# design 1

<file path="src/rtl/mips_pkg.sv">
// mips_pkg: shared fetch-stage constants and the fetch FSM state type.
//   INSTR_W  instruction / PC width
//   PC_RESET text-segment base loaded into the PC on reset
//   PC_STEP  byte distance between consecutive instructions
package mips_pkg;
   localparam int INSTR_W = 32;
   localparam logic [31:0] PC_RESET = 32'h0040_0000;
   localparam logic [31:0] PC_STEP = 32'd4;
   typedef enum logic [1:0] {IDLE, FETCH, VALID} fetch_state_t;
endpackage

</file>
<file path="src/rtl/instr_fetch_unit_pc_register.sv">
// pc_register: program counter with synchronous reset, load and increment.
//   clk, reset   clock and synchronous active-high reset (pc <= RESET_VAL)
//   load         load load_val (wins over inc)
//   load_val     value to load
//   inc          advance pc by PC_STEP
//   pc           current program counter
module pc_register #(
   parameter int WIDTH = mips_pkg::INSTR_W,
   parameter logic [WIDTH-1:0] RESET_VAL = mips_pkg::PC_RESET
) (
   input  logic             clk,
   input  logic             reset,
   input  logic             load,
   input  logic [WIDTH-1:0] load_val,
   input  logic             inc,
   output logic [WIDTH-1:0] pc
);
   import mips_pkg::*;
   always_ff @(posedge clk) begin
      if (reset) pc <= RESET_VAL;
      else if (load) pc <= load_val;
      else if (inc) pc <= pc + WIDTH'(PC_STEP);
   end
endmodule

</file>
<file path="src/rtl/instr_fetch_unit.sv">
// instr_fetch_unit: MIPS fetch stage - PC, ROM req/valid handshake, IR with decode handshake.
//   clk, reset               clock and synchronous active-high reset
//   fetch_en                 control requests the next instruction
//   rom_req, rom_addr        ROM read request and word address (pc - PC_RESET) >> 2
//   rom_data, rom_valid      ROM read response
//   instr_out, instr_valid   IR contents and unconsumed-instruction flag
//   instr_ready              decode accepts instr_out
//   redirect, redirect_pc    branch/jump target load
//   pc_out, pc_plus4         address of IR instruction and that address + 4
//   align_err                one-cycle pulse after a misaligned redirect target
//   range_err                fetch address beyond the ROM window while requesting
module instr_fetch_unit #(
   parameter int DATA_WIDTH = mips_pkg::INSTR_W,
   parameter logic [DATA_WIDTH-1:0] PC_RESET = mips_pkg::PC_RESET,
   parameter int ROM_ADDR_W = 8
) (
   input  logic                  clk,
   input  logic                  reset,
   input  logic                  fetch_en,
   output logic                  rom_req,
   output logic [ROM_ADDR_W-1:0] rom_addr,
   input  logic [DATA_WIDTH-1:0] rom_data,
   input  logic                  rom_valid,
   output logic [DATA_WIDTH-1:0] instr_out,
   output logic                  instr_valid,
   input  logic                  instr_ready,
   input  logic                  redirect,
   input  logic [DATA_WIDTH-1:0] redirect_pc,
   output logic [DATA_WIDTH-1:0] pc_out,
   output logic [DATA_WIDTH-1:0] pc_plus4,
   output logic                  align_err,
   output logic                  range_err
);
   import mips_pkg::*;
   fetch_state_t state, next;
   logic [DATA_WIDTH-1:0] pc, word;
   logic capture;
   pc_register #(.WIDTH(DATA_WIDTH), .RESET_VAL(PC_RESET)) u_pc (
      .clk(clk),
      .reset(reset),
      .load(redirect),
      .load_val({redirect_pc[DATA_WIDTH-1:2], 2'b00}),
      .inc(capture),
      .pc(pc)
   );
   always_ff @(posedge clk) begin
      if (reset) state <= IDLE;
      else state <= next;
   end
   // A redirect discards any word returning in the same cycle and squashes a held IR.
   always_comb begin
      next = state;
      case (state)
         IDLE:    next = fetch_en ? FETCH : IDLE;
         FETCH:   next = (rom_valid && !redirect) ? VALID : FETCH;
         VALID:   next = (redirect || instr_ready) ? (fetch_en ? FETCH : IDLE) : VALID;
         default: next = IDLE;
      endcase
   end
   always_comb begin
      rom_req = state == FETCH;
      instr_valid = state == VALID;
      capture = rom_req && rom_valid && !redirect;
   end
   always_ff @(posedge clk) begin
      if (reset) begin
         instr_out <= '0;
         pc_out <= PC_RESET;
         align_err <= 1'b0;
      end else begin
         align_err <= redirect && |redirect_pc[1:0];
         if (capture) begin
            instr_out <= rom_data;
            pc_out <= pc;
         end
      end
   end
   // Word offset from the text base; wraps below PC_RESET so those PCs read as out of range.
   assign word = (pc - PC_RESET) >> 2;
   assign rom_addr = word[ROM_ADDR_W-1:0];
   assign range_err = rom_req && ((word >> ROM_ADDR_W) != '0);
   assign pc_plus4 = pc_out + DATA_WIDTH'(PC_STEP);
endmodule

</file>
<file path="config.mk">
export PLATFORM = sky130hd
export DESIGN_NAME = instr_fetch_unit
export DESIGN_NICKNAME = d
export VERILOG_FILES = /design/src/rtl/mips_pkg.sv /design/src/rtl/instr_fetch_unit_pc_register.sv /design/src/rtl/instr_fetch_unit.sv
export SDC_FILE = /design/constraint.sdc
export NUM_CORES = 1
export LEC_CHECK = 0
export ABC_CLOCK_PERIOD_IN_PS = 6060
export CAP_MARGIN = 15
export CORE_ASPECT_RATIO = 1.4
export CORE_MARGIN = 2
export CORE_UTILIZATION = 45
export DETAILED_ROUTE_END_ITERATION = 8
export PLACE_DENSITY = 0.81
export SLEW_MARGIN = 5
export SYNTH_ARGS = -nofsm -noshare
export SYNTH_HDL_FRONTEND = slang
export SYNTH_HIERARCHICAL = 1
export SYNTH_SLANG_ARGS = --single-unit
</file>
<file path="constraint.sdc">
create_clock -name clk -period 6.06 [get_ports clk]
set_input_delay 0.909 -clock clk [delete_from_list [all_inputs] [get_ports clk]]
set_output_delay 0.909 -clock clk [all_outputs]
set_load 0.01 [all_outputs]
</file>
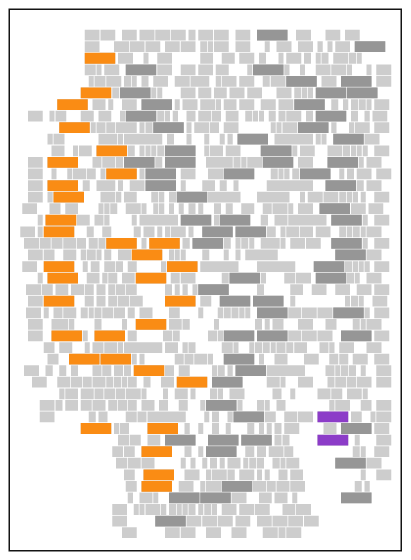
*Sequential cells grouped by signal name, design 1*
legend:
  state:
    color: purple
    placed_flops: 2
  u_pc/pc:
    color: orange
    placed_flops: 32
not colored: 65

==> flow_summary.toml <==
# physical design summary
[status]
status = "completed"

[floorplan]
fp-utilization_pct = 46.4
tapCellCount = 138
rows = 44

[drt]
routed_wirelength_um = 14400
firstDrtPassIters = 5
via_per_inst = 5.54
wl_per_cell_um = 15.7

[worst_setup_path]
r2r_slack_ns = 3.07
worstReg2RegStart = "state[1]$_SDFF_PP0_"
critPathKind = "in -> reg"
crit_end = "u_pc/pc[30]$_SDFFE_PP0N_"
worstPathArrival_ns = 4.13
crit_path_start_kind = "primary input"

[flow_run]
max-cap-violations = 0

[final_layout]
diodes = 0
mostFrequentLayoutCell = "clkdlybuf4s50_1"
regArea_um2 = 1980
flop-count = 99
top_area_cell_class = "combinational gates"

[clocking]
htreeDepth = 3
cts_setup_buffers = 0

[global_route]
met3_usage_pct = 3.44

[worst_hold_path]
worstHoldStart = "instr_out[29]$_SDFFE_PP0P_"
min_path_type = "reg -> reg"

[final_timing]
maxSlewHeadroom_pct = 42.4
finalSetupViolations = 0

[logic_synthesis]
edf_count = 0

[placement]
dpl_worst_slack_ns = 1.92
-- where the power goes --
group	switching [mW]	internal, mW
combinational	0.0741	0.0960
clock	0.247	0.331
sequential	0.0364	0.675
total	0.357	1.10
-- metrics by stage --
stage	instance area (µm²)	util (%)	power [mW]
6_report	6940	66.3	1.46
5_1_grt	6940	66.3	1.51
4_1_cts	6940	66.3	1.46
3_5_place_dp	6630	63.4	0.894
3_3_place_gp	6630	63.4	0.889
2_1_floorplan	4860	-	0.793

# design 2

### M2 wires, design 2

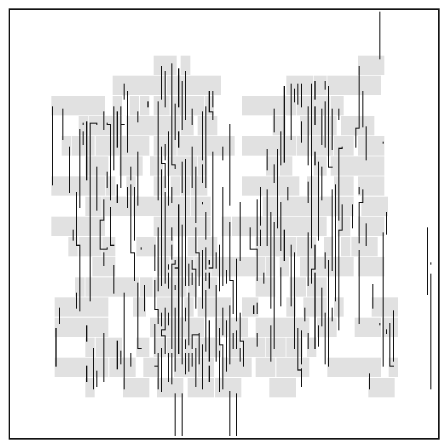
### Sequential cells grouped by signal name, design 2

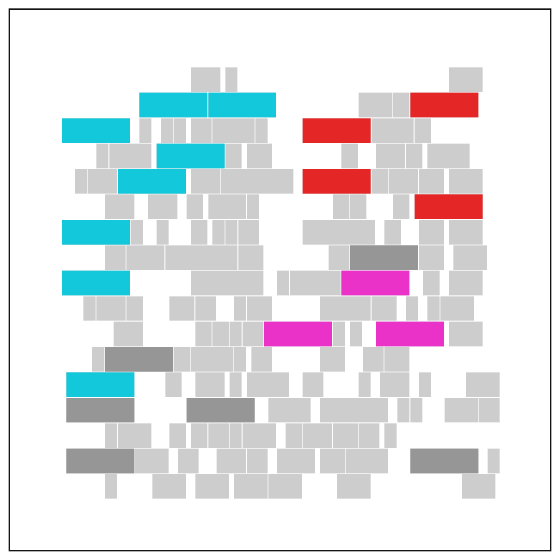
**config.mk**
```make
export PLATFORM = sky130hd
export DESIGN_NAME = led_breather
export DESIGN_NICKNAME = d
export VERILOG_FILES = /design/src/rtl/led_breather.sv
export SDC_FILE = /design/constraint.sdc
export NUM_CORES = 1
export LEC_CHECK = 0
export ABC_AREA = 0
export CORE_MARGIN = 5
export CORE_UTILIZATION = 54
export CTS_CLUSTER_SIZE = 25
export DETAILED_ROUTE_END_ITERATION = 8
export GPL_ROUTABILITY_DRIVEN = 0
export HOLD_SLACK_MARGIN = 0.08
export PLACE_DENSITY = 0.75
export SLEW_MARGIN = 20
export SYNTH_ARGS = -nofsm -noshare
export SYNTH_HDL_FRONTEND = slang
export SYNTH_SLANG_ARGS = --single-unit
```
**constraint.sdc**
```tcl
create_clock -name clk -period 2.5 [get_ports clk]
set_input_delay 0.375 -clock clk [delete_from_list [all_inputs] [get_ports clk]]
set_output_delay 0.375 -clock clk [all_outputs]
set_load 0.05 [all_outputs]
```
**src/rtl/led_breather.sv**
```systemverilog
// Breathing brightness sequencer for the 4-bit PWM LED dimmer: ramps w up, holds bright,
// ramps down, holds dim, and only ever changes w on 16-clk PWM frame boundaries.
module led_breather #(
    parameter int STEP_FRAMES = 64,
    parameter int HOLD_FRAMES = 256,
    parameter int W_MIN       = 0,
    parameter int W_MAX       = 15
) (
    input  logic       clk,
    input  logic       rst,
    input  logic       start,
    input  logic       stop,
    input  logic       continuous,
    output logic       en_out,
    output logic [3:0] w,
    output logic       busy,
    output logic       cycle_done,
    output logic [2:0] state_dbg
);

    localparam int MAX_FRAMES = (STEP_FRAMES > HOLD_FRAMES) ? STEP_FRAMES : HOLD_FRAMES;
    localparam int CW         = (MAX_FRAMES > 1) ? $clog2(MAX_FRAMES) : 1;

    localparam logic [CW-1:0] STEP_LAST = CW'(STEP_FRAMES - 1);
    localparam logic [CW-1:0] HOLD_LAST = CW'(HOLD_FRAMES - 1);
    localparam logic [3:0]    W_LO      = 4'(W_MIN);
    localparam logic [3:0]    W_HI      = 4'(W_MAX);

    typedef enum logic [2:0] {
        S_IDLE    = 3'd0,
        S_RISE    = 3'd1,
        S_HOLD_HI = 3'd2,
        S_FALL    = 3'd3,
        S_HOLD_LO = 3'd4
    } state_t;

    state_t        state;
    state_t        state_next;
    logic [3:0]    phase;
    logic [3:0]    phase_next;
    logic [CW-1:0] frame_cnt;
    logic [CW-1:0] frame_cnt_next;
    logic [3:0]    w_next;
    logic          en_next;
    logic          done_next;
    logic          frame_end;
    logic          step_end;
    logic          hold_end;

    // phase tracks the dimmer's own counter, which also sits at 0 whenever en is low
    assign frame_end = en_out && (phase == 4'd15);
    assign step_end  = frame_end && (frame_cnt == STEP_LAST);
    assign hold_end  = frame_end && (frame_cnt == HOLD_LAST);
    assign state_dbg = state;

    always_ff @(posedge clk) begin
        if (rst) begin
            state <= S_IDLE;
        end else begin
            state <= state_next;
        end
    end

    always_comb begin
        state_next = state;
        if (stop) begin
            state_next = S_IDLE;
        end else begin
            case (state)
                S_IDLE:    if (start) state_next = S_RISE;
                S_RISE:    if (step_end && (w == W_HI)) state_next = S_HOLD_HI;
                S_HOLD_HI: if (hold_end) state_next = S_FALL;
                S_FALL:    if (step_end && (w == W_LO)) state_next = S_HOLD_LO;
                S_HOLD_LO: if (hold_end) state_next = continuous ? S_RISE : S_IDLE;
                default:   state_next = S_IDLE;
            endcase
        end
    end

    always_comb begin
        w_next         = w;
        frame_cnt_next = frame_cnt;
        done_next      = 1'b0;
        if (stop) begin
            w_next         = W_LO;
            frame_cnt_next = '0;
        end else begin
            case (state)
                S_IDLE: begin
                    w_next         = W_LO;
                    frame_cnt_next = '0;
                end
                S_RISE: begin
                    if (step_end) begin
                        frame_cnt_next = '0;
                        if (w != W_HI) w_next = w + 4'd1;
                    end else if (frame_end) begin
                        frame_cnt_next = frame_cnt + CW'(1);
                    end
                end
                S_HOLD_HI: begin
                    w_next = W_HI;
                    if (hold_end) frame_cnt_next = '0;
                    else if (frame_end) frame_cnt_next = frame_cnt + CW'(1);
                end
                S_FALL: begin
                    if (step_end) begin
                        frame_cnt_next = '0;
                        if (w != W_LO) w_next = w - 4'd1;
                    end else if (frame_end) begin
                        frame_cnt_next = frame_cnt + CW'(1);
                    end
                end
                S_HOLD_LO: begin
                    w_next = W_LO;
                    if (hold_end) begin
                        frame_cnt_next = '0;
                        done_next      = 1'b1;
                    end else if (frame_end) begin
                        frame_cnt_next = frame_cnt + CW'(1);
                    end
                end
                default: begin
                    w_next         = W_LO;
                    frame_cnt_next = '0;
                end
            endcase
        end
        en_next = (state_next != S_IDLE);
        // a continuous loop keeps en high, so the phase carries on across the breath boundary
        phase_next = (en_next && en_out) ? phase + 4'd1 : 4'd0;
    end

    always_ff @(posedge clk) begin
        if (rst) begin
            en_out     <= 1'b0;
            busy       <= 1'b0;
            w          <= W_LO;
            cycle_done <= 1'b0;
            phase      <= 4'd0;
            frame_cnt  <= '0;
        end else begin
            en_out     <= en_next;
            busy       <= en_next;
            w          <= w_next;
            cycle_done <= done_next;
            phase      <= phase_next;
            frame_cnt  <= frame_cnt_next;
        end
    end

endmodule

```
==> flow_summary.toml <==
# physical design summary
[placement]
dp_hpwl_um = 2040

[worst_hold_path]
whs_path_depth = 2

[worst_setup_path]
startpoint = "state_dbg[1]$_SDFF_PP0_"
endpoint_kind = "flop"
cp_num_cells = 8
rr_worst_depth = 8

[final_layout]
top_area_cell_class = "combinational gates"
n_fill_cell = 182

[final_timing]
period_minus_slack_ns = 2.14
layout_setup_ws_ns = 0.362
period_used_pct = 85.5

[logic_synthesis]
yosysTopAreaCell = "dfxtp_1"
syn_area_um2 = 1230
avgSynthCellArea_um2 = 9.20

[power]
p_seq_uw = 342
p_leak_nw = 0.564

[status]
status = "completed"

[clocking]
cts_tree = "yes"
htreeDepth = 1

[floorplan]
fp-utilization_pct = 56.3
die_w_um = 57.8

[drt]
drc_errors = 0
## Picture notes: 'M2 wires' of design 2
nets with wire on the layer: 139
share of all routed wire: 48%

## Picture notes: 'Sequential cells grouped by signal name' of design 2
legend:
  state_dbg:
    color: magenta
    placed_flops: 3
  phase:
    color: red
    placed_flops: 4
  frame_cnt:
    color: cyan
    placed_flops: 8
not colored: 6
Final Core Density: 65.3%
register area: 420 µm²

routing by layer:
layer	share of wire [%]	GRT usage [%]
met5	0	0
met4	1.2	7.28
met3	6.5	3.56
met2	48	29.4
met1	45	22.8
state kept, by name, summed over array words and instances, names as in the netlist:
register,flops
frame_cnt,8
phase,4
cycle_done,1
state_dbg,3
busy,1
w,4
kinds of logic after synthesis:
logic type | share of synthesized area, %
multiplexers | 3.25
XOR/XNOR | 7.11
AND/OR/NAND/NOR | 29.6
flip-flops | 34.1
AND-OR/OR-AND | 17.8
buffers and inverters | 2.44
adder cells (fa/ha/maj) | 5.69

# design 3

### M2 wires, design 3

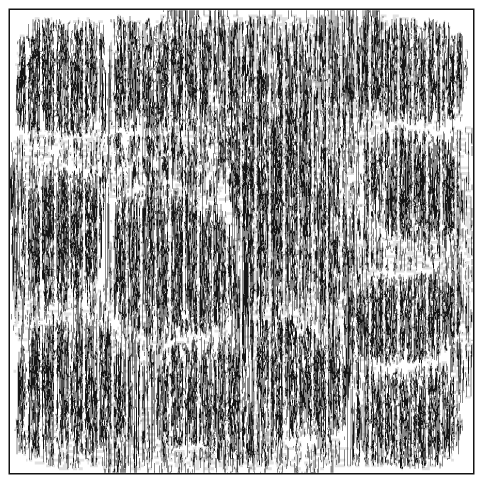
**src/rtl/aes_128_inv_pkg.sv**
```systemverilog
// aes_128_inv_pkg: shared types, S-box tables, GF(2^8) helpers and key schedule for the AES-128 inverse cipher
package aes_128_inv_pkg;
  typedef logic [3:0][3:0][7:0] state_t;
  typedef logic [10:0][3:0][3:0][7:0] rks_t;
  typedef enum logic [2:0] {IDLE, LOAD, ROUND, CHECK, DONE} fsm_t;
  localparam logic [0:255][7:0] SBOX = {
    128'h637c777bf26b6fc53001672bfed7ab76, 128'hca82c97dfa5947f0add4a2af9ca472c0,
    128'hb7fd9326363ff7cc34a5e5f171d83115, 128'h04c723c31896059a071280e2eb27b275,
    128'h09832c1a1b6e5aa0523bd6b329e32f84, 128'h53d100ed20fcb15b6acbbe394a4c58cf,
    128'hd0efaafb434d338545f9027f503c9fa8, 128'h51a3408f929d38f5bcb6da2110fff3d2,
    128'hcd0c13ec5f974417c4a77e3d645d1973, 128'h60814fdc222a908846eeb814de5e0bdb,
    128'he0323a0a4906245cc2d3ac629195e479, 128'he7c8376d8dd54ea96c56f4ea657aae08,
    128'hba78252e1ca6b4c6e8dd741f4bbd8b8a, 128'h703eb5664803f60e613557b986c11d9e,
    128'he1f8981169d98e949b1e87e9ce5528df, 128'h8ca1890dbfe6426841992d0fb054bb16};
  localparam logic [0:255][7:0] INV_SBOX = {
    128'h52096ad53036a538bf40a39e81f3d7fb, 128'h7ce339829b2fff87348e4344c4dee9cb,
    128'h547b9432a6c2233dee4c950b42fac34e, 128'h082ea16628d924b2765ba2496d8bd125,
    128'h72f8f66486689816d4a45ccc5d65b692, 128'h6c704850fdedb9da5e154657a78d9d84,
    128'h90d8ab008cbcd30af7e45805b8b34506, 128'hd02c1e8fca3f0f02c1afbd0301138a6b,
    128'h3a9111414f67dcea97f2cfcef0b4e673, 128'h96ac7422e7ad3585e2f937e81c75df6e,
    128'h47f11a711d29c5896fb7620eaa18be1b, 128'hfc563e4bc6d279209adbc0fe78cd5af4,
    128'h1fdda8338807c731b11210592780ec5f, 128'h60517fa919b54a0d2de57a9f93c99cef,
    128'ha0e03b4dae2af5b0c8ebbb3c83539961, 128'h172b047eba77d626e169146355210c7d};
  function automatic logic [7:0] xtime(input logic [7:0] a);
    return {a[6:0], 1'b0} ^ (a[7] ? 8'h1b : 8'h00);
  endfunction
  // Multiply by a 4-bit constant; InvMixColumns only needs 9, 11, 13 and 14.
  function automatic logic [7:0] gmul(input logic [7:0] a, input logic [3:0] m);
    logic [7:0] p, x;
    p = 8'h00;
    x = a;
    for (int i = 0; i < 4; i++) begin
      p = m[i] ? p ^ x : p;
      x = xtime(x);
    end
    return p;
  endfunction
  // Cyclic rotation of the state n columns to the left.
  function automatic state_t rotl(input state_t s, input int n);
    state_t o;
    for (int r = 0; r < 4; r++)
      for (int c = 0; c < 4; c++)
        o[r][c] = s[r][2'(c + n)];
    return o;
  endfunction
  // Full key schedule; entry i is the round key for round i, laid out like the state.
  function automatic rks_t key_expand(input state_t k);
    rks_t o;
    logic [3:0][7:0] t;
    logic [7:0] rc;
    o[0] = k;
    rc = 8'h01;
    for (int i = 1; i <= 10; i++) begin
      for (int r = 0; r < 4; r++)
        t[r] = SBOX[o[i-1][2'(r + 1)][3]];
      t[0] = t[0] ^ rc;
      for (int r = 0; r < 4; r++) begin
        o[i][r][0] = o[i-1][r][0] ^ t[r];
        for (int c = 1; c < 4; c++)
          o[i][r][c] = o[i-1][r][c] ^ o[i][r][c-1];
      end
      rc = xtime(rc);
    end
    return o;
  endfunction
endpackage

```
**src/rtl/aes_128_inv_round.sv**
```systemverilog
// aes_128_inv_round: one combinational AES inverse round
// state/round_key: input block and round key; last_round: skip InvMixColumns; result: round output
module aes_128_inv_round
  import aes_128_inv_pkg::*;
(
  input  state_t state,
  input  state_t round_key,
  input  logic   last_round,
  output state_t result
);
  state_t s, m;
  always_comb begin
    s = '0;
    m = '0;
    for (int r = 0; r < 4; r++)
      for (int c = 0; c < 4; c++)
        s[r][c] = INV_SBOX[state[r][2'(c - r)]] ^ round_key[r][c];
    for (int c = 0; c < 4; c++)
      for (int r = 0; r < 4; r++)
        m[r][c] = gmul(s[r][c], 4'd14) ^ gmul(s[2'(r + 1)][c], 4'd11) ^
                  gmul(s[2'(r + 2)][c], 4'd13) ^ gmul(s[2'(r + 3)][c], 4'd9);
  end
  assign result = last_round ? s : m;
endmodule

```
**src/rtl/aes_128_inv.sv**
```systemverilog
// aes_128_inv: iterative AES-128 decryption with optional time-redundant error detection
// clock/reset(active-low async); start, ciphertext, key, ced_en, fault_*: request inputs latched on accept;
// plaintext, busy, done, fault_detected: results and status
module aes_128_inv
  import aes_128_inv_pkg::*;
#(
  parameter int ROUNDS = 10,
  parameter int ROT    = 1
) (
  input  logic       clock,
  input  logic       reset,
  input  logic       start,
  input  state_t     ciphertext,
  input  state_t     key,
  input  logic       ced_en,
  output state_t     plaintext,
  output logic       busy,
  output logic       done,
  output logic       fault_detected,
  input  logic       fault_en,
  input  logic [3:0] fault_round,
  input  logic [3:0] fault_byte,
  input  logic [2:0] fault_bit
);
  fsm_t       fsm;
  state_t     st, shadow, ct_r, key_r, rk, r_raw, r, c_rot, c_back;
  rks_t       rks;
  logic [3:0] round, fr_r, fbyte_r;
  logic [2:0] fbit_r;
  logic       ced_r, fen_r, last;
  assign rks  = key_expand(key_r);
  assign rk   = rks[round];
  assign last = round == 4'd0;
  aes_128_inv_round u_primary (.state(st), .round_key(rk), .last_round(last), .result(r_raw));
  // The whole round commutes with a column rotation, so the rotated recompute must match after rotating back.
  aes_128_inv_round u_check (.state(rotl(st, ROT)), .round_key(rotl(rk, ROT)), .last_round(last), .result(c_rot));
  assign c_back = rotl(c_rot, 4 - ROT);
  always_comb begin
    r = r_raw;
    if (fen_r && fr_r == round)
      r[fbyte_r[1:0]][fbyte_r[3:2]][fbit_r] = ~r_raw[fbyte_r[1:0]][fbyte_r[3:2]][fbit_r];
  end
  always_ff @(posedge clock or negedge reset) begin
    if (!reset) begin
      fsm <= IDLE;
      st <= '0;
      shadow <= '0;
      ct_r <= '0;
      key_r <= '0;
      round <= '0;
      fr_r <= '0;
      fbyte_r <= '0;
      fbit_r <= '0;
      ced_r <= 1'b0;
      fen_r <= 1'b0;
      plaintext <= '0;
      busy <= 1'b0;
      done <= 1'b0;
      fault_detected <= 1'b0;
    end else begin
      done <= 1'b0;
      case (fsm)
        IDLE: if (start) begin
          fsm <= LOAD;
          busy <= 1'b1;
          fault_detected <= 1'b0;
          ct_r <= ciphertext;
          key_r <= key;
          ced_r <= ced_en;
          fen_r <= fault_en;
          fr_r <= fault_round;
          fbyte_r <= fault_byte;
          fbit_r <= fault_bit;
        end
        LOAD: begin
          st <= ct_r ^ rks[ROUNDS];
          round <= 4'(ROUNDS - 1);
          fsm <= ROUND;
        end
        ROUND: if (ced_r) begin
          shadow <= r;
          fsm <= CHECK;
        end else begin
          st <= r;
          round <= last ? round : round - 4'd1;
          fsm <= last ? DONE : ROUND;
        end
        CHECK: begin
          fault_detected <= fault_detected | (c_back != shadow);
          st <= shadow;
          round <= last ? round : round - 4'd1;
          fsm <= last ? DONE : ROUND;
        end
        DONE: begin
          plaintext <= st;
          done <= 1'b1;
          busy <= 1'b0;
          fsm <= IDLE;
        end
        default: fsm <= IDLE;
      endcase
    end
  end
endmodule

```
**config.mk**
```make
export PLATFORM = sky130hd
export DESIGN_NAME = aes_128_inv
export DESIGN_NICKNAME = d
export VERILOG_FILES = /design/src/rtl/aes_128_inv_pkg.sv /design/src/rtl/aes_128_inv_round.sv /design/src/rtl/aes_128_inv.sv
export SDC_FILE = /design/constraint.sdc
export NUM_CORES = 2
export LEC_CHECK = 0
export CAP_MARGIN = 40
export CELL_PAD_IN_SITES_DETAIL_PLACEMENT = 2
export CELL_PAD_IN_SITES_GLOBAL_PLACEMENT = 2
export CORE_MARGIN = 2
export CORE_UTILIZATION = 32
export CTS_BUF_LIST = sky130_fd_sc_hd__clkbuf_16
export CTS_CLUSTER_DIAMETER = 200
export DETAILED_ROUTE_END_ITERATION = 16
export PLACE_DENSITY_LB_ADDON = 0.1
export RECOVER_POWER = 25
export SYNTH_ARGS = -nofsm -noshare
export SYNTH_HDL_FRONTEND = slang
export SYNTH_SLANG_ARGS = --single-unit
```
**constraint.sdc**
```tcl
create_clock -name clock -period 6.7 [get_ports clock]
set_input_delay 1.675 -clock clock [delete_from_list [all_inputs] [get_ports clock]]
set_output_delay 1.675 -clock clock [all_outputs]
set_load 0.1 [all_outputs]
```
==> flow_summary.toml <==
# physical design summary
[final_timing]
hold_viol = 0
whs_ns = 0.479
report.final.slew_viol_count = 221
rsz0062_at_grt = "yes"

[logic_synthesis]
ys.flops = 511
yosysUniqueCellTypes = 116
postSynthCellCount = 8334
synth_top_area_share_pct = 21.1
syn_area_um2 = 60700

[status]
status = "complete, but fails checks"
violations = "max-capacitance violations, max-slew violations"

[worst_setup_path]
critPathKind = "reg -> reg"
crit_family = "AND-OR/OR-AND gates"
crit_buf_inv = 7
reg2reg_to = "st[4]$_DFFE_PN0P_"

[clocking]
cts_num_sinks = 511
hold_buffers = 0
clk_latency_ns = 0.71

[global_route]
overflow = 0
grt_pass1_vias = 75400
met3_usage_pct = 3.77

[final_layout]
bufAreaShareNonClock_pct = 15.4
top_area_cell_class = "combinational gates"
comb_cells = 6807

[flow_run]
max-cap-violations = 3

[floorplan]
rows = 159

[drt]
dr_wl_met3_um = 21900

[power]
About 'M2 wires' of design 3:
nets with wire on the layer: 8091
longest straight run: 170 µm
main direction: vertical
share of all routed wire: 46%
wire length on this layer: 171 mm

kinds of logic (layout without fill, tap and decap cells):
group / after synthesis / after routing / synth area share [%]
mux: 437 / 437 / 9.89
buf+inv: 1016 / 1451 / 6.81
simple gates: 2817 / 2817 / 20.9
other cells: 0 / 4 / 0
compound gates: 3102 / 3102 / 32.8
fa+ha+maj: 277 / 277 / 5.83
xor+xnor: 174 / 174 / 2.65
flops: 511 / 511 / 21.1

# design 4

### Congestion heat map, design 4

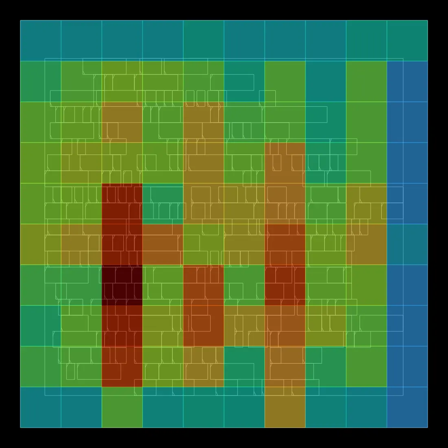
### The metal 3 layer, design 4

The bar under the picture is 20 µm long.
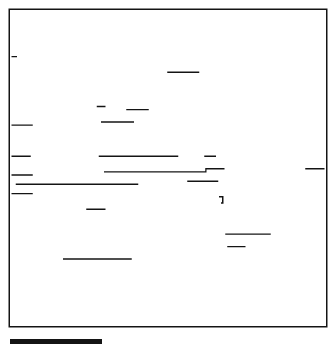
File: src/rtl/code_lock_pkg.sv
// code_lock_pkg: shared types, default code and width helpers for the keypad code lock.
package code_lock_pkg;

   typedef enum logic [2:0] {
      ST_IDLE,
      ST_ENTRY,
      ST_CHECK,
      ST_OPEN,
      ST_LOCKOUT,
      ST_PROG
   } state_e;

   localparam logic [15:0] DEFAULT_CODE = 16'h2327;

   function automatic int fail_w(input int max_fail);
      return $clog2(max_fail + 1);
   endfunction

   function automatic int tmr_w(input int a, input int b, input int c);
      int m;
      m = a;
      if (b > m) m = b;
      if (c > m) m = c;
      return $clog2(m + 1);
   endfunction

endpackage

File: src/rtl/code_lock_timer.sv
// code_lock_timer: shared down-counter; expired_o flags the cycle in which the count runs out.
module code_lock_timer #(
   parameter int W = 8
) (
   input  logic         clk_i,
   input  logic         rst_i,
   input  logic [W-1:0] load_val_i,
   input  logic         load_i,
   input  logic         run_i,
   output logic         expired_o
);

   logic [W-1:0] cnt_q;

   always_ff @(posedge clk_i) begin
      if (rst_i) begin
         cnt_q <= '0;
      end else if (load_i) begin
         cnt_q <= load_val_i;
      end else if (run_i && (cnt_q != '0)) begin
         cnt_q <= cnt_q - W'(1);
      end
   end

   // Flagged while the last count is pending, so a load of N expires exactly N edges later.
   assign expired_o = run_i && (cnt_q == W'(1));

endmodule

File: src/rtl/code_lock_ctrl.sv
// code_lock_ctrl: keypad code lock supervisor (digit entry, compare, fail/lockout, auto-close).
// Build option CODE_PROG_EN adds the PROG state for storing a new code while open.
//   state      | meaning
//   ST_IDLE    | waiting for the first digit
//   ST_ENTRY   | collecting digits, inter-digit timeout running
//   ST_CHECK   | one cycle: compare full entry against stored code
//   ST_OPEN    | lock open, auto-close timer running
//   ST_LOCKOUT | too many failures, digits ignored until timer expires
//   ST_PROG    | collecting a new code while staying open
module code_lock_ctrl #(
   parameter int DIGITS        = 4,
   parameter int DIGIT_W       = 4,
   parameter int MAX_FAIL      = 3,
   parameter int DIGIT_TMO_CYC = 500,
   parameter int OPEN_CYC      = 2000,
   parameter int LOCKOUT_CYC   = 1000,
   parameter logic [DIGITS*DIGIT_W-1:0] DEFAULT_CODE = code_lock_pkg::DEFAULT_CODE
) (
   input  logic                                          i_clk,
   input  logic                                          i_rst,
   input  logic [DIGIT_W-1:0]                            i_code,
   input  logic                                          i_code_vld,
   input  logic                                          i_close,
   input  logic                                          i_prog,
   output logic                                          o_open,
   output logic                                          o_locked,
   output logic                                          o_err,
   output logic [code_lock_pkg::fail_w(MAX_FAIL)-1:0]    o_fail_cnt,
   output logic                                          o_prog_done
);
   import code_lock_pkg::*;

   localparam int CW  = DIGITS * DIGIT_W;
   localparam int FW  = fail_w(MAX_FAIL);
   localparam int TW  = tmr_w(DIGIT_TMO_CYC, OPEN_CYC, LOCKOUT_CYC);
   localparam int DCW = $clog2(DIGITS + 1);

   state_e          state_q;
   logic [CW-1:0]   entry_q;
   logic [DCW-1:0]  dcnt_q;
   logic [FW-1:0]   fail_q;
   logic            open_q, locked_q, err_q;
   logic [CW-1:0]   code_w;
   logic [CW-1:0]   shifted;
   logic [FW-1:0]   fail_inc;
   logic            match, lock_hit, last_digit;
   logic            tmr_load, tmr_run, tmr_exp;
   logic [TW-1:0]   tmr_val;

`ifdef CODE_PROG_EN
   logic [CW-1:0]   code_q;
   logic            prog_done_q;
   assign code_w      = code_q;
   assign o_prog_done = prog_done_q;
`else
   logic            prog_unused;
   assign prog_unused = i_prog;
   assign code_w      = DEFAULT_CODE;
   assign o_prog_done = 1'b0;
`endif

   assign shifted    = (entry_q << DIGIT_W) | CW'(i_code);
   assign match      = (entry_q == code_w);
   assign fail_inc   = (fail_q == FW'(MAX_FAIL)) ? fail_q : fail_q + FW'(1);
   assign lock_hit   = (fail_inc == FW'(MAX_FAIL));
   assign last_digit = (dcnt_q == DCW'(DIGITS - 1));
   assign tmr_run    = state_q inside {ST_ENTRY, ST_OPEN, ST_LOCKOUT, ST_PROG};

   always_comb begin
      tmr_load = 1'b0;
      tmr_val  = '0;
      case (state_q)
         ST_IDLE, ST_ENTRY: begin
            if (i_code_vld) begin
               tmr_load = 1'b1;
               tmr_val  = TW'(DIGIT_TMO_CYC);
            end
         end
         ST_CHECK: begin
            if (match) begin
               tmr_load = 1'b1;
               tmr_val  = TW'(OPEN_CYC);
            end else if (lock_hit) begin
               tmr_load = 1'b1;
               tmr_val  = TW'(LOCKOUT_CYC);
            end
         end
`ifdef CODE_PROG_EN
         ST_OPEN: begin
            if (!(i_close || tmr_exp) && i_prog) begin
               tmr_load = 1'b1;
               tmr_val  = TW'(DIGIT_TMO_CYC);
            end
         end
         ST_PROG: begin
            if (i_code_vld) begin
               tmr_load = 1'b1;
               tmr_val  = last_digit ? TW'(OPEN_CYC) : TW'(DIGIT_TMO_CYC);
            end else if (tmr_exp) begin
               tmr_load = 1'b1;
               tmr_val  = TW'(OPEN_CYC);
            end
         end
`endif
         default: ;
      endcase
   end

   code_lock_timer #(.W(TW)) u_timer (
      .clk_i      (i_clk),
      .rst_i      (i_rst),
      .load_val_i (tmr_val),
      .load_i     (tmr_load),
      .run_i      (tmr_run),
      .expired_o  (tmr_exp)
   );

   always_ff @(posedge i_clk) begin
      if (i_rst) begin
         state_q  <= ST_IDLE;
         entry_q  <= '0;
         dcnt_q   <= '0;
         fail_q   <= '0;
         open_q   <= 1'b0;
         locked_q <= 1'b0;
         err_q    <= 1'b0;
`ifdef CODE_PROG_EN
         code_q      <= DEFAULT_CODE;
         prog_done_q <= 1'b0;
`endif
      end else begin
         err_q <= 1'b0;
`ifdef CODE_PROG_EN
         prog_done_q <= 1'b0;
`endif
         case (state_q)
            ST_IDLE: begin
               if (i_code_vld) begin
                  entry_q <= shifted;
                  dcnt_q  <= DCW'(1);
                  state_q <= (DIGITS == 1) ? ST_CHECK : ST_ENTRY;
               end
            end
            ST_ENTRY: begin
               if (i_code_vld) begin
                  entry_q <= shifted;
                  if (last_digit) begin
                     dcnt_q  <= '0;
                     state_q <= ST_CHECK;
                  end else begin
                     dcnt_q <= dcnt_q + DCW'(1);
                  end
               end else if (tmr_exp) begin
                  dcnt_q  <= '0;
                  state_q <= ST_IDLE;
               end
            end
            ST_CHECK: begin
               if (match) begin
                  fail_q  <= '0;
                  open_q  <= 1'b1;
                  state_q <= ST_OPEN;
               end else begin
                  err_q  <= 1'b1;
                  fail_q <= fail_inc;
                  if (lock_hit) begin
                     locked_q <= 1'b1;
                     state_q  <= ST_LOCKOUT;
                  end else begin
                     state_q <= ST_IDLE;
                  end
               end
            end
            ST_OPEN: begin
               if (i_close || tmr_exp) begin
                  open_q  <= 1'b0;
                  state_q <= ST_IDLE;
               end
`ifdef CODE_PROG_EN
               else if (i_prog) begin
                  dcnt_q  <= '0;
                  state_q <= ST_PROG;
               end
`endif
            end
            ST_LOCKOUT: begin
               if (tmr_exp) begin
                  fail_q   <= '0;
                  locked_q <= 1'b0;
                  state_q  <= ST_IDLE;
               end
            end
`ifdef CODE_PROG_EN
            ST_PROG: begin
               if (i_code_vld) begin
                  entry_q <= shifted;
                  if (last_digit) begin
                     code_q      <= shifted;
                     prog_done_q <= 1'b1;
                     dcnt_q      <= '0;
                     state_q     <= ST_OPEN;
                  end else begin
                     dcnt_q <= dcnt_q + DCW'(1);
                  end
               end else if (tmr_exp) begin
                  dcnt_q  <= '0;
                  state_q <= ST_OPEN;
               end
            end
`endif
            default: state_q <= ST_IDLE;
         endcase
      end
   end

   assign o_open     = open_q;
   assign o_locked   = locked_q;
   assign o_err      = err_q;
   assign o_fail_cnt = fail_q;

endmodule

File: config.mk
export PLATFORM = sky130hd
export DESIGN_NAME = code_lock_ctrl
export DESIGN_NICKNAME = d
export VERILOG_FILES = /design/src/rtl/code_lock_pkg.sv /design/src/rtl/code_lock_timer.sv /design/src/rtl/code_lock_ctrl.sv
export SDC_FILE = /design/constraint.sdc
export NUM_CORES = 1
export LEC_CHECK = 0
export ABC_CLOCK_PERIOD_IN_PS = 5000
export CORE_MARGIN = 4
export CORE_UTILIZATION = 50
export CTS_BUF_LIST = sky130_fd_sc_hd__clkbuf_4
export DETAILED_ROUTE_END_ITERATION = 7
export PLACE_DENSITY = 0.79
export SLEW_MARGIN = 0
export SYNTH_ARGS = -nofsm -noshare
export SYNTH_HDL_FRONTEND = slang
export SYNTH_HIERARCHICAL = 1
export SYNTH_SLANG_ARGS = --single-unit
File: constraint.sdc
create_clock -name i_clk -period 5 [get_ports i_clk]
set_clock_uncertainty 0.05 [all_clocks]
set_input_delay 0.75 -clock i_clk [delete_from_list [all_inputs] [get_ports i_clk]]
set_output_delay 0.75 -clock i_clk [all_outputs]
set_load 0.005 [all_outputs]
==> flow_summary.toml <==
# physical design summary
[final_layout]
largest_reg_flops = 16
seq_share_pct = 36.4
comb-cell-share_pct = 48.5
drive_gt1_share_pct = 8.05

[final_timing]
rsz0062_at_grt = "no"
period_used_pct = 56.6

[floorplan]
ios = 15
rows = 21
chip_area_um2 = 4760
die_w_um = 69

[clocking]
hold_buffers = 0
cts_tree = "yes"

[worst_setup_path]
worstPathArrival_ns = 3.00
cpPeakStageDelay_ns = 0.56
crit_family = "buffers and inverters"
reg2reg_to = "dcnt_q[2]$_SDFFE_PP0P_"

[logic_synthesis]
syn_area_um2 = 1860

[status]
status = "completed"

[placement]
dpl_worst_slack_ns = 1.81

[drt]
maxUsedRoutingLayer = "met4"
## Picture notes: 'Congestion heat map' of design 4
met2 Resource Use GR: 25.5%
DR WL/cell: 13.1 µm
gr busiest metal: met2

## Picture notes: 'The metal 3 layer' of design 4
main direction: horizontal
nets with wire on the layer: 15
share of all routed wire: 4.2%
wire length on this layer: 155 µm
final WL: 3690 µm
vias: 1576
met3 Use GR: 3.63%

## cell families (layout without fill, tap and decap cells)
| logic type | count (synthesis) | count (layout) | synth area share (%) |
|---|---|---|---|
| buffers and inverters | 20 | 29 | 5.04 |
| and+or+nand+nor | 101 | 101 | 29.6 |
| AOI/OAI and AO/OA | 56 | 56 | 19.1 |
| muxes | 5 | 5 | 2.69 |
| xor gates and xnor gates | 1 | 1 | 0.471 |
| other | 1 | 3 | 0.202 |
| DFF | 38 | 38 | 40.9 |
| adders and majority gates | 3 | 3 | 2.02 |

# design 5

### Congestion heat map, design 5

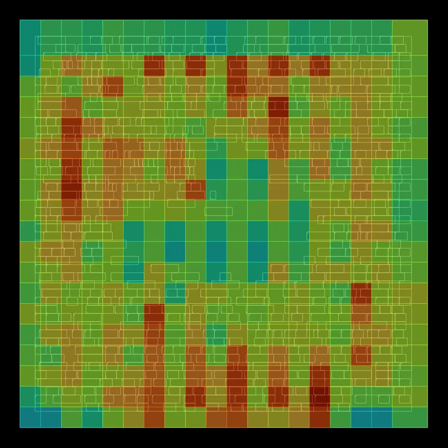
### Logic cells by family, design 5

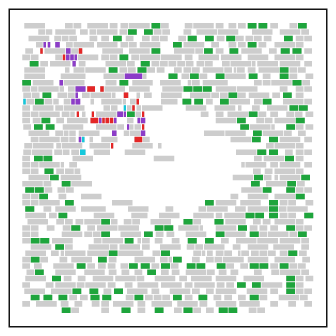
File: config.mk
export PLATFORM = sky130hd
export DESIGN_NAME = tlut_seq_ctrl
export DESIGN_NICKNAME = d
export VERILOG_FILES = /design/src/rtl/tlut_pkg.sv /design/src/rtl/tlut_cycle_counter.sv /design/src/rtl/tlut_seq_ctrl.sv
export SDC_FILE = /design/constraint.sdc
export NUM_CORES = 1
export LEC_CHECK = 0
export ABC_AREA = 0
export CORE_MARGIN = 5
export CORE_UTILIZATION = 41
export DETAILED_ROUTE_END_ITERATION = 8
export GPL_TIMING_DRIVEN = 0
export PLACE_DENSITY = 0.81
export SETUP_SLACK_MARGIN = 0.5
export SLEW_MARGIN = 20
export SYNTH_ARGS = -nofsm -noshare
export SYNTH_HDL_FRONTEND = slang
export SYNTH_SLANG_ARGS = --single-unit
File: constraint.sdc
create_clock -name clk -period 6.1 [get_ports clk]
set_input_delay 1.22 -clock clk [delete_from_list [all_inputs] [get_ports clk]]
set_output_delay 1.22 -clock clk [all_outputs]
set_load 0.05 [all_outputs]
File: src/rtl/tlut_pkg.sv
// Shared defaults and FSM state encoding for the table-LUT SIMD sequencer.
package tlut_pkg;

    localparam int DIM_A_DEF        = 9;
    localparam int DIM_C_DEF        = 9;
    localparam int DIM_MULT_DEF     = 9;
    localparam int INPUT_WIDTH_DEF  = 4;
    localparam int WEIGHT_WIDTH_DEF = 4;
    localparam int ACC_WIDTH_DEF    = 8;
    localparam int DRAIN_CYCLES_DEF = 2;

    typedef enum logic [2:0] {
        ST_IDLE,
        ST_CLEAR,
        ST_RUN,
        ST_DRAIN,
        ST_HOLD
    } tlut_state_e;

    // Counter width able to hold the larger of the two phase lengths.
    function automatic int cnt_width(input int a, input int b);
        int m;
        m = (a > b) ? a : b;
        return (m < 2) ? 1 : $clog2(m + 1);
    endfunction

endpackage

File: src/rtl/tlut_cycle_counter.sv
// Up-counter with synchronous load-to-zero and a terminal-count flag.
module tlut_cycle_counter #(
    parameter int W = 5
) (
    input  logic         clk,
    input  logic         rst,
    input  logic         load,
    input  logic         en,
    input  logic [W-1:0] term,
    output logic [W-1:0] count,
    output logic         tc
);

    logic [W-1:0] cnt_q, cnt_d;

    always_comb begin
        cnt_d = cnt_q;
        if (load)
            cnt_d = '0;
        else if (en)
            cnt_d = cnt_q + W'(1);
    end

    always_ff @(posedge clk or posedge rst) begin
        if (rst)
            cnt_q <= '0;
        else
            cnt_q <= cnt_d;
    end

    assign count = cnt_q;
    assign tc    = (cnt_q == term);

endmodule

File: src/rtl/tlut_seq_ctrl.sv
// Job sequencer for a simd_cell: clear, run for RUN_CYCLES, drain, then hold
// the captured products until the consumer takes them.
module tlut_seq_ctrl
    import tlut_pkg::*;
#(
    parameter int DIM_A        = DIM_A_DEF,
    parameter int DIM_C        = DIM_C_DEF,
    parameter int DIM_MULT     = DIM_MULT_DEF,
    parameter int INPUT_WIDTH  = INPUT_WIDTH_DEF,
    parameter int WEIGHT_WIDTH = WEIGHT_WIDTH_DEF,
    parameter int ACC_WIDTH    = ACC_WIDTH_DEF,
    parameter int RUN_CYCLES   = 2**INPUT_WIDTH,
    parameter int DRAIN_CYCLES = DRAIN_CYCLES_DEF
) (
    input  logic                                   clk,
    input  logic                                   rst,
    input  logic                                   in_valid,
    output logic                                   in_ready,
    input  logic [DIM_A-1:0][INPUT_WIDTH-1:0]      in_act,
    input  logic [DIM_C-1:0][WEIGHT_WIDTH-1:0]     in_wgt,
    output logic                                   out_valid,
    input  logic                                   out_ready,
    output logic [DIM_MULT-1:0][ACC_WIDTH-1:0]     out_prod,
    output logic                                   cell_rst_n,
    output logic                                   cell_enable,
    output logic [DIM_A-1:0][INPUT_WIDTH-1:0]      cell_input_bin,
    output logic [DIM_C-1:0][WEIGHT_WIDTH-1:0]     cell_weight_bin,
    input  logic [DIM_MULT-1:0][ACC_WIDTH-1:0]     cell_product,
    output logic                                   busy,
    output logic [15:0]                            job_count
);

    localparam int CW = cnt_width(RUN_CYCLES, DRAIN_CYCLES);
    localparam logic [CW-1:0] RUN_LAST   = CW'(RUN_CYCLES - 1);
    localparam logic [CW-1:0] DRAIN_LAST = CW'(DRAIN_CYCLES - 1);

    tlut_state_e                            state_q, state_d;
    logic [DIM_A-1:0][INPUT_WIDTH-1:0]      act_q, act_d;
    logic [DIM_C-1:0][WEIGHT_WIDTH-1:0]     wgt_q, wgt_d;
    logic [DIM_MULT-1:0][ACC_WIDTH-1:0]     prod_q, prod_d;
    logic [15:0]                            job_count_q, job_count_d;

    logic          cnt_load, cnt_en, cnt_tc;
    logic [CW-1:0] cnt_term, cnt_val;

    // One counter times both phases; it is re-zeroed on each phase entry.
    tlut_cycle_counter #(.W(CW)) u_cnt (
        .clk   (clk),
        .rst   (rst),
        .load  (cnt_load),
        .en    (cnt_en),
        .term  (cnt_term),
        .count (cnt_val),
        .tc    (cnt_tc)
    );

    always_comb begin
        state_d     = state_q;
        act_d       = act_q;
        wgt_d       = wgt_q;
        prod_d      = prod_q;
        job_count_d = job_count_q;
        cnt_load    = 1'b0;
        cnt_en      = 1'b0;
        cnt_term    = RUN_LAST;
        case (state_q)
            ST_IDLE: begin
                if (in_valid) begin
                    act_d    = in_act;
                    wgt_d    = in_wgt;
                    cnt_load = 1'b1;
                    state_d  = ST_CLEAR;
                end
            end
            ST_CLEAR: state_d = ST_RUN;
            ST_RUN: begin
                if (cnt_tc) begin
                    cnt_load = 1'b1;
                    state_d  = ST_DRAIN;
                end else begin
                    cnt_en = 1'b1;
                end
            end
            ST_DRAIN: begin
                cnt_term = DRAIN_LAST;
                if (cnt_tc) begin
                    prod_d  = cell_product;
                    state_d = ST_HOLD;
                end else begin
                    cnt_en = 1'b1;
                end
            end
            ST_HOLD: begin
                if (out_ready) begin
                    job_count_d = job_count_q + 16'd1;
                    state_d     = ST_IDLE;
                end
            end
            default: state_d = ST_IDLE;
        endcase
    end

    always_ff @(posedge clk or posedge rst) begin
        if (rst) begin
            state_q     <= ST_IDLE;
            act_q       <= '0;
            wgt_q       <= '0;
            prod_q      <= '0;
            job_count_q <= '0;
        end else begin
            state_q     <= state_d;
            act_q       <= act_d;
            wgt_q       <= wgt_d;
            prod_q      <= prod_d;
            job_count_q <= job_count_d;
        end
    end

    assign in_ready        = (state_q == ST_IDLE);
    assign out_valid       = (state_q == ST_HOLD);
    assign busy            = (state_q != ST_IDLE);
    assign cell_enable     = (state_q == ST_RUN);
    // Cell is held in clear during our own reset as well as the CLEAR beat.
    assign cell_rst_n      = ~rst & (state_q != ST_CLEAR);
    assign cell_input_bin  = act_q;
    assign cell_weight_bin = wgt_q;
    assign out_prod        = prod_q;
    assign job_count       = job_count_q;

endmodule
==> flow_summary.toml <==
# physical design summary
[clocking]
root_buffer = "clkbuf_16"
cts_buffers = 17

[logic_synthesis]
adder_share_pct = 0.385
ys_warn_count = 0
yosys_area_um2 = 6510

[final_timing]
period_used_pct = 64.0
setup_tns_ns = 0

[floorplan]
core_um2 = 15700
rows = 46

[placement]
dp.cells = 950

[final_layout]
syn_to_final_growth_pct = 63.6
fin_util_pct = 67.8
seq_share_pct = 39.5
flop-count = 168

[status]
status = "completed"

[worst_setup_path]
endpoint_kind = "output port"
crit_family = "buffers and inverters"

[global_route]
grt_max_degree = 37
About 'Congestion heat map' of design 5:
gr busiest metal: met2
met3 Use GR: 7.11%
DR WL/cell: 18.6 µm
met2 Resource Use GR: 36.1%

About 'Logic cells by family' of design 5:
legend:
  mux cells:
    color: green
    cells: 146
    where: widely spread
  nand cells:
    color: purple
    cells: 24
  nor cells:
    color: red
    cells: 18
  inv cells:
    color: cyan
    cells: 4
Comb area share: 20.5%
non-filler cells, final: 982

[path summary, 6_finish.rpt]
check	from	to	slack, ns
worst max-delay path	rst	cell_rst_n	2.20
worst min-delay path	out_prod[11]$_DFFE_PP0P_	out_prod[11]$_DFFE_PP0P_	0.49
worst max register to register	state_q[2]$_DFFE_PP0P_	cell_weight_bin[26]$_DFFE_PP0P_	4.10
worst min register to register	out_prod[11]$_DFFE_PP0P_	out_prod[11]$_DFFE_PP0P_	0.49
max in group asynchronous	rst	out_prod[35]$_DFFE_PP0P_	3.84
min in group asynchronous	rst	cell_input_bin[22]$_DFFE_PP0P_	1.26

# design 6

### Congestion heat map, design 6

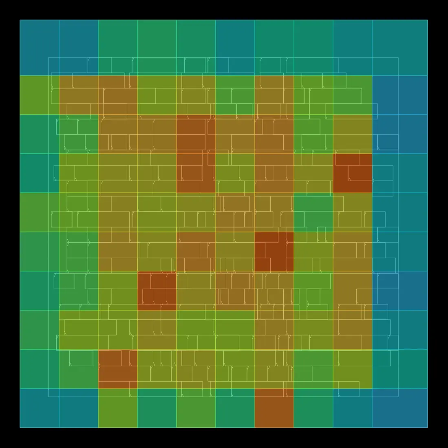
### The metal 3 layer, design 6

The bar under the picture is 20 µm long.
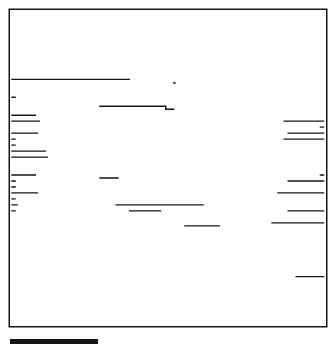
### Logic cells by family, design 6

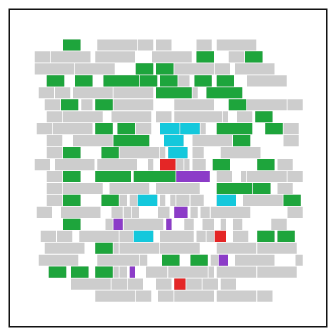
[src/rtl/seq_magnitude_comparator.sv]
// Multi-cycle magnitude comparator: walks two WIDTH-bit operands MSB-first,
// CHUNK bits per clock, and stops on the first differing chunk.
// Signed (two's complement) or unsigned mode is latched with the operands.
module seq_magnitude_comparator #(
  parameter int unsigned WIDTH = 16,
  parameter int unsigned CHUNK = 4
) (
  input  logic                             CLK,
  input  logic                             RST,
  input  logic                             START,
  input  logic [WIDTH-1:0]                 A,
  input  logic [WIDTH-1:0]                 B,
  input  logic                             S,
  output logic                             READY,
  output logic                             DONE,
  output logic                             regE,
  output logic                             regL,
  output logic                             regG,
  output logic [$clog2(WIDTH/CHUNK):0]     CYC
);

  localparam int unsigned NCH = WIDTH / CHUNK;
  localparam int unsigned IW  = (NCH > 1) ? $clog2(NCH) : 1;
  localparam int unsigned CW  = $clog2(NCH) + 1;

  typedef enum logic {
    IDLE = 1'b0,
    RUN  = 1'b1
  } stateT;

  stateT            stateQ;
  stateT            stateNext;
  logic [WIDTH-1:0] opA;
  logic [WIDTH-1:0] opB;
  logic             opS;
  logic [IW-1:0]    idx;
  logic [CW-1:0]    cnt;
  logic [CHUNK-1:0] chunkA;
  logic [CHUNK-1:0] chunkB;
  logic             signSplit;
  logic             chunkDiff;
  logic             chunkGt;
  logic             accept;
  logic             finish;

  // Select the current chunk and decide it; the sign bits override on the top chunk in signed mode
  always_comb begin
    chunkA    = CHUNK'(opA >> (idx * CHUNK));
    chunkB    = CHUNK'(opB >> (idx * CHUNK));
    signSplit = opS && (idx == IW'(NCH - 1)) && (opA[WIDTH-1] != opB[WIDTH-1]);
    chunkDiff = chunkA != chunkB;
    chunkGt   = chunkA > chunkB;
    if (signSplit) begin
      chunkDiff = 1'b1;
      chunkGt   = opB[WIDTH-1];
    end
  end

  // State register
  always_ff @(posedge CLK or negedge RST) begin
    if (!RST) begin
      stateQ <= IDLE;
    end else begin
      stateQ <= stateNext;
    end
  end

  // Next-state decode: accept in IDLE, finish on a differing chunk or the last chunk
  always_comb begin
    stateNext = stateQ;
    accept    = 1'b0;
    finish    = 1'b0;
    case (stateQ)
      IDLE: begin
        if (START) begin
          accept    = 1'b1;
          stateNext = RUN;
        end
      end
      RUN: begin
        if (chunkDiff || (idx == IW'(0))) begin
          finish    = 1'b1;
          stateNext = IDLE;
        end
      end
      default: stateNext = IDLE;
    endcase
  end

  // Operand latch, chunk walk and registered result/handshake outputs
  always_ff @(posedge CLK or negedge RST) begin
    if (!RST) begin
      opA   <= '0;
      opB   <= '0;
      opS   <= 1'b0;
      idx   <= '0;
      cnt   <= '0;
      READY <= 1'b1;
      DONE  <= 1'b0;
      regE  <= 1'b0;
      regL  <= 1'b0;
      regG  <= 1'b0;
      CYC   <= '0;
    end else begin
      DONE  <= 1'b0;
      READY <= (stateNext == IDLE);
      if (accept) begin
        opA <= A;
        opB <= B;
        opS <= S;
        idx <= IW'(NCH - 1);
        cnt <= CW'(1);
      end else if (finish) begin
        DONE <= 1'b1;
        CYC  <= cnt;
        if (chunkDiff) begin
          regE <= 1'b0;
          regG <= chunkGt;
          regL <= !chunkGt;
        end else begin
          regE <= 1'b1;
          regG <= 1'b0;
          regL <= 1'b0;
        end
      end else if (stateQ == RUN) begin
        idx <= idx - IW'(1);
        cnt <= cnt + CW'(1);
      end
    end
  end

endmodule

[config.mk]
export PLATFORM = sky130hd
export DESIGN_NAME = seq_magnitude_comparator
export DESIGN_NICKNAME = d
export VERILOG_FILES = /design/src/rtl/seq_magnitude_comparator.sv
export SDC_FILE = /design/constraint.sdc
export NUM_CORES = 1
export LEC_CHECK = 0
export CAP_MARGIN = 10
export CORE_MARGIN = 5
export CORE_UTILIZATION = 57
export CTS_BUF_LIST = sky130_fd_sc_hd__clkbuf_4
export CTS_CLUSTER_SIZE = 40
export DETAILED_ROUTE_END_ITERATION = 10
export PLACE_DENSITY = 0.85
export SYNTH_ARGS = -nofsm -noshare
export SYNTH_HDL_FRONTEND = slang
export SYNTH_SLANG_ARGS = --single-unit
export TNS_END_PERCENT = 30
[constraint.sdc]
create_clock -name CLK -period 3.75 [get_ports CLK]
set_input_delay 0.375 -clock CLK [delete_from_list [all_inputs] [get_ports CLK]]
set_output_delay 0.375 -clock CLK [all_outputs]
set_load 0.01 [all_outputs]
==> flow_summary.toml <==
# physical design summary
[global_route]
overflow = 0
grt_pass1_wl_um = 7120

[worst_setup_path]
rr_worst_depth = 6
crit_buf_inv = 0
endpoint_kind = "flop"
critPathKind = "reg -> reg"

[final_timing]
period_used_pct = 75.4
maxSlewHeadroom_pct = 31.2
rsz0062_at_grt = "no"

[final_layout]
drive_gt1_share_pct = 30.6
n_fill_cell = 254
diodes = 0

[status]
status = "completed"

[logic_synthesis]
ys_sh_simple_pct = 5.33
ys_warn_count = 0
avgSynthCellArea_um2 = 14.7

[power]
p_leak_nw = 1.17
powerDensity_nw_per_um2 = 651

[clocking]
cts_num_sinks = 47
cts_buffers = 5
clk_latency_ns = 0.36

[drt]
routed_wirelength_um = 4030

[placement]
port_buffers = 43
dp_hpwl_um = 2980
About 'Congestion heat map' of design 6:
met3 Use GR: 4.77%
met2 Resource Use GR: 28.0%
DR WL/cell: 16.7 µm
gr busiest metal: met2
met1 Resource Use GR: 24.6%

About 'The metal 3 layer' of design 6:
main direction: horizontal
share of all routed wire: 5.1%

About 'Logic cells by family' of design 6:
legend:
  nand cells:
    color: purple
    cells: 6
  non-inverting ao/oa cells:
    color: red
    cells: 3
  fa/ha/maj cells:
    color: cyan
    cells: 7
    where: center
  mux cells:
    color: green
    cells: 45

[metrics by stage]
step / utilization (%) / total power [mW] / hold slack (ns) / worst slack, ns
2_1_floorplan: - / 1.29 / 0.0794 / 1.27
4_1_cts: 73.9 / 1.80 / 0.188 / 0.868
5_1_grt: 73.9 / 1.90 / 0.240 / 0.665
3_3_place_gp: 71.7 / 1.45 / 0.462 / 1.05
3_5_place_dp: 71.7 / 1.50 / 0.465 / 0.932
6_report: 73.9 / 1.78 / 0.165 / 0.923
[power breakdown]
part / switching, mW / internal [mW]
sequential: 0.123 / 0.660
clock: 0.160 / 0.140
combinational: 0.292 / 0.401

# design 7

`config.mk`:
```
export PLATFORM = sky130hd
export DESIGN_NAME = cnn_load_ctrl_flat
export DESIGN_NICKNAME = d
export VERILOG_FILES = /design/src/rtl/cnn_load_ctrl_if.sv /design/src/rtl/cnn_load_ctrl.sv /design/src/flat_wrapper.sv
export SDC_FILE = /design/constraint.sdc
export NUM_CORES = 1
export LEC_CHECK = 0
export CORE_MARGIN = 2
export CORE_UTILIZATION = 35
export CTS_BUF_LIST = sky130_fd_sc_hd__clkbuf_8
export DETAILED_ROUTE_END_ITERATION = 7
export HOLD_SLACK_MARGIN = 0.08
export SLEW_MARGIN = 10
export SYNTH_ARGS = -nofsm -noshare
export SYNTH_HDL_FRONTEND = slang
export SYNTH_SLANG_ARGS = --single-unit
```
`constraint.sdc`:
```
create_clock -name clk -period 2 [get_ports clk]
set_clock_uncertainty 0.05 [all_clocks]
set_input_delay 0.6 -clock clk [delete_from_list [all_inputs] [get_ports clk]]
set_output_delay 0.6 -clock clk [all_outputs]
set_load 0.02 [all_outputs]
```
`src/rtl/cnn_load_ctrl_if.sv`:
```
// Bus bundle between the CNN load/compute sequencer and its host: byte stream
// in, RAM write port and status out, datapath result in, captured result out.
interface cnn_load_ctrl_if #(
    parameter int DW           = 8,
    parameter int DATA_DEPTH   = 64,
    parameter int WEIGHT_DEPTH = 54
);
    localparam int DAW = $clog2(DATA_DEPTH);
    localparam int WAW = $clog2(WEIGHT_DEPTH);

    logic           mode;
    logic [DW-1:0]  din;
    logic           din_valid;
    logic           clear;
    logic           data_wen;
    logic [DAW-1:0] data_waddr;
    logic           weight_wen;
    logic [WAW-1:0] weight_waddr;
    logic [DW-1:0]  wdata;
    logic           data_full;
    logic           weight_full;
    logic           overflow;
    logic           calc_start;
    logic           busy;
    logic [DW-1:0]  result_in;
    logic [DW-1:0]  dout;
    logic           out_valid;
    logic           out_data_flag;

    modport master (
        output mode, din, din_valid, clear, result_in,
        input  data_wen, data_waddr, weight_wen, weight_waddr, wdata,
               data_full, weight_full, overflow, calc_start, busy,
               dout, out_valid, out_data_flag
    );

    modport slave (
        input  mode, din, din_valid, clear, result_in,
        output data_wen, data_waddr, weight_wen, weight_waddr, wdata,
               data_full, weight_full, overflow, calc_start, busy,
               dout, out_valid, out_data_flag
    );
endinterface

```
`src/rtl/cnn_load_ctrl.sv`:
```
// Load/compute sequencer: fills the data and weight RAM banks from a tagged byte
// stream, then times the combinational datapath and captures its result.
module cnn_load_ctrl #(
    parameter int DW           = 8,
    parameter int DATA_DEPTH   = 64,
    parameter int WEIGHT_DEPTH = 54,
    parameter int CALC_LAT     = 4
) (
    input  logic                clk,
    input  logic                rst_n,
    cnn_load_ctrl_if.slave      bus
);
    localparam int DAW = $clog2(DATA_DEPTH);
    localparam int WAW = $clog2(WEIGHT_DEPTH);
    localparam int CW  = (CALC_LAT > 1) ? $clog2(CALC_LAT) : 1;

    typedef enum logic [1:0] {LOAD, CALC, DONE} state_t;

    state_t         state;
    state_t         state_next;
    logic [DAW-1:0] data_cnt;
    logic [WAW-1:0] weight_cnt;
    logic [CW-1:0]  calc_cnt;
    logic           data_accept;
    logic           weight_accept;
    logic           drop;
    logic           calc_last;

    logic           data_wen_q;
    logic [DAW-1:0] data_waddr_q;
    logic           weight_wen_q;
    logic [WAW-1:0] weight_waddr_q;
    logic [DW-1:0]  wdata_q;
    logic           data_full_q;
    logic           weight_full_q;
    logic           overflow_q;
    logic           calc_start_q;
    logic           busy_q;
    logic [DW-1:0]  dout_q;
    logic           out_valid_q;
    logic           out_data_flag_q;

    // clear overrides everything, including a concurrent beat, which is then
    // neither written nor counted as an overflow.
    always_comb begin
        state_next    = state;
        data_accept   = 1'b0;
        weight_accept = 1'b0;
        drop          = 1'b0;
        calc_last     = (state == CALC) && (calc_cnt == CW'(CALC_LAT - 1));
        if (bus.clear) begin
            state_next = LOAD;
        end else begin
            case (state)
                LOAD: begin
                    if (bus.din_valid) begin
                        if (!bus.mode && !data_full_q) begin
                            data_accept = 1'b1;
                        end else if (bus.mode && !weight_full_q) begin
                            weight_accept = 1'b1;
                        end else begin
                            drop = 1'b1;
                        end
                    end
                    if (data_full_q && weight_full_q) begin
                        state_next = CALC;
                    end
                end
                CALC: begin
                    drop = bus.din_valid;
                    if (calc_last) begin
                        state_next = DONE;
                    end
                end
                DONE: begin
                    drop = bus.din_valid;
                end
                default: begin
                    state_next = LOAD;
                end
            endcase
        end
    end

    // Counters stop at DEPTH-1 once the bank is full, so they never wrap.
    always_ff @(posedge clk or negedge rst_n) begin
        if (!rst_n) begin
            state          <= LOAD;
            data_cnt       <= '0;
            weight_cnt     <= '0;
            calc_cnt       <= '0;
            data_wen_q     <= 1'b0;
            data_waddr_q   <= '0;
            weight_wen_q   <= 1'b0;
            weight_waddr_q <= '0;
            wdata_q        <= '0;
            data_full_q    <= 1'b0;
            weight_full_q  <= 1'b0;
            overflow_q     <= 1'b0;
            calc_start_q   <= 1'b0;
            busy_q         <= 1'b0;
            dout_q         <= '0;
            out_valid_q    <= 1'b0;
            out_data_flag_q <= 1'b0;
        end else begin
            state        <= state_next;
            data_wen_q   <= data_accept;
            weight_wen_q <= weight_accept;
            calc_start_q <= (state == LOAD) && (state_next == CALC);
            busy_q       <= (state_next == CALC);
            out_valid_q  <= calc_last && !bus.clear;
            calc_cnt     <= (state == CALC && !bus.clear && !calc_last) ? calc_cnt + 1'b1 : '0;

            if (data_accept || weight_accept) begin
                wdata_q <= bus.din;
            end
            if (data_accept) begin
                data_waddr_q <= data_cnt;
                if (data_cnt == DAW'(DATA_DEPTH - 1)) begin
                    data_full_q <= 1'b1;
                end else begin
                    data_cnt <= data_cnt + 1'b1;
                end
            end
            if (weight_accept) begin
                weight_waddr_q <= weight_cnt;
                if (weight_cnt == WAW'(WEIGHT_DEPTH - 1)) begin
                    weight_full_q <= 1'b1;
                end else begin
                    weight_cnt <= weight_cnt + 1'b1;
                end
            end
            if (drop) begin
                overflow_q <= 1'b1;
            end
            if (calc_last && !bus.clear) begin
                dout_q          <= bus.result_in;
                out_data_flag_q <= (bus.result_in != '0);
            end

            if (bus.clear) begin
                data_cnt       <= '0;
                weight_cnt     <= '0;
                data_waddr_q   <= '0;
                weight_waddr_q <= '0;
                data_full_q    <= 1'b0;
                weight_full_q  <= 1'b0;
                overflow_q     <= 1'b0;
            end
        end
    end

    assign bus.data_wen      = data_wen_q;
    assign bus.data_waddr    = data_waddr_q;
    assign bus.weight_wen    = weight_wen_q;
    assign bus.weight_waddr  = weight_waddr_q;
    assign bus.wdata         = wdata_q;
    assign bus.data_full     = data_full_q;
    assign bus.weight_full   = weight_full_q;
    assign bus.overflow      = overflow_q;
    assign bus.calc_start    = calc_start_q;
    assign bus.busy          = busy_q;
    assign bus.dout          = dout_q;
    assign bus.out_valid     = out_valid_q;
    assign bus.out_data_flag = out_data_flag_q;
endmodule

```
`src/flat_wrapper.sv`:
```
// flat-port wrapper written by rule: the top's interface ports become plain ports
module cnn_load_ctrl_flat 
#(
    parameter int DW           = 8,
    parameter int DATA_DEPTH   = 64,
    parameter int WEIGHT_DEPTH = 54,
    parameter int CALC_LAT     = 4
)
  (clk, rst_n, bus_mode, bus_din, bus_din_valid, bus_clear, bus_result_in, bus_data_wen, bus_data_waddr, bus_weight_wen, bus_weight_waddr, bus_wdata, bus_data_full, bus_weight_full, bus_overflow, bus_calc_start, bus_busy, bus_dout, bus_out_valid, bus_out_data_flag);
  cnn_load_ctrl_if #(.DW(DW), .DATA_DEPTH(DATA_DEPTH), .WEIGHT_DEPTH(WEIGHT_DEPTH)) bus_i ();
  input  logic clk;
  input  logic rst_n;
  input wire logic [$bits(bus_i.mode)-1:0] bus_mode;
  input wire logic [$bits(bus_i.din)-1:0] bus_din;
  input wire logic [$bits(bus_i.din_valid)-1:0] bus_din_valid;
  input wire logic [$bits(bus_i.clear)-1:0] bus_clear;
  input wire logic [$bits(bus_i.result_in)-1:0] bus_result_in;
  output wire logic [$bits(bus_i.data_wen)-1:0] bus_data_wen;
  output wire logic [$bits(bus_i.data_waddr)-1:0] bus_data_waddr;
  output wire logic [$bits(bus_i.weight_wen)-1:0] bus_weight_wen;
  output wire logic [$bits(bus_i.weight_waddr)-1:0] bus_weight_waddr;
  output wire logic [$bits(bus_i.wdata)-1:0] bus_wdata;
  output wire logic [$bits(bus_i.data_full)-1:0] bus_data_full;
  output wire logic [$bits(bus_i.weight_full)-1:0] bus_weight_full;
  output wire logic [$bits(bus_i.overflow)-1:0] bus_overflow;
  output wire logic [$bits(bus_i.calc_start)-1:0] bus_calc_start;
  output wire logic [$bits(bus_i.busy)-1:0] bus_busy;
  output wire logic [$bits(bus_i.dout)-1:0] bus_dout;
  output wire logic [$bits(bus_i.out_valid)-1:0] bus_out_valid;
  output wire logic [$bits(bus_i.out_data_flag)-1:0] bus_out_data_flag;
  assign bus_i.mode = bus_mode;
  assign bus_i.din = bus_din;
  assign bus_i.din_valid = bus_din_valid;
  assign bus_i.clear = bus_clear;
  assign bus_i.result_in = bus_result_in;
  assign bus_data_wen = bus_i.data_wen;
  assign bus_data_waddr = bus_i.data_waddr;
  assign bus_weight_wen = bus_i.weight_wen;
  assign bus_weight_waddr = bus_i.weight_waddr;
  assign bus_wdata = bus_i.wdata;
  assign bus_data_full = bus_i.data_full;
  assign bus_weight_full = bus_i.weight_full;
  assign bus_overflow = bus_i.overflow;
  assign bus_calc_start = bus_i.calc_start;
  assign bus_busy = bus_i.busy;
  assign bus_dout = bus_i.dout;
  assign bus_out_valid = bus_i.out_valid;
  assign bus_out_data_flag = bus_i.out_data_flag;
  cnn_load_ctrl #(.DW(DW), .DATA_DEPTH(DATA_DEPTH), .WEIGHT_DEPTH(WEIGHT_DEPTH), .CALC_LAT(CALC_LAT)) u_core (.clk(clk), .rst_n(rst_n), .bus(bus_i));
endmodule
```
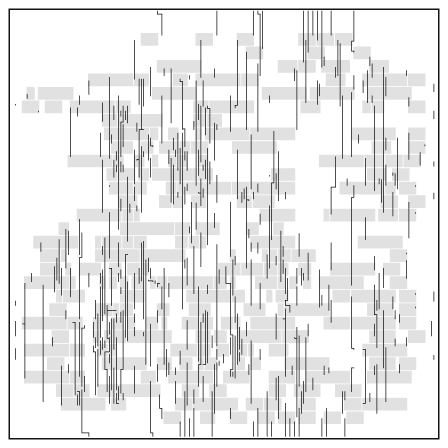
*M2 wires, design 7*
wire length on this layer: 2170 µm
longest straight run: 35.4 µm

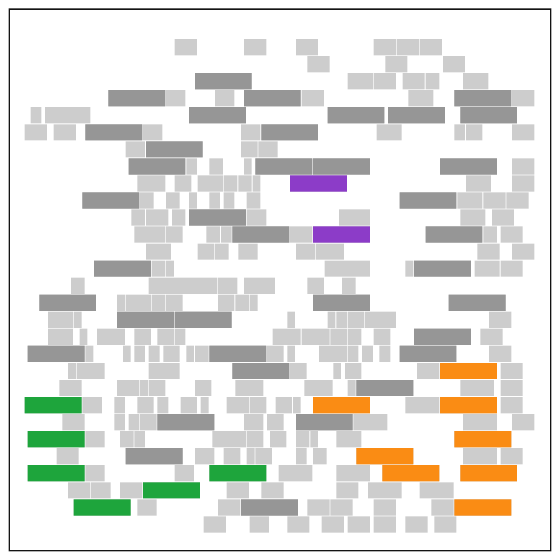
*Sequential cells grouped by signal name, design 7*
legend:
  u_core.bus.wdata:
    color: orange
    placed_flops: 8
    where: lower right
  u_core.calc_cnt:
    color: purple
    placed_flops: 2
  u_core.bus.weight_waddr:
    color: green
    placed_flops: 6
    where: lower left
register area: 1330 µm²
sequential portion of the cell area: 40.6%
Final Core Density: 50.8%

==> flow_summary.toml <==
# physical design summary
[status]
status = "completed"

[final_layout]
layout.non_clock_buffers = 76
clockNetworkAreaShare_pct = 3.18
diodes = 0
drive_gt1_share_pct = 19.7
comb_cells = 119

[power]
vdd_drop_max_v = 0.000299
p_seq_share_pct = 53.6
finalPower_mw = 2.10

[clocking]
cts_tree = "yes"
htreeDepth = 2

[global_route]
met3_usage_pct = 3.85

[drt]
drc_errors = 0
drtIter0Drc = 57
via_per_inst = 5.00

[logic_synthesis]
yosys_area_um2 = 2360

[worst_setup_path]
worstPathArrival_ns = 1.28

[floorplan]
fp-utilization_pct = 36.8

[placement]
dp_hpwl_um = 3270
metrics by stage:
stage               worst slack (ns)  cell area [µm²]  TNS (ns)
global route                  0.0129             3270         0
finish                        0.0683             3270         0
floorplan                      0.194             2360         0
global placement              -0.374             3160     -8.70
CTS                           0.0449             3270         0
detailed placement            -0.387             3160     -8.98
kinds of logic (layout without fill, tap and decap cells):
family                     after synthesis  in the layout  share of synthesized area, %
and+or+nand+nor                         48             48                          12.6
buffers and inverters                   15             92                          2.70
AOI/OAI and AO/OA                       40             40                          12.0
muxes                                   23             23                          12.3
DFF                                     53             53                          56.1
adders and majority gates                8              8                          4.24

# design 8

### Congestion heat map, design 8

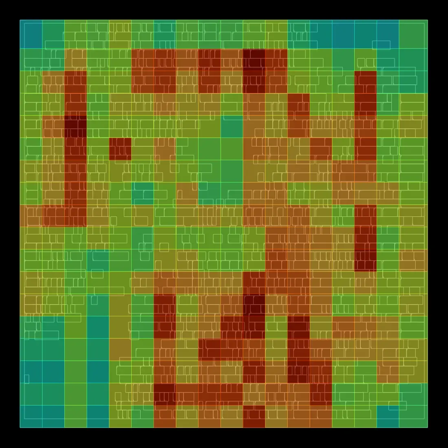
===== src/rtl/instr_fetch_unit.sv =====
// Instruction fetch unit: fetches one word from instruction memory, presents
// it to decode, and keeps it there until decode consumes it. A redirect
// restarts fetching at a new target.
// Optional build macro: IFU_MISALIGN_TRAP_EN. When it is defined, a redirect
// to a target that is not word-aligned traps into a sticky ERROR state. When
// it is undefined, the low two bits of the target are cleared instead.
module instr_fetch_unit #(
  parameter logic [31:0] RESET_PC = 32'h0000_0000
) (
  input  logic        clk,
  input  logic        reset,
  input  logic        stall,
  input  logic        redirect_valid,
  input  logic [31:0] redirect_pc,
  output logic        imem_req,
  output logic [31:0] imem_addr,
  input  logic        imem_ready,
  input  logic [31:0] imem_rdata,
  output logic        instr_valid,
  output logic [31:0] instruction,
  output logic [31:0] instr_pc,
  output logic [31:0] pc_plus4,
  output logic [31:0] instr_count,
  output logic        misaligned_err
);

  localparam logic [1:0] ST_FETCH = 2'd0;
  localparam logic [1:0] ST_ISSUE = 2'd1;
`ifdef IFU_MISALIGN_TRAP_EN
  localparam logic [1:0] ST_ERROR = 2'd2;
`endif

  logic [1:0]  state_r;
  logic [31:0] pc_r;
  logic [31:0] instruction_r;
  logic [31:0] instr_pc_r;
  logic        instr_valid_r;
  logic [31:0] instr_count_r;
  logic        misaligned_err_r;

  logic [1:0]  state_n_s;
  logic [31:0] pc_n_s;
  logic [31:0] instruction_n_s;
  logic [31:0] instr_pc_n_s;
  logic        instr_valid_n_s;
  logic [31:0] instr_count_n_s;
  logic        misaligned_err_n_s;
  logic        redirect_take_s;
  logic [31:0] redirect_tgt_s;

  // Decide whether a redirect is honoured this cycle and where it goes.
  always_comb begin
    redirect_take_s = 1'b0;
    redirect_tgt_s  = 32'h0000_0000;
`ifdef IFU_MISALIGN_TRAP_EN
    redirect_tgt_s  = redirect_pc;
    if (redirect_valid && (state_r != ST_ERROR)) begin
      redirect_take_s = 1'b1;
    end else begin
      redirect_take_s = 1'b0;
    end
`else
    // Word alignment is forced, so the low target bits are simply dropped.
    redirect_tgt_s  = redirect_pc & 32'hFFFF_FFFC;
    redirect_take_s = redirect_valid;
`endif
  end

  // Next-state and next-datapath values; a redirect beats memory and decode.
  always_comb begin
    state_n_s          = state_r;
    pc_n_s             = pc_r;
    instruction_n_s    = instruction_r;
    instr_pc_n_s       = instr_pc_r;
    instr_valid_n_s    = instr_valid_r;
    instr_count_n_s    = instr_count_r;
    misaligned_err_n_s = misaligned_err_r;
    if (redirect_take_s) begin
`ifdef IFU_MISALIGN_TRAP_EN
      if (redirect_tgt_s[1:0] != 2'b00) begin
        state_n_s          = ST_ERROR;
        misaligned_err_n_s = 1'b1;
        instr_valid_n_s    = 1'b0;
      end else begin
        state_n_s       = ST_FETCH;
        pc_n_s          = redirect_tgt_s;
        instr_valid_n_s = 1'b0;
      end
`else
      state_n_s       = ST_FETCH;
      pc_n_s          = redirect_tgt_s;
      instr_valid_n_s = 1'b0;
`endif
    end else begin
      case (state_r)
        ST_FETCH: begin
          if (imem_ready) begin
            instruction_n_s = imem_rdata;
            instr_pc_n_s    = pc_r;
            pc_n_s          = pc_r + 32'd4;
            instr_valid_n_s = 1'b1;
            state_n_s       = ST_ISSUE;
          end else begin
            state_n_s = ST_FETCH;
          end
        end
        ST_ISSUE: begin
          if (!stall) begin
            instr_count_n_s = instr_count_r + 32'd1;
            instr_valid_n_s = 1'b0;
            state_n_s       = ST_FETCH;
          end else begin
            state_n_s = ST_ISSUE;
          end
        end
`ifdef IFU_MISALIGN_TRAP_EN
        ST_ERROR: begin
          // Only reset leaves the trap.
          state_n_s = ST_ERROR;
        end
`endif
        default: begin
          state_n_s       = ST_FETCH;
          instr_valid_n_s = 1'b0;
        end
      endcase
    end
  end

  // State and datapath registers with synchronous reset.
  always_ff @(posedge clk) begin
    if (reset) begin
      state_r          <= ST_FETCH;
      pc_r             <= RESET_PC;
      instruction_r    <= 32'h0000_0000;
      instr_pc_r       <= 32'h0000_0000;
      instr_valid_r    <= 1'b0;
      instr_count_r    <= 32'h0000_0000;
      misaligned_err_r <= 1'b0;
    end else begin
      state_r          <= state_n_s;
      pc_r             <= pc_n_s;
      instruction_r    <= instruction_n_s;
      instr_pc_r       <= instr_pc_n_s;
      instr_valid_r    <= instr_valid_n_s;
      instr_count_r    <= instr_count_n_s;
      misaligned_err_r <= misaligned_err_n_s;
    end
  end

  // Memory request follows the FETCH state but is held off while in reset.
  always_comb begin
    if (reset) begin
      imem_req = 1'b0;
    end else if (state_r == ST_FETCH) begin
      imem_req = 1'b1;
    end else begin
      imem_req = 1'b0;
    end
  end

  assign imem_addr   = pc_r;
  assign instr_valid = instr_valid_r;
  assign instruction = instruction_r;
  assign instr_pc    = instr_pc_r;
  assign pc_plus4    = instr_pc_r + 32'd4;
  assign instr_count = instr_count_r;
`ifdef IFU_MISALIGN_TRAP_EN
  assign misaligned_err = misaligned_err_r;
`else
  assign misaligned_err = 1'b0;
`endif

endmodule


===== config.mk =====
export PLATFORM = sky130hd
export DESIGN_NAME = instr_fetch_unit
export DESIGN_NICKNAME = d
export VERILOG_FILES = /design/src/rtl/instr_fetch_unit.sv
export SDC_FILE = /design/constraint.sdc
export NUM_CORES = 1
export LEC_CHECK = 0
export ABC_CLOCK_PERIOD_IN_PS = 2400
export CAP_MARGIN = 25
export CORE_UTILIZATION = 40
export DETAILED_ROUTE_END_ITERATION = 16
export PLACE_DENSITY = 0.85
export RECOVER_POWER = 50
export SLEW_MARGIN = 20
export SYNTH_ARGS = -nofsm -noshare
export SYNTH_HDL_FRONTEND = slang
export SYNTH_SLANG_ARGS = --single-unit

===== constraint.sdc =====
create_clock -name clk -period 2.4 [get_ports clk]
set_clock_uncertainty 0.15 [all_clocks]
set_input_delay 0.6 -clock clk [delete_from_list [all_inputs] [get_ports clk]]
set_output_delay 0.6 -clock clk [all_outputs]
set_load 0.05 [all_outputs]

==> flow_summary.toml <==
# physical design summary
[clocking]
ctsResizeCount = 82
cts_setup_buffers = 10
clk_pin_slew_ns = 0.06
clk_latency_ns = 0.42

[final_timing]
whs_ns = 0.303
report.final.slew_viol_count = 0
finalSetupViolations = 23
layout_setup_ws_ns = -0.472
period_used_pct = 120

[worst_setup_path]
endpoint_kind = "output port"
crit_fanout = 6

[logic_synthesis]
yosysTopAreaCell = "dfxtp_1"
most_common_cell = "nand2_1"
syn_area_um2 = 6160

[worst_hold_path]
min_to = "instruction[21]$_SDFFE_PP0P_"
whs_path_depth = 2

[final_layout]
bufAreaShareNonClock_pct = 29.0
fin_util_pct = 69.8
logic_area_um2 = 3990
layout.non_clock_buffers = 303

[global_route]
met3_usage_pct = 6.71
antenna_found_initial = 2

[status]
violations = "negative setup slack"
status = "complete, but fails checks"

[power]
pg_clk_mw = 2.62
finalPower_mw = 5.89

[floorplan]
core_um2 = 15100
Notes on 'Congestion heat map' of design 8 above:
Total GRT Usage: 24.9%
met2 Resource Use GR: 42.5%
DR WL/cell: 16.3 µm
gr busiest metal: met2

## sequential cells by signal, indices dropped and copies added (netlist names)
| register | flops |
|---|---|
| instr_count | 32 |
| instruction | 32 |
| imem_addr | 30 |
| instr_pc | 30 |
| instr_valid | 1 |
| state_r | 1 |
## cell families after synthesis
kind of cell,synth area share (%)
buffers and inverters,5.18
multiplexers,1.99
XOR/XNOR,6.68
flip-flops,40.9
AND/OR/NAND/NOR,31.1
adder cells (fa/ha/maj),0.609
other,0.0608
AND-OR/OR-AND,13.5

# design 9

### Logic cells by family, design 9

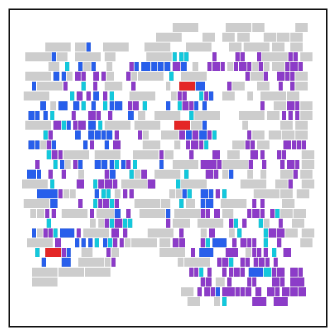
File: src/rtl/led_share_arbiter_if.sv
// LED-share bus: four requesters' request/pattern lines plus the arbiter's
// grant, LED drive and prescaler tick.
interface led_share_arbiter_if;
  logic [3:0] req;
  logic [7:0] pat0;
  logic [7:0] pat1;
  logic [7:0] pat2;
  logic [7:0] pat3;
  logic [3:0] grant;
  logic [7:0] led;
  logic       tick;

  modport master (
    output req, pat0, pat1, pat2, pat3,
    input  grant, led, tick
  );

  modport slave (
    input  req, pat0, pat1, pat2, pat3,
    output grant, led, tick
  );
endinterface

File: src/rtl/led_share_arbiter.sv
// Time-sliced round-robin arbiter sharing 8 LEDs among four pattern requesters,
// with a 1 s prescaler, idle heartbeat and minimum-hold rotation.
module led_share_arbiter #(
  parameter logic [26:0] TICK_DIV   = 27'd124999999,
  parameter logic [7:0]  HOLD_TICKS = 8'd2
) (
  input  logic               clk,
  input  logic               rst,
  led_share_arbiter_if.slave arb
);

  typedef enum logic {S_IDLE, S_OWN} state_t;

  state_t      r_state, w_state_nxt;
  logic [26:0] r_cnt;
  logic        r_tick;
  logic        r_hb;
  logic [3:0]  r_grant, w_grant_nxt;
  logic [1:0]  r_owner, w_owner_nxt;
  logic [7:0]  r_hold, w_hold_nxt;
  logic [1:0]  r_rr_ptr, w_rr_nxt;
  logic [7:0]  r_led, w_led_nxt;

  logic        w_wrap;
  logic        w_found;
  logic [1:0]  w_winner;
  logic [1:0]  w_idx;
  logic [7:0]  w_pat_owner;
  logic        w_release;
  logic [7:0]  w_hold_inc;

  assign w_wrap = (r_cnt == TICK_DIV);

  always_ff @(posedge clk) begin
    if (rst) begin
      r_cnt  <= '0;
      r_tick <= 1'b0;
      r_hb   <= 1'b0;
    end else begin
      r_cnt  <= w_wrap ? '0 : r_cnt + 27'd1;
      r_tick <= w_wrap;
      if (w_wrap) r_hb <= ~r_hb;
    end
  end

  // Search starts just past the previous owner, so it is considered last.
  always_comb begin
    w_found  = 1'b0;
    w_winner = r_rr_ptr;
    w_idx    = r_rr_ptr;
    for (int unsigned i = 1; i <= 4; i++) begin
      w_idx = r_rr_ptr + 2'(i);
      if (!w_found && arb.req[w_idx]) begin
        w_found  = 1'b1;
        w_winner = w_idx;
      end
    end
  end

  always_comb begin
    case (r_owner)
      2'd0:    w_pat_owner = arb.pat0;
      2'd1:    w_pat_owner = arb.pat1;
      2'd2:    w_pat_owner = arb.pat2;
      default: w_pat_owner = arb.pat3;
    endcase
  end

  assign w_release  = !arb.req[r_owner] ||
                      ((r_hold == HOLD_TICKS) && ((arb.req & ~r_grant) != 4'b0000));
  assign w_hold_inc = (r_hold < HOLD_TICKS) ? r_hold + 8'd1 : HOLD_TICKS;

  always_comb begin
    w_state_nxt = r_state;
    w_grant_nxt = r_grant;
    w_owner_nxt = r_owner;
    w_hold_nxt  = r_hold;
    w_rr_nxt    = r_rr_ptr;
    w_led_nxt   = r_led;
    case (r_state)
      S_IDLE: begin
        w_led_nxt = {8{r_hb}};
        if (w_found) begin
          w_grant_nxt = 4'b0001 << w_winner;
          w_owner_nxt = w_winner;
          w_hold_nxt  = '0;
          w_state_nxt = S_OWN;
        end
      end
      S_OWN: begin
        w_led_nxt = w_pat_owner;
        if (w_release) begin
          w_grant_nxt = '0;
          w_rr_nxt    = r_owner;
          w_state_nxt = S_IDLE;
        end else if (r_tick) begin
          w_hold_nxt = w_hold_inc;
        end
      end
      default: w_state_nxt = S_IDLE;
    endcase
  end

  always_ff @(posedge clk) begin
    if (rst) begin
      r_state  <= S_IDLE;
      r_grant  <= '0;
      r_owner  <= '0;
      r_hold   <= '0;
      r_rr_ptr <= 2'd3;
      r_led    <= '0;
    end else begin
      r_state  <= w_state_nxt;
      r_grant  <= w_grant_nxt;
      r_owner  <= w_owner_nxt;
      r_hold   <= w_hold_nxt;
      r_rr_ptr <= w_rr_nxt;
      r_led    <= w_led_nxt;
    end
  end

  assign arb.grant = r_grant;
  assign arb.led   = r_led;
  assign arb.tick  = r_tick;

endmodule

File: src/flat_wrapper.sv
// flat-port wrapper written by rule: the top's interface ports become plain ports
module led_share_arbiter_flat 
#(
  parameter logic [26:0] TICK_DIV   = 27'd124999999,
  parameter logic [7:0]  HOLD_TICKS = 8'd2
)
  (clk, rst, arb_req, arb_pat0, arb_pat1, arb_pat2, arb_pat3, arb_grant, arb_led, arb_tick);
  led_share_arbiter_if arb_i ();
  input  logic clk;
  input  logic rst;
  input wire logic [$bits(arb_i.req)-1:0] arb_req;
  input wire logic [$bits(arb_i.pat0)-1:0] arb_pat0;
  input wire logic [$bits(arb_i.pat1)-1:0] arb_pat1;
  input wire logic [$bits(arb_i.pat2)-1:0] arb_pat2;
  input wire logic [$bits(arb_i.pat3)-1:0] arb_pat3;
  output wire logic [$bits(arb_i.grant)-1:0] arb_grant;
  output wire logic [$bits(arb_i.led)-1:0] arb_led;
  output wire logic [$bits(arb_i.tick)-1:0] arb_tick;
  assign arb_i.req = arb_req;
  assign arb_i.pat0 = arb_pat0;
  assign arb_i.pat1 = arb_pat1;
  assign arb_i.pat2 = arb_pat2;
  assign arb_i.pat3 = arb_pat3;
  assign arb_grant = arb_i.grant;
  assign arb_led = arb_i.led;
  assign arb_tick = arb_i.tick;
  led_share_arbiter #(.TICK_DIV(TICK_DIV), .HOLD_TICKS(HOLD_TICKS)) u_core (.clk(clk), .rst(rst), .arb(arb_i));
endmodule
File: config.mk
export PLATFORM = sky130hd
export DESIGN_NAME = led_share_arbiter_flat
export DESIGN_NICKNAME = d
export VERILOG_FILES = /design/src/rtl/led_share_arbiter_if.sv /design/src/rtl/led_share_arbiter.sv /design/src/flat_wrapper.sv
export SDC_FILE = /design/constraint.sdc
export NUM_CORES = 1
export LEC_CHECK = 0
export ABC_AREA = 1
export CAP_MARGIN = 20
export CORE_MARGIN = 3
export CORE_UTILIZATION = 45
export DETAILED_ROUTE_END_ITERATION = 6
export PLACE_DENSITY = 0.69
export REMOVE_ABC_BUFFERS = 1
export SKIP_LAST_GASP = 1
export SYNTH_ARGS = -nofsm -noshare
export SYNTH_HDL_FRONTEND = slang
export SYNTH_SLANG_ARGS = --single-unit
File: constraint.sdc
create_clock -name clk -period 5.3 [get_ports clk]
set_clock_uncertainty 0.2 [all_clocks]
set_input_delay 0.53 -clock clk [delete_from_list [all_inputs] [get_ports clk]]
set_output_delay 0.53 -clock clk [all_outputs]
set_load 0.01 [all_outputs]
==> flow_summary.toml <==
# physical design summary
[global_route]
antenna_found_initial = 0

[worst_hold_path]
worstHoldStart = "u_core.r_hold[5]$_SDFFE_PP0P_"

[worst_setup_path]
worstPathArrival_ns = 2.59
reg2reg_to = "u_core.r_hold[1]$_SDFFE_PP0P_"
crit_buf_inv = 2
cpPeakStageDelay_ns = 1.07
crit_family = "buffers and inverters"

[status]
status = "completed"

[flow_run]
log.warning_count = 26

[floorplan]
tapCellCount = 77
ios = 51
fp-utilization_pct = 46.9
chip_area_um2 = 7710

[logic_synthesis]
ys_warn_count = 0
syn_area_um2 = 3010

[drt]
routed_wirelength_um = 6830
drc_errors = 0

[power]
swShare_pct = 42.0
pg_clk_uw = 225
p_seq_uw = 521
p_leak_nw = 1.46
powerComb_uw = 633

[final_layout]
regArea_um2 = 1080
comb_cells = 339
logic_area_um2 = 1660

[final_timing]
layout_setup_ws_ns = 2.72
Notes on 'Logic cells by family' of design 9 above:
legend:
  inv cells:
    color: cyan
    cells: 56
  fa/ha/maj cells:
    color: red
    cells: 3
  nand cells:
    color: purple
    cells: 206
    where: widely spread
  nor cells:
    color: blue
    cells: 78

## through the flow
stage,cell area [µm²],hold WS [ns],std cells,util (%),power [mW]
after floorplan,2960,0.218,449,-,0.975
after global placement,3550,0.225,576,55.3,1.16
after detailed placement,3550,0.244,576,55.3,1.17
after CTS,3640,0.258,584,56.7,1.39
after global routing,3640,0.276,584,56.7,1.50
final,3640,0.256,584,56.7,1.38
## per-layer routing
metal / part of all wire, % / vias to the layer above / wire length (µm)
met4: 0.92 / 0 / 63
li1: - / 1565 / -
met2: 44 / 80 / 3000
met3: 6.5 / 8 / 446
met5: 0 / - / 0
met1: 49 / 1280 / 3320

# design 10

### M2 wires, design 10

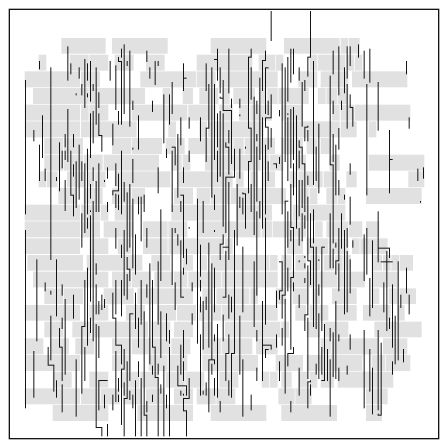
### Sequential cells grouped by signal name, design 10

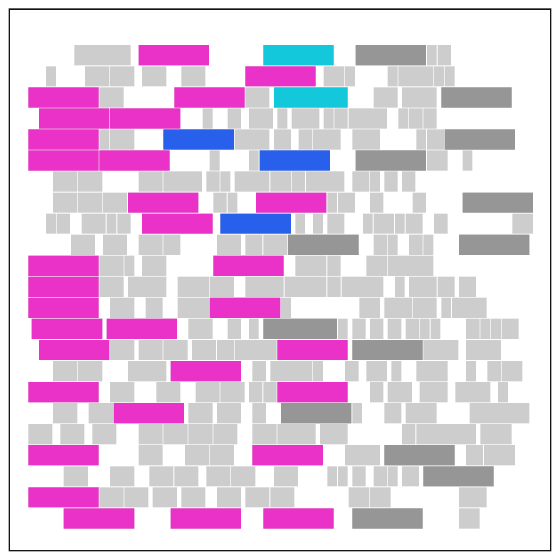
## config.mk

```make
export PLATFORM = sky130hd
export DESIGN_NAME = usb_token_tx
export DESIGN_NICKNAME = d
export VERILOG_FILES = /design/src/rtl/usb_token_tx.sv
export SDC_FILE = /design/constraint.sdc
export NUM_CORES = 1
export LEC_CHECK = 0
export ABC_AREA = 0
export CAP_MARGIN = 5
export CORE_MARGIN = 2
export CORE_UTILIZATION = 63
export CTS_CLUSTER_SIZE = 30
export DETAILED_ROUTE_END_ITERATION = 8
export DONT_BUFFER_PORTS = 1
export GPL_TIMING_DRIVEN = 0
export PLACE_DENSITY = 0.79
export SYNTH_ARGS = -nofsm -noshare
export SYNTH_HDL_FRONTEND = slang
export SYNTH_SLANG_ARGS = --single-unit
```

## constraint.sdc

```tcl
create_clock -name clk -period 3 [get_ports clk]
set_input_delay 0.6 -clock clk [delete_from_list [all_inputs] [get_ports clk]]
set_output_delay 0.6 -clock clk [all_outputs]
set_load 0.05 [all_outputs]
```

## src/rtl/usb_token_tx.sv

```systemverilog
// USB host packet serializer: SYNC/PID/token fields with CRC5, bit stuffing,
// NRZI line coding and EOP, driven as {D+,D-} symbols with a drive enable.
module usb_token_tx #(
  parameter int CLKS_PER_BIT   = 8,
  parameter bit USB_FULL_SPEED = 1'b0
) (
  input  logic       clk,
  input  logic       reset,
  input  logic       start,
  input  logic [3:0] pid,
  input  logic [6:0] addr,
  input  logic [3:0] endp,
  output logic       busy,
  output logic       done,
  output logic [1:0] d,
  output logic       oe
);

  typedef enum logic [3:0] {
    PID_OUT   = 4'b0001,
    PID_IN    = 4'b1001,
    PID_SOF   = 4'b0101,
    PID_SETUP = 4'b1101,
    PID_PING  = 4'b0100,
    PID_ACK   = 4'b0010,
    PID_NAK   = 4'b1010,
    PID_STALL = 4'b1110,
    PID_NYET  = 4'b0110
  } pid_t;

  typedef logic [1:0] d_port_t;

  typedef enum logic [2:0] {
    S_IDLE, S_SYNC, S_PID, S_ADDR, S_ENDP, S_CRC, S_EOP_SE0, S_EOP_J
  } state_t;

  // Low-speed idles with D- pulled high, full-speed with D+.
  localparam d_port_t LINE_J   = USB_FULL_SPEED ? 2'b10 : 2'b01;
  localparam d_port_t LINE_K   = USB_FULL_SPEED ? 2'b01 : 2'b10;
  localparam d_port_t LINE_SE0 = 2'b00;

  localparam int            BW       = (CLKS_PER_BIT > 2) ? $clog2(CLKS_PER_BIT) : 1;
  localparam logic [BW-1:0] BIT_LAST = BW'(CLKS_PER_BIT - 1);

  // Transmitted CRC5 field: complemented remainder, remainder MSB goes out first.
  function automatic logic [4:0] crc5_field(input logic [10:0] data);
    logic [4:0] r;
    logic [4:0] f;
    logic       fb;
    r = 5'b11111;
    for (int i = 0; i < 11; i++) begin
      fb = data[i] ^ r[4];
      r  = {r[3:0], 1'b0} ^ (fb ? 5'b00101 : 5'b00000);
    end
    for (int i = 0; i < 5; i++) f[i] = ~r[4-i];
    return f;
  endfunction

  state_t        state, state_n, next_field;
  logic [BW-1:0] bit_cnt, bit_cnt_n;
  logic [2:0]    field_cnt, field_cnt_n, field_last;
  logic [2:0]    ones_cnt, ones_n;
  logic          stuffing, stuffing_n;
  logic          token_q, token_n;
  logic [30:0]   raw_q, raw_n;
  d_port_t       d_n, d_toggle;
  logic          oe_n, busy_n, done_n;
  logic          is_token, is_hs, accept;

  assign is_token = (pid[1:0] == 2'b01) || (pid == PID_PING);
  assign is_hs    = (pid[1:0] == 2'b10);
  assign accept   = (state == S_IDLE) && start && (is_token || is_hs);
  assign d_toggle = (d == LINE_J) ? LINE_K : LINE_J;

  always_comb begin
    field_last = 3'd0;
    next_field = S_IDLE;
    case (state)
      S_SYNC:    begin field_last = 3'd7; next_field = S_PID; end
      S_PID:     begin field_last = 3'd7; next_field = token_q ? S_ADDR : S_EOP_SE0; end
      S_ADDR:    begin field_last = 3'd6; next_field = S_ENDP; end
      S_ENDP:    begin field_last = 3'd3; next_field = S_CRC; end
      S_CRC:     begin field_last = 3'd4; next_field = S_EOP_SE0; end
      S_EOP_SE0: begin field_last = 3'd1; next_field = S_EOP_J; end
      default:   begin field_last = 3'd0; next_field = S_IDLE; end
    endcase
  end

  // NOTE: every variable gets a default before any branch, so no path through
  // this block can leave a value unassigned and infer a latch.
  always_comb begin
    state_n     = state;
    bit_cnt_n   = bit_cnt;
    field_cnt_n = field_cnt;
    ones_n      = ones_cnt;
    stuffing_n  = stuffing;
    token_n     = token_q;
    raw_n       = raw_q;
    d_n         = d;
    oe_n        = oe;
    busy_n      = busy;
    done_n      = 1'b0;

    if (state == S_IDLE) begin
      if (accept) begin
        // The first SYNC bit (raw 0) goes straight onto the line as K;
        // raw_q holds the bits that follow it, next one at index 0.
        state_n     = S_SYNC;
        bit_cnt_n   = '0;
        field_cnt_n = '0;
        ones_n      = '0;
        stuffing_n  = 1'b0;
        token_n     = is_token;
        raw_n       = {crc5_field({endp, addr}), endp, addr, ~pid, pid, 7'b100_0000};
        d_n         = LINE_K;
        oe_n        = 1'b1;
        busy_n      = 1'b1;
      end
    end else if (bit_cnt != BIT_LAST) begin
      bit_cnt_n = bit_cnt + 1'b1;
    end else begin
      bit_cnt_n = '0;
      if (!stuffing && ones_cnt == 3'd6) begin
        // Stuffed 0: field position stays put for this bit time.
        stuffing_n = 1'b1;
        ones_n     = '0;
        d_n        = d_toggle;
      end else begin
        stuffing_n = 1'b0;
        if (field_cnt == field_last) begin
          state_n     = next_field;
          field_cnt_n = '0;
        end else begin
          field_cnt_n = field_cnt + 3'd1;
        end
        case (state_n)
          S_EOP_SE0: begin d_n = LINE_SE0; ones_n = '0; end
          S_EOP_J:   begin d_n = LINE_J;   ones_n = '0; end
          S_IDLE: begin
            d_n    = LINE_J;
            oe_n   = 1'b0;
            busy_n = 1'b0;
            done_n = 1'b1;
          end
          default: begin
            raw_n = {1'b0, raw_q[30:1]};
            if (raw_q[0]) begin
              ones_n = ones_cnt + 3'd1;
            end else begin
              ones_n = '0;
              d_n    = d_toggle;
            end
          end
        endcase
      end
    end
  end

  // NOTE: state and outputs update with non-blocking assignments so every
  // register samples the pre-edge values computed above.
  always_ff @(posedge clk or posedge reset) begin
    if (reset) begin
      state     <= S_IDLE;
      bit_cnt   <= '0;
      field_cnt <= '0;
      ones_cnt  <= '0;
      stuffing  <= 1'b0;
      token_q   <= 1'b0;
      raw_q     <= '0;
      d         <= LINE_J;
      oe        <= 1'b0;
      busy      <= 1'b0;
      done      <= 1'b0;
    end else begin
      state     <= state_n;
      bit_cnt   <= bit_cnt_n;
      field_cnt <= field_cnt_n;
      ones_cnt  <= ones_n;
      stuffing  <= stuffing_n;
      token_q   <= token_n;
      raw_q     <= raw_n;
      d         <= d_n;
      oe        <= oe_n;
      busy      <= busy_n;
      done      <= done_n;
    end
  end

endmodule

```

==> flow_summary.toml <==
# physical design summary
[global_route]
grt_use_total_pct = 23.2
met2_usage_pct = 37.5

[final_timing]
finalSetupViolations = 0
setup_tns_ns = 0
rsz0062_at_grt = "no"
max_freq_ghz = 0.357

[final_layout]
n_fill_cell = 311
flop-count = 49
fin_util_pct = 71.8
seq_share_pct = 41.9
comb-cell-share_pct = 47.6
clock_buffers = 7

[drt]
dr_wl_met3_um = 203

[worst_setup_path]
reg2reg_to = "raw_q[21]$_DFFE_PP0P_"
cp_cell_sequence = "inv_1 > ha_1 > mux2_2 > o21a_1 > o211ai_4 > o32a_1 > o211ai_1 > buf_2 > o22a_1 > o22a_1"
rr_worst_depth = 10
worstPathArrival_ns = 2.99
cpPeakStageDelay_ns = 0.42

[logic_synthesis]
adder_share_pct = 4.13
ys_top_logic_family = "AND-OR/OR-AND gates"
yosysTopAreaCell = "dfrtp_1"

[floorplan]
tapCellCount = 50

[status]
status = "completed"

[clocking]
htreeDepth = 2
## Picture notes: 'M2 wires' of design 10
wire length on this layer: 2540 µm
longest straight run: 31.3 µm
nets with wire on the layer: 242
share of all routed wire: 48%

## Picture notes: 'Sequential cells grouped by signal name' of design 10
legend:
  raw_q:
    color: magenta
    placed_flops: 31
  bit_cnt:
    color: blue
    placed_flops: 3
  d:
    color: cyan
    placed_flops: 2
not colored: 13

## worst max-delay path: cells and delay by family, from the launching register on
kind / cells / cell delay, ns
flip-flops: 1 / 0.42
AND-OR/OR-AND: 6 / 1.33
buffers and inverters: 2 / 0.36
adder cells (fa/ha/maj): 1 / 0.27
multiplexers: 1 / 0.31
## state kept, by name, indices dropped and copies added, names as in the netlist
| register | cells |
|---|---|
| token_q | 1 |
| field_cnt | 3 |
| stuffing | 1 |
| d | 2 |
| raw_q | 31 |
| ones_cnt | 3 |
| state | 3 |
| done | 1 |
| bit_cnt | 3 |
| oe | 1 |

# design 11

**src/rtl/serial_tx_arbiter_pkg.sv**
```systemverilog
// ----------------------------------------------------------------------------
// MCPkg: shared types and constants for the GBT serial TX arbiter.  Rev 1.0
// ----------------------------------------------------------------------------
`default_nettype none

package MCPkg;

  localparam int SERIAL_TX_ARB_MAX_REQ = 16;

  typedef struct packed {
    logic clk;
    logic reset;
  } ckrs_t;

  typedef enum logic [1:0] {
    IDLE      = 2'd0,
    LOAD      = 2'd1,
    WAIT_BUSY = 2'd2,
    WAIT_IDLE = 2'd3
  } serial_tx_arb_state_t;

endpackage

`default_nettype wire

```
**src/rtl/serial_tx_arbiter_rr_pick.sv**
```systemverilog
// ----------------------------------------------------------------------------
// rr_pick: combinational round-robin selector, first request at/above i_ptr.
// Rev 1.0
// ----------------------------------------------------------------------------
`default_nettype none

module rr_pick #(
  parameter int REQUESTERS = 4
) (
  input  logic [REQUESTERS-1:0]         i_req,
  input  logic [$clog2(REQUESTERS)-1:0] i_ptr,
  output logic [REQUESTERS-1:0]         o_onehot,
  output logic [$clog2(REQUESTERS)-1:0] o_idx,
  output logic                          o_valid
);

  localparam int IW = $clog2(REQUESTERS);

  always_comb begin : p_pick
    int   cand;
    logic found;
    o_onehot = '0;
    o_idx    = '0;
    found    = 1'b0;
    cand     = 0;
    for (int i = 0; i < REQUESTERS; i++) begin
      cand = int'(i_ptr) + i;
      if (cand >= REQUESTERS) cand = cand - REQUESTERS;
      if (!found && i_req[IW'(cand)]) begin
        found                = 1'b1;
        o_onehot[IW'(cand)]  = 1'b1;
        o_idx                = IW'(cand);
      end
    end
    o_valid = found;
  end

endmodule

`default_nettype wire

```
**src/rtl/serial_tx_arbiter.sv**
```systemverilog
// ----------------------------------------------------------------------------
// serial_tx_arbiter: round-robin sharing of one serial_register TX channel.
// Option macro SERIAL_TX_ARB_TIMEOUT_EN adds a per-phase abort.  Rev 1.0
// ----------------------------------------------------------------------------
`default_nettype none

module serial_tx_arbiter
  import MCPkg::*;
#(
  parameter int g_requesters = 4,
  parameter int g_timeout    = 4096
) (
  input  ckrs_t                           ClkRs_ix,
  input  logic [g_requesters-1:0]         Req_ib,
  input  logic [g_requesters-1:0][31:0]   Data_ib32,
  output logic [g_requesters-1:0]         Grant_ob,
  output logic [g_requesters-1:0]         Done_ob,
  output logic [$clog2(g_requesters)-1:0] Owner_ob,
  output logic [31:0]                     TxData_ob32,
  output logic                            TxLoad_o,
  input  logic                            TxBusy_i,
  input  logic                            ClearFlags_i,
  output logic                            Timeout_o
);

  localparam int OW = $clog2(g_requesters);

  if (g_requesters < 2 || g_requesters > SERIAL_TX_ARB_MAX_REQ || g_timeout < 1)
  begin : g_unsupported_params
  end

  logic w_clk;
  logic w_rst_n;
  assign w_clk   = ClkRs_ix.clk;
  assign w_rst_n = ClkRs_ix.reset;

  serial_tx_arb_state_t    r_state;
  logic [OW-1:0]           r_ptr;
  logic [OW-1:0]           r_owner;
  logic [g_requesters-1:0] r_win;
  logic [31:0]             r_data;
  logic [g_requesters-1:0] r_grant;
  logic [g_requesters-1:0] r_done;
  logic                    r_load;

  logic [g_requesters-1:0] w_pick_onehot;
  logic [OW-1:0]           w_pick_idx;
  logic                    w_pick_valid;
  logic [OW-1:0]           w_next_ptr;

  rr_pick #(
    .REQUESTERS (g_requesters)
  ) u_rr_pick (
    .i_req    (Req_ib),
    .i_ptr    (r_ptr),
    .o_onehot (w_pick_onehot),
    .o_idx    (w_pick_idx),
    .o_valid  (w_pick_valid)
  );

  assign w_next_ptr = (r_owner == OW'(g_requesters - 1)) ? '0 : r_owner + 1'b1;

`ifdef SERIAL_TX_ARB_TIMEOUT_EN
  localparam int CW = $clog2(g_timeout + 1);
  logic [CW-1:0] r_cnt;
  logic          r_timeout;
  logic          w_expired;
  // Abort on the edge where the phase counter would reach g_timeout.
  assign w_expired = (r_cnt == CW'(g_timeout - 1));
  assign Timeout_o = r_timeout;
`else
  logic w_unused_clear;
  assign w_unused_clear = ClearFlags_i;
  assign Timeout_o      = 1'b0;
`endif

  always_ff @(posedge w_clk or negedge w_rst_n) begin
    if (!w_rst_n) begin
      r_state <= IDLE;
      r_ptr   <= '0;
      r_owner <= '0;
      r_win   <= '0;
      r_data  <= '0;
      r_grant <= '0;
      r_done  <= '0;
      r_load  <= 1'b0;
`ifdef SERIAL_TX_ARB_TIMEOUT_EN
      r_cnt     <= '0;
      r_timeout <= 1'b0;
`endif
    end else begin
      r_grant <= '0;
      r_done  <= '0;
      r_load  <= 1'b0;
`ifdef SERIAL_TX_ARB_TIMEOUT_EN
      // A same-cycle abort below overrides this clear.
      if (ClearFlags_i) r_timeout <= 1'b0;
`endif
      case (r_state)
        IDLE: begin
          if (w_pick_valid) begin
            r_grant <= w_pick_onehot;
            r_win   <= w_pick_onehot;
            r_owner <= w_pick_idx;
            r_data  <= Data_ib32[w_pick_idx];
            r_state <= LOAD;
          end
        end
        LOAD: begin
          r_load  <= 1'b1;
          r_state <= WAIT_BUSY;
`ifdef SERIAL_TX_ARB_TIMEOUT_EN
          r_cnt   <= '0;
`endif
        end
        WAIT_BUSY: begin
          if (TxBusy_i) begin
            r_state <= WAIT_IDLE;
`ifdef SERIAL_TX_ARB_TIMEOUT_EN
            r_cnt   <= '0;
          end else if (w_expired) begin
            r_state   <= IDLE;
            r_ptr     <= w_next_ptr;
            r_timeout <= 1'b1;
            r_cnt     <= '0;
          end else begin
            r_cnt <= r_cnt + 1'b1;
`endif
          end
        end
        WAIT_IDLE: begin
          if (!TxBusy_i) begin
            r_done  <= r_win;
            r_ptr   <= w_next_ptr;
            r_state <= IDLE;
`ifdef SERIAL_TX_ARB_TIMEOUT_EN
            r_cnt   <= '0;
          end else if (w_expired) begin
            r_state   <= IDLE;
            r_ptr     <= w_next_ptr;
            r_timeout <= 1'b1;
            r_cnt     <= '0;
          end else begin
            r_cnt <= r_cnt + 1'b1;
`endif
          end
        end
        default: r_state <= IDLE;
      endcase
    end
  end

  assign Grant_ob    = r_grant;
  assign Done_ob     = r_done;
  assign Owner_ob    = r_owner;
  assign TxData_ob32 = r_data;
  assign TxLoad_o    = r_load;

endmodule

`default_nettype wire
```
**config.mk**
```make
export PLATFORM = sky130hd
export DESIGN_NAME = serial_tx_arbiter
export DESIGN_NICKNAME = d
export VERILOG_FILES = /design/src/rtl/serial_tx_arbiter_pkg.sv /design/src/rtl/serial_tx_arbiter_rr_pick.sv /design/src/rtl/serial_tx_arbiter.sv
export SDC_FILE = /design/constraint.sdc
export NUM_CORES = 1
export LEC_CHECK = 0
export ABC_CLOCK_PERIOD_IN_PS = 3250
export CAP_MARGIN = 25
export CORE_ASPECT_RATIO = 2
export CORE_MARGIN = 2
export CORE_UTILIZATION = 39
export DETAILED_ROUTE_END_ITERATION = 8
export HOLD_SLACK_MARGIN = 0.08
export PLACE_DENSITY = 0.79
export SETUP_SLACK_MARGIN = 0.05
export SYNTH_ARGS = -nofsm -noshare
export SYNTH_HDL_FRONTEND = slang
export SYNTH_SLANG_ARGS = --single-unit
```
**constraint.sdc**
```tcl
create_clock -name ClkRs_ix -period 3.25 [get_ports ClkRs_ix]
set_input_delay 0.4875 -clock ClkRs_ix [delete_from_list [all_inputs] [get_ports ClkRs_ix]]
set_output_delay 0.4875 -clock ClkRs_ix [all_outputs]
set_load 0.03 [all_outputs]
```
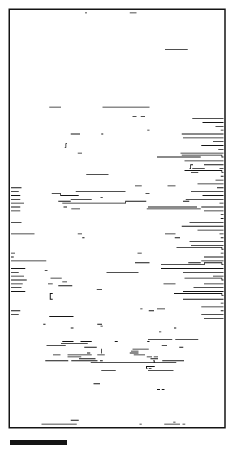
*The metal 3 layer, design 11*
The bar under the picture is 20 µm long.
wire length on this layer: 965 µm
share of all routed wire: 6.9%
longest straight run: 29.9 µm
nets with wire on the layer: 129
main direction: horizontal
met3 Use GR: 7.50%
vias: 4311

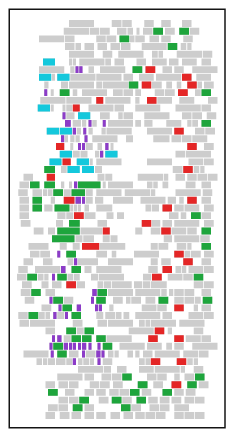
*Logic cells by family, design 11*
legend:
  fa/ha/maj cells:
    color: cyan
    cells: 13
  mux cells:
    color: green
    cells: 58
    where: widely spread
  non-inverting ao/oa cells:
    color: red
    cells: 34
  nand cells:
    color: purple
    cells: 47
most used logic cell in the final layout: clkdlybuf4s50_1
non-filler cells, final: 717
Comb area share: 40.1%

## metrics by stage
stage | worst slack [ns] | cell area [µm²] | total power [mW] | utilization, %
2_1_floorplan | 0.0675 | 4020 | 4.16 | -
3_3_place_gp | 0.211 | 5950 | 5.57 | 59.0
3_5_place_dp | 0.124 | 5950 | 5.69 | 59.0
4_1_cts | 0.427 | 6280 | 7.03 | 62.3
5_1_grt | 0.304 | 6280 | 7.41 | 62.3
6_report | 0.434 | 6280 | 6.96 | 62.3
==> flow_summary.toml <==
# physical design summary
[worst_setup_path]
crit_buf_inv = 1
cpPeakStageDelay_ns = 0.58
rr_worst_depth = 6
cp_num_cells = 6

[final_timing]
whs_ns = -0.324
setup_tns_ns = 0
hold_viol = 51
period_minus_slack_ns = 2.82

[placement]
gp_congestion = 0.901

[global_route]
met2_usage_pct = 43.2
grt_pass1_vias = 4573

[logic_synthesis]
synth_top_area_share_pct = 31.7
ys_sh_simple_pct = 9.90
synth.area.top_cells = "dfrtp_1, mux2i_1, a221oi_2"
yosysTopAreaCell = "dfrtp_1"

[drt]
drtIter0Drc = 312

[floorplan]
fp-utilization_pct = 39.9

[status]
violations = "negative hold slack"
status = "complete, but fails checks"

[clocking]
cts_tree = "yes"

[power]
swShare_pct = 49.9
power_frac_comb_pct = 67.6

[final_layout]
layout.non_clock_buffers = 199

[flow_run]
log.warning_count = 37

# design 12

<file path="src/rtl/fixed_arith_seq_if.sv">
// Start/busy/done handshake bundle for the sequential fixed-point arithmetic unit.
// W is the operand/result width (INT_W + FRAC_W of the attached unit).
interface fixed_arith_seq_if #(
  parameter int W = 16
);
  logic         start;
  logic         op;
  logic [W-1:0] num1;
  logic [W-1:0] num2;
  logic         busy;
  logic         done;
  logic [W-1:0] result;
  logic         overflow;

  modport master (
    output start, op, num1, num2,
    input  busy, done, result, overflow
  );

  modport slave (
    input  start, op, num1, num2,
    output busy, done, result, overflow
  );
endinterface

</file>
<file path="src/rtl/fixed_arith_seq.sv">
// Unsigned INT_W.FRAC_W fixed-point unit: single-cycle add or shift-add multiply
// (one multiplier bit per clock), with optional clamp-to-all-ones on overflow.
module fixed_arith_seq #(
  parameter int INT_W    = 8,
  parameter int FRAC_W   = 8,
  parameter int SATURATE = 0
) (
  input  logic               clk,
  input  logic               rst,
  fixed_arith_seq_if.slave   bus
);
  localparam int W  = INT_W + FRAC_W;
  localparam int CW = $clog2(W);
  localparam logic [CW-1:0] CNT_LAST = CW'(W - 1);

  typedef enum logic [1:0] {
    IDLE = 2'd0,
    MUL  = 2'd1,
    DONE = 2'd2
  } state_t;

  state_t           state_r;
  logic [CW-1:0]    cnt_r;
  logic [2*W-1:0]   acc_r;
  logic [W-1:0]     a_r;
  logic [W-1:0]     b_r;
  logic [W-1:0]     result_r;
  logic             overflow_r;
  logic             busy_r;
  logic             done_r;

  logic [2*W-1:0]   addend_s;
  logic [2*W-1:0]   acc_next_s;
  logic [W:0]       sum_s;
  logic [W-1:0]     mul_raw_s;
  logic             mul_ovf_s;

  function automatic logic [W-1:0] sat_fn(input logic [W-1:0] raw, input logic ovf);
    logic [W-1:0] res;
    if ((SATURATE != 0) && ovf) begin
      res = {W{1'b1}};
    end else begin
      res = raw;
    end
    return res;
  endfunction

  // Partial-product step and adder; the product window drops FRAC_W low bits.
  always_comb begin
    addend_s = {(2*W){1'b0}};
    if (b_r[cnt_r]) begin
      addend_s = {{W{1'b0}}, a_r} << cnt_r;
    end else begin
      addend_s = {(2*W){1'b0}};
    end
    acc_next_s = acc_r + addend_s;
    sum_s      = {1'b0, bus.num1} + {1'b0, bus.num2};
    mul_raw_s  = acc_next_s[W+FRAC_W-1:FRAC_W];
    mul_ovf_s  = |acc_next_s[2*W-1:W+FRAC_W];
  end

  // Control FSM with registered handshake and result outputs.
  always_ff @(posedge clk or posedge rst) begin
    if (rst) begin
      state_r    <= IDLE;
      cnt_r      <= {CW{1'b0}};
      acc_r      <= {(2*W){1'b0}};
      a_r        <= {W{1'b0}};
      b_r        <= {W{1'b0}};
      result_r   <= {W{1'b0}};
      overflow_r <= 1'b0;
      busy_r     <= 1'b0;
      done_r     <= 1'b0;
    end else begin
      case (state_r)
        IDLE: begin
          done_r <= 1'b0;
          if (bus.start) begin
            a_r    <= bus.num1;
            b_r    <= bus.num2;
            busy_r <= 1'b1;
            if (!bus.op) begin
              result_r   <= sat_fn(sum_s[W-1:0], sum_s[W]);
              overflow_r <= sum_s[W];
              done_r     <= 1'b1;
              state_r    <= DONE;
            end else begin
              acc_r   <= {(2*W){1'b0}};
              cnt_r   <= {CW{1'b0}};
              state_r <= MUL;
            end
          end else begin
            busy_r <= 1'b0;
          end
        end
        MUL: begin
          acc_r <= acc_next_s;
          cnt_r <= cnt_r + CW'(1);
          if (cnt_r == CNT_LAST) begin
            result_r   <= sat_fn(mul_raw_s, mul_ovf_s);
            overflow_r <= mul_ovf_s;
            done_r     <= 1'b1;
            state_r    <= DONE;
          end else begin
            done_r <= 1'b0;
          end
        end
        DONE: begin
          done_r  <= 1'b0;
          busy_r  <= 1'b0;
          state_r <= IDLE;
        end
        default: begin
          done_r  <= 1'b0;
          busy_r  <= 1'b0;
          state_r <= IDLE;
        end
      endcase
    end
  end

  assign bus.busy     = busy_r;
  assign bus.done     = done_r;
  assign bus.result   = result_r;
  assign bus.overflow = overflow_r;
endmodule

</file>
<file path="src/flat_wrapper.sv">
// flat-port wrapper written by rule: the top's interface ports become plain ports
module fixed_arith_seq_flat 
#(
  parameter int INT_W    = 8,
  parameter int FRAC_W   = 8,
  parameter int SATURATE = 0
)
  (clk, rst, bus_start, bus_op, bus_num1, bus_num2, bus_busy, bus_done, bus_result, bus_overflow);
  fixed_arith_seq_if #(.W(16)) bus_i ();
  input  logic clk;
  input  logic rst;
  input wire logic [$bits(bus_i.start)-1:0] bus_start;
  input wire logic [$bits(bus_i.op)-1:0] bus_op;
  input wire logic [$bits(bus_i.num1)-1:0] bus_num1;
  input wire logic [$bits(bus_i.num2)-1:0] bus_num2;
  output wire logic [$bits(bus_i.busy)-1:0] bus_busy;
  output wire logic [$bits(bus_i.done)-1:0] bus_done;
  output wire logic [$bits(bus_i.result)-1:0] bus_result;
  output wire logic [$bits(bus_i.overflow)-1:0] bus_overflow;
  assign bus_i.start = bus_start;
  assign bus_i.op = bus_op;
  assign bus_i.num1 = bus_num1;
  assign bus_i.num2 = bus_num2;
  assign bus_busy = bus_i.busy;
  assign bus_done = bus_i.done;
  assign bus_result = bus_i.result;
  assign bus_overflow = bus_i.overflow;
  fixed_arith_seq #(.INT_W(INT_W), .FRAC_W(FRAC_W), .SATURATE(SATURATE)) u_core (.clk(clk), .rst(rst), .bus(bus_i));
endmodule
</file>
<file path="config.mk">
export PLATFORM = sky130hd
export DESIGN_NAME = fixed_arith_seq_flat
export DESIGN_NICKNAME = d
export VERILOG_FILES = /design/src/rtl/fixed_arith_seq_if.sv /design/src/rtl/fixed_arith_seq.sv /design/src/flat_wrapper.sv
export SDC_FILE = /design/constraint.sdc
export NUM_CORES = 1
export LEC_CHECK = 0
export CORE_UTILIZATION = 60
export DETAILED_ROUTE_END_ITERATION = 6
export PLACE_DENSITY = 0.79
export SETUP_SLACK_MARGIN = 0.4
export SYNTH_ARGS = -nofsm -noshare
export SYNTH_HDL_FRONTEND = slang
export SYNTH_SLANG_ARGS = --single-unit
</file>
<file path="constraint.sdc">
create_clock -name clk -period 11.3 [get_ports clk]
set_clock_uncertainty 0.15 [all_clocks]
set_input_delay 2.26 -clock clk [delete_from_list [all_inputs] [get_ports clk]]
set_output_delay 2.26 -clock clk [all_outputs]
set_load 0.01 [all_outputs]
</file>
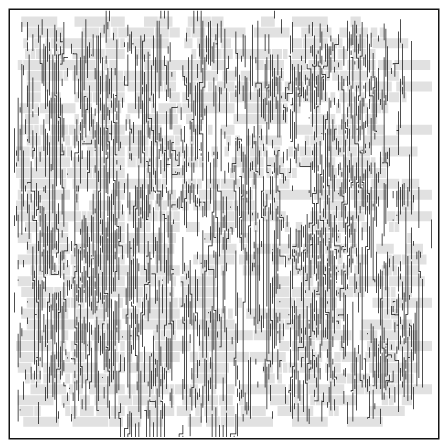
*M2 wires, design 12*
nets with wire on the layer: 804
share of all routed wire: 48%
longest straight run: 43.5 µm
wire length on this layer: 9050 µm

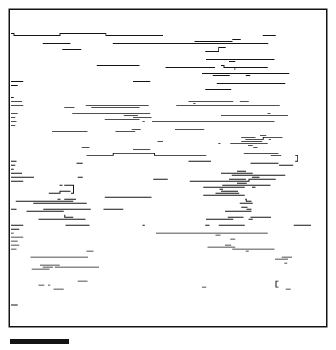
*The metal 3 layer, design 12*
The bar under the picture is 20 µm long.
nets with wire on the layer: 113
share of all routed wire: 6.3%

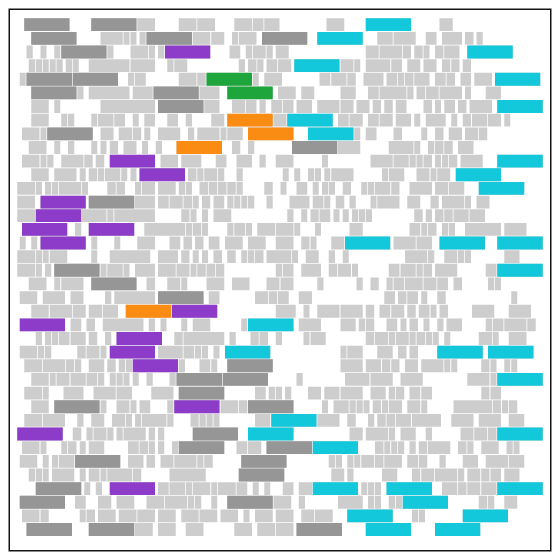
*Sequential cells grouped by signal name, design 12*
legend:
  u_core.a_r:
    color: purple
    placed_flops: 16
  u_core.acc_r:
    color: cyan
    placed_flops: 32
  u_core.state_r:
    color: green
    placed_flops: 2
  u_core.cnt_r:
    color: orange
    placed_flops: 4
    where: top center
not colored: 35
sequential portion of the cell area: 29.6%
register area: 2230 µm²
Final Core Density: 69.5%
sequential power: 568 µW

==> flow_summary.toml <==
# physical design summary
[status]
status = "completed"

[power]
vdd_drop_max_v = 0.000178

[global_route]
grt_max_degree = 84
grt_pass1_wl_um = 30600
grt_use_total_pct = 34.8

[drt]
firstDrtPassIters = 5

[final_layout]
n_fill_cell = 879
syn_to_final_growth_pct = 12.5
stdcell_count = 999

[logic_synthesis]
yosysUniqueCellTypes = 69
postSynthSeqShare_pct = 33.3
flop_cell = "dfrtp_1"
synth_top_area_share_pct = 33.3
avgSynthCellArea_um2 = 8.18
most_common_cell = "nand2_1"
postSynthCellCount = 819

[worst_setup_path]
crit_family = "AND-OR/OR-AND gates"
crit_fanout = 24
required_ns = 11.48
cp_cell_sequence = "clkinv_1 > o21ai_0 > nor2_1 > a21oi_1 > nor2_1 > ha_1 > a21o_1 > o41a_4 > o41ai_2 > o21ai_1 > a311oi_1 > o21bai_1 > xor2_1 > o21a_1"
cp_num_cells = 14
worstReg2RegStart = "u_core.cnt_r[1]$_DFFE_PP0P_"

[placement]
port_buffers = 54
placed_area_um2 = 7330

[clocking]
cts_setup_buffers = 0

[flow_run]
log.warning_count = 26

[final_timing]
rsz0062_at_grt = "no"

[floorplan]
die_h_um = 108
==> power breakdown <==
part           internal [mW]  switching, mW
combinational          0.521          0.792
clock                  0.110          0.127
sequential             0.456          0.113
==> metal layers <==
| layer | GRT usage [%] | vias up | wire [µm] | share of wire (%) |
|---|---|---|---|---|
| met5 | 0 | - | 0 | 0 |
| met4 | 14.4 | 0 | 539 | 2.9 |
| met3 | 4.90 | 42 | 1190 | 6.3 |
| met2 | 57.1 | 249 | 9050 | 48 |
| met1 | 46.0 | 2990 | 8090 | 43 |
| li1 | - | 2964 | - | - |

# design 13

### Logic cells by family, design 13

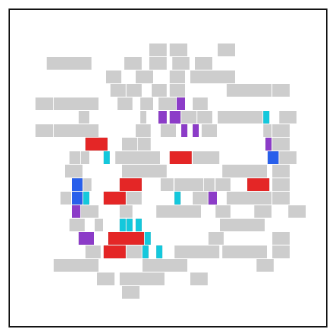
### Sequential cells grouped by signal name, design 13

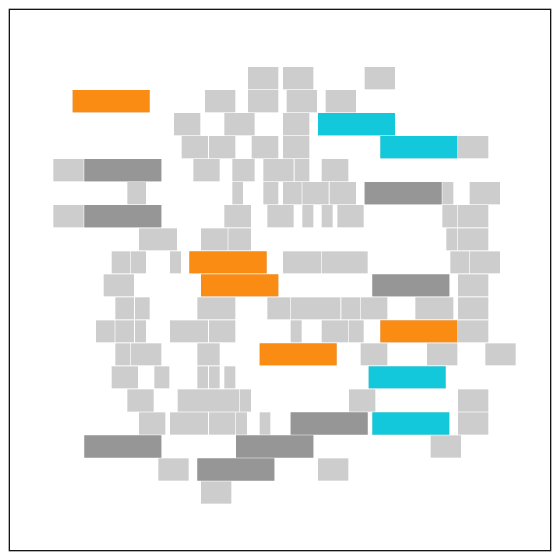
### Congestion heat map, design 13

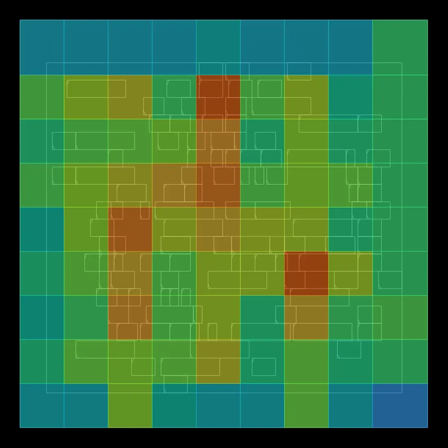
--- config.mk ---
export PLATFORM = sky130hd
export DESIGN_NAME = wptr_full_ctrl
export DESIGN_NICKNAME = d
export VERILOG_FILES = /design/src/rtl/wptr_full_ctrl.sv
export SDC_FILE = /design/constraint.sdc
export NUM_CORES = 1
export LEC_CHECK = 0
export CORE_MARGIN = 4
export CORE_UTILIZATION = 30
export DETAILED_ROUTE_END_ITERATION = 8
export HOLD_SLACK_MARGIN = 0.15
export PLACE_DENSITY = 0.51
export REMOVE_ABC_BUFFERS = 1
export SLEW_MARGIN = 25
export SYNTH_ARGS = -nofsm -noshare
export SYNTH_HDL_FRONTEND = slang
export SYNTH_SLANG_ARGS = --single-unit
--- constraint.sdc ---
create_clock -name clk_wr -period 4.2 [get_ports clk_wr]
set_input_delay 0.63 -clock clk_wr [delete_from_list [all_inputs] [get_ports clk_wr]]
set_output_delay 0.63 -clock clk_wr [all_outputs]
set_load 0.03 [all_outputs]
--- src/rtl/wptr_full_ctrl.sv ---
// wptr_full_ctrl: async-FIFO write-side pointer, full/almost-full, level and sticky overflow
// Ports: clk_wr/rstn write clock and async active-low reset; wr_en producer request;
//   wq2_rptr synchronized Gray read pointer; ovf_clr clears wovf; wr_ok RAM write enable;
//   waddr RAM write address; wptr Gray write pointer; wfull/walmost_full/wlevel/wovf status.
module wptr_full_ctrl #(
  parameter int ADDSIZE  = 4,
  parameter int AFULL_TH = 12
) (
  input  logic               clk_wr,
  input  logic               rstn,
  input  logic               wr_en,
  input  logic [ADDSIZE:0]   wq2_rptr,
  input  logic               ovf_clr,
  output logic               wr_ok,
  output logic [ADDSIZE-1:0] waddr,
  output logic [ADDSIZE:0]   wptr,
  output logic               wfull,
  output logic               walmost_full,
  output logic [ADDSIZE:0]   wlevel,
  output logic               wovf
);
  localparam int PW = ADDSIZE + 1;
  logic [PW-1:0] wbin_q, wbin_d, wptr_q, wptr_d, wlevel_q, wlevel_d, rbin;
  logic          wfull_q, wfull_d, wafull_q, wafull_d, wovf_q, wovf_d;
  assign wr_ok  = wr_en & ~wfull_q;
  assign wbin_d = wbin_q + PW'(wr_ok);
  assign wptr_d = (wbin_d >> 1) ^ wbin_d;
  always_comb begin
    rbin = '0;
    for (int i = 0; i < PW; i++) rbin = rbin ^ (wq2_rptr >> i);
  end
  // Full when the write pointer has lapped the read pointer by exactly one depth.
  assign wfull_d  = wptr_d == {~wq2_rptr[PW-1:PW-2], wq2_rptr[PW-3:0]};
  assign wlevel_d = wbin_d - rbin;
  assign wafull_d = wlevel_d >= PW'(AFULL_TH);
  // A new overflow wins over a simultaneous clear.
  assign wovf_d   = (wr_en & wfull_q) | (wovf_q & ~ovf_clr);
  always_ff @(posedge clk_wr or negedge rstn) begin
    if (!rstn) begin
      wbin_q   <= '0;
      wptr_q   <= '0;
      wlevel_q <= '0;
      wfull_q  <= 1'b0;
      wafull_q <= 1'b0;
      wovf_q   <= 1'b0;
    end else begin
      wbin_q   <= wbin_d;
      wptr_q   <= wptr_d;
      wlevel_q <= wlevel_d;
      wfull_q  <= wfull_d;
      wafull_q <= wafull_d;
      wovf_q   <= wovf_d;
    end
  end
  assign waddr        = wbin_q[ADDSIZE-1:0];
  assign wptr         = wptr_q;
  assign wfull        = wfull_q;
  assign walmost_full = wafull_q;
  assign wlevel       = wlevel_q;
  assign wovf         = wovf_q;
endmodule

==> flow_summary.toml <==
# physical design summary
[final_layout]
n_fill_cell = 291
stdcell_count = 154
logic_area_um2 = 467
layout.non_clock_buffers = 26

[placement]
dp_hpwl_um = 1430
dpl_worst_slack_ns = 0.379

[drt]
ant_nets = 0
via_per_inst = 4.34
vias = 668

[floorplan]
fp-utilization_pct = 32.5
ios = 27

[clocking]
clockBufferDepth = 2
cts_buffers = 3
clk_pin_slew_ns = 0.10

[logic_synthesis]
ys_top_logic_family = "XOR/XNOR gates"

[status]
status = "completed"
About 'Logic cells by family' of design 13:
legend:
  fa/ha/maj cells:
    color: red
    cells: 7
  inv cells:
    color: cyan
    cells: 10
  nor cells:
    color: blue
    cells: 3
  nand cells:
    color: purple
    cells: 9

About 'Sequential cells grouped by signal name' of design 13:
legend:
  wbin_q:
    color: orange
    placed_flops: 5
  wptr:
    color: cyan
    placed_flops: 4
not colored: 8
Final Core Density: 44.1%
sequential portion of the cell area: 33.5%

About 'Congestion heat map' of design 13:
met3 Use GR: 2.98%
met2 Resource Use GR: 15.9%
DR WL/cell: 11.5 µm
gr busiest metal: met2

[path summary, 6_finish.rpt]
check                                start                     end  slack [ns]  cells after the start
setup / recovery               wq2_rptr[3]  walmost_full$_DFF_PN0_        0.68                     11
hold / removal             wfull$_DFF_PN0_          wovf$_DFF_PN0_        0.52                      2
setup reg to reg           wfull$_DFF_PN0_  walmost_full$_DFF_PN0_        1.26                     10
hold reg to reg            wfull$_DFF_PN0_          wovf$_DFF_PN0_        0.52                      2
max in group asynchronous             rstn     wbin_q[2]$_DFF_PN0_        2.96                      1
min in group asynchronous             rstn          wovf$_DFF_PN0_        0.78                      1


==> layout pictures side by side <==
Sequential cells grouped by signal name.
(a)
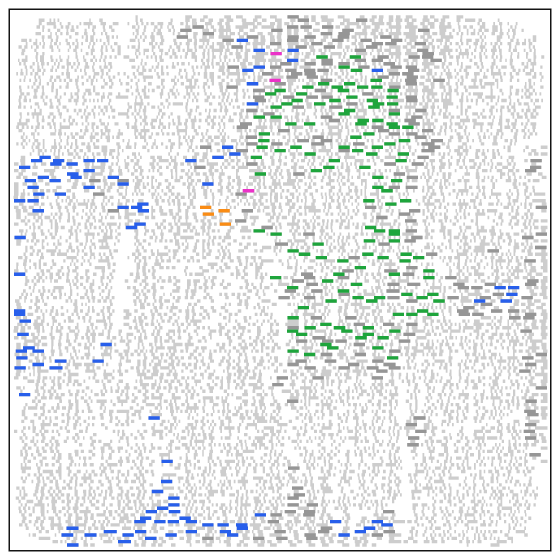
(b)
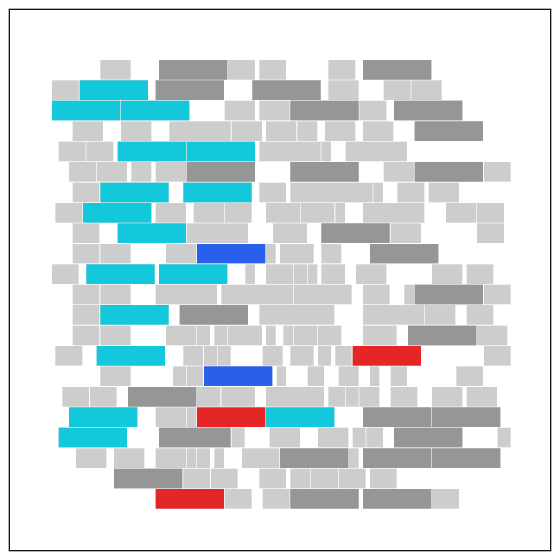
(c)
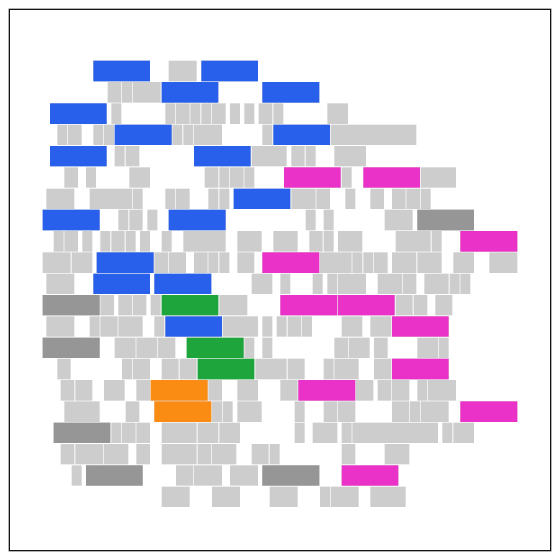
(d)
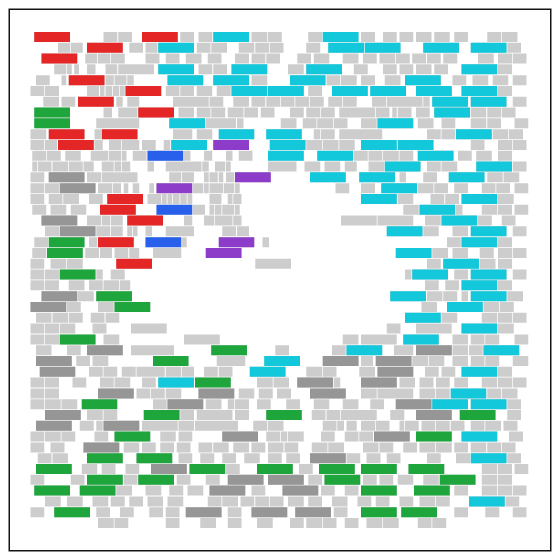
(e)
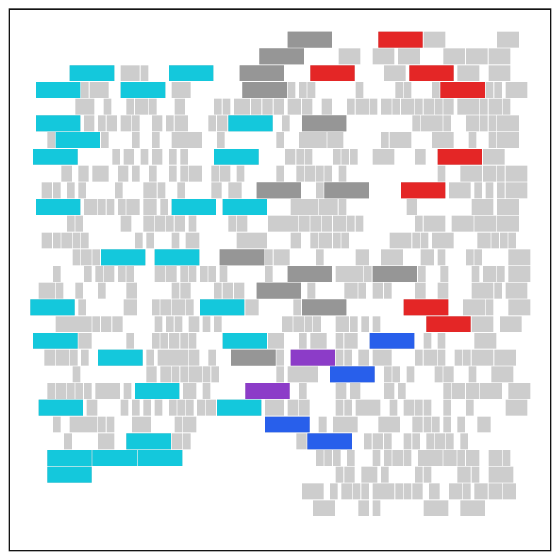
(f)
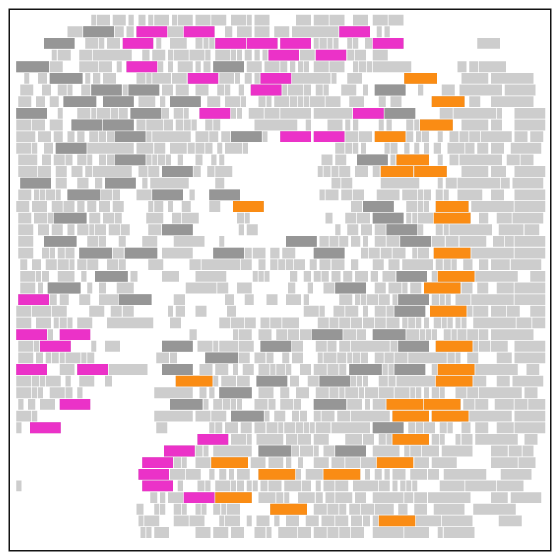
Of these, most sequential cells: (a)
Of these, fewest cells: (b)
- (e) = design 9
- (c) = design 4
- (a) = design 3
- (d) = design 5
- (b) = design 6
- (f) = design 8


==> gallery <==
Logic cells by family.
Plate I
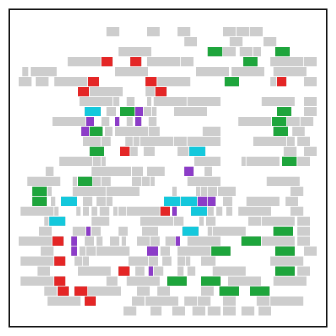
Plate II
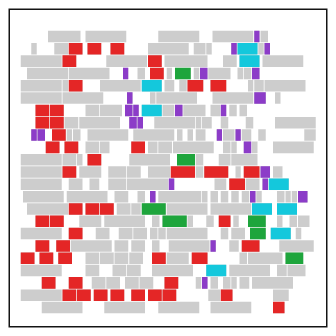
Plate III
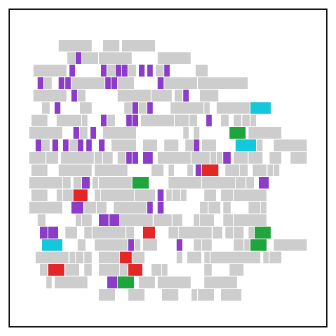
Plate IV
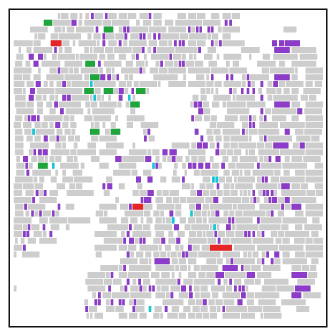
Plate V
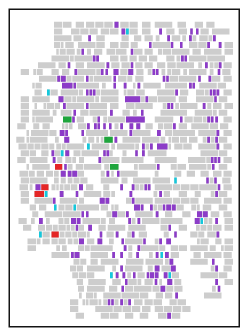
Plate VI
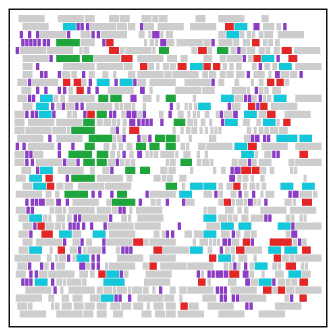
Plate I is design 7.
Plate VI is design 12.
Plate IV is design 8.
Plate III is design 4.
Plate V is design 1.
Plate II is design 10.
Of these, most cells: Plate IV

Power and IR drop assume default switching activity.
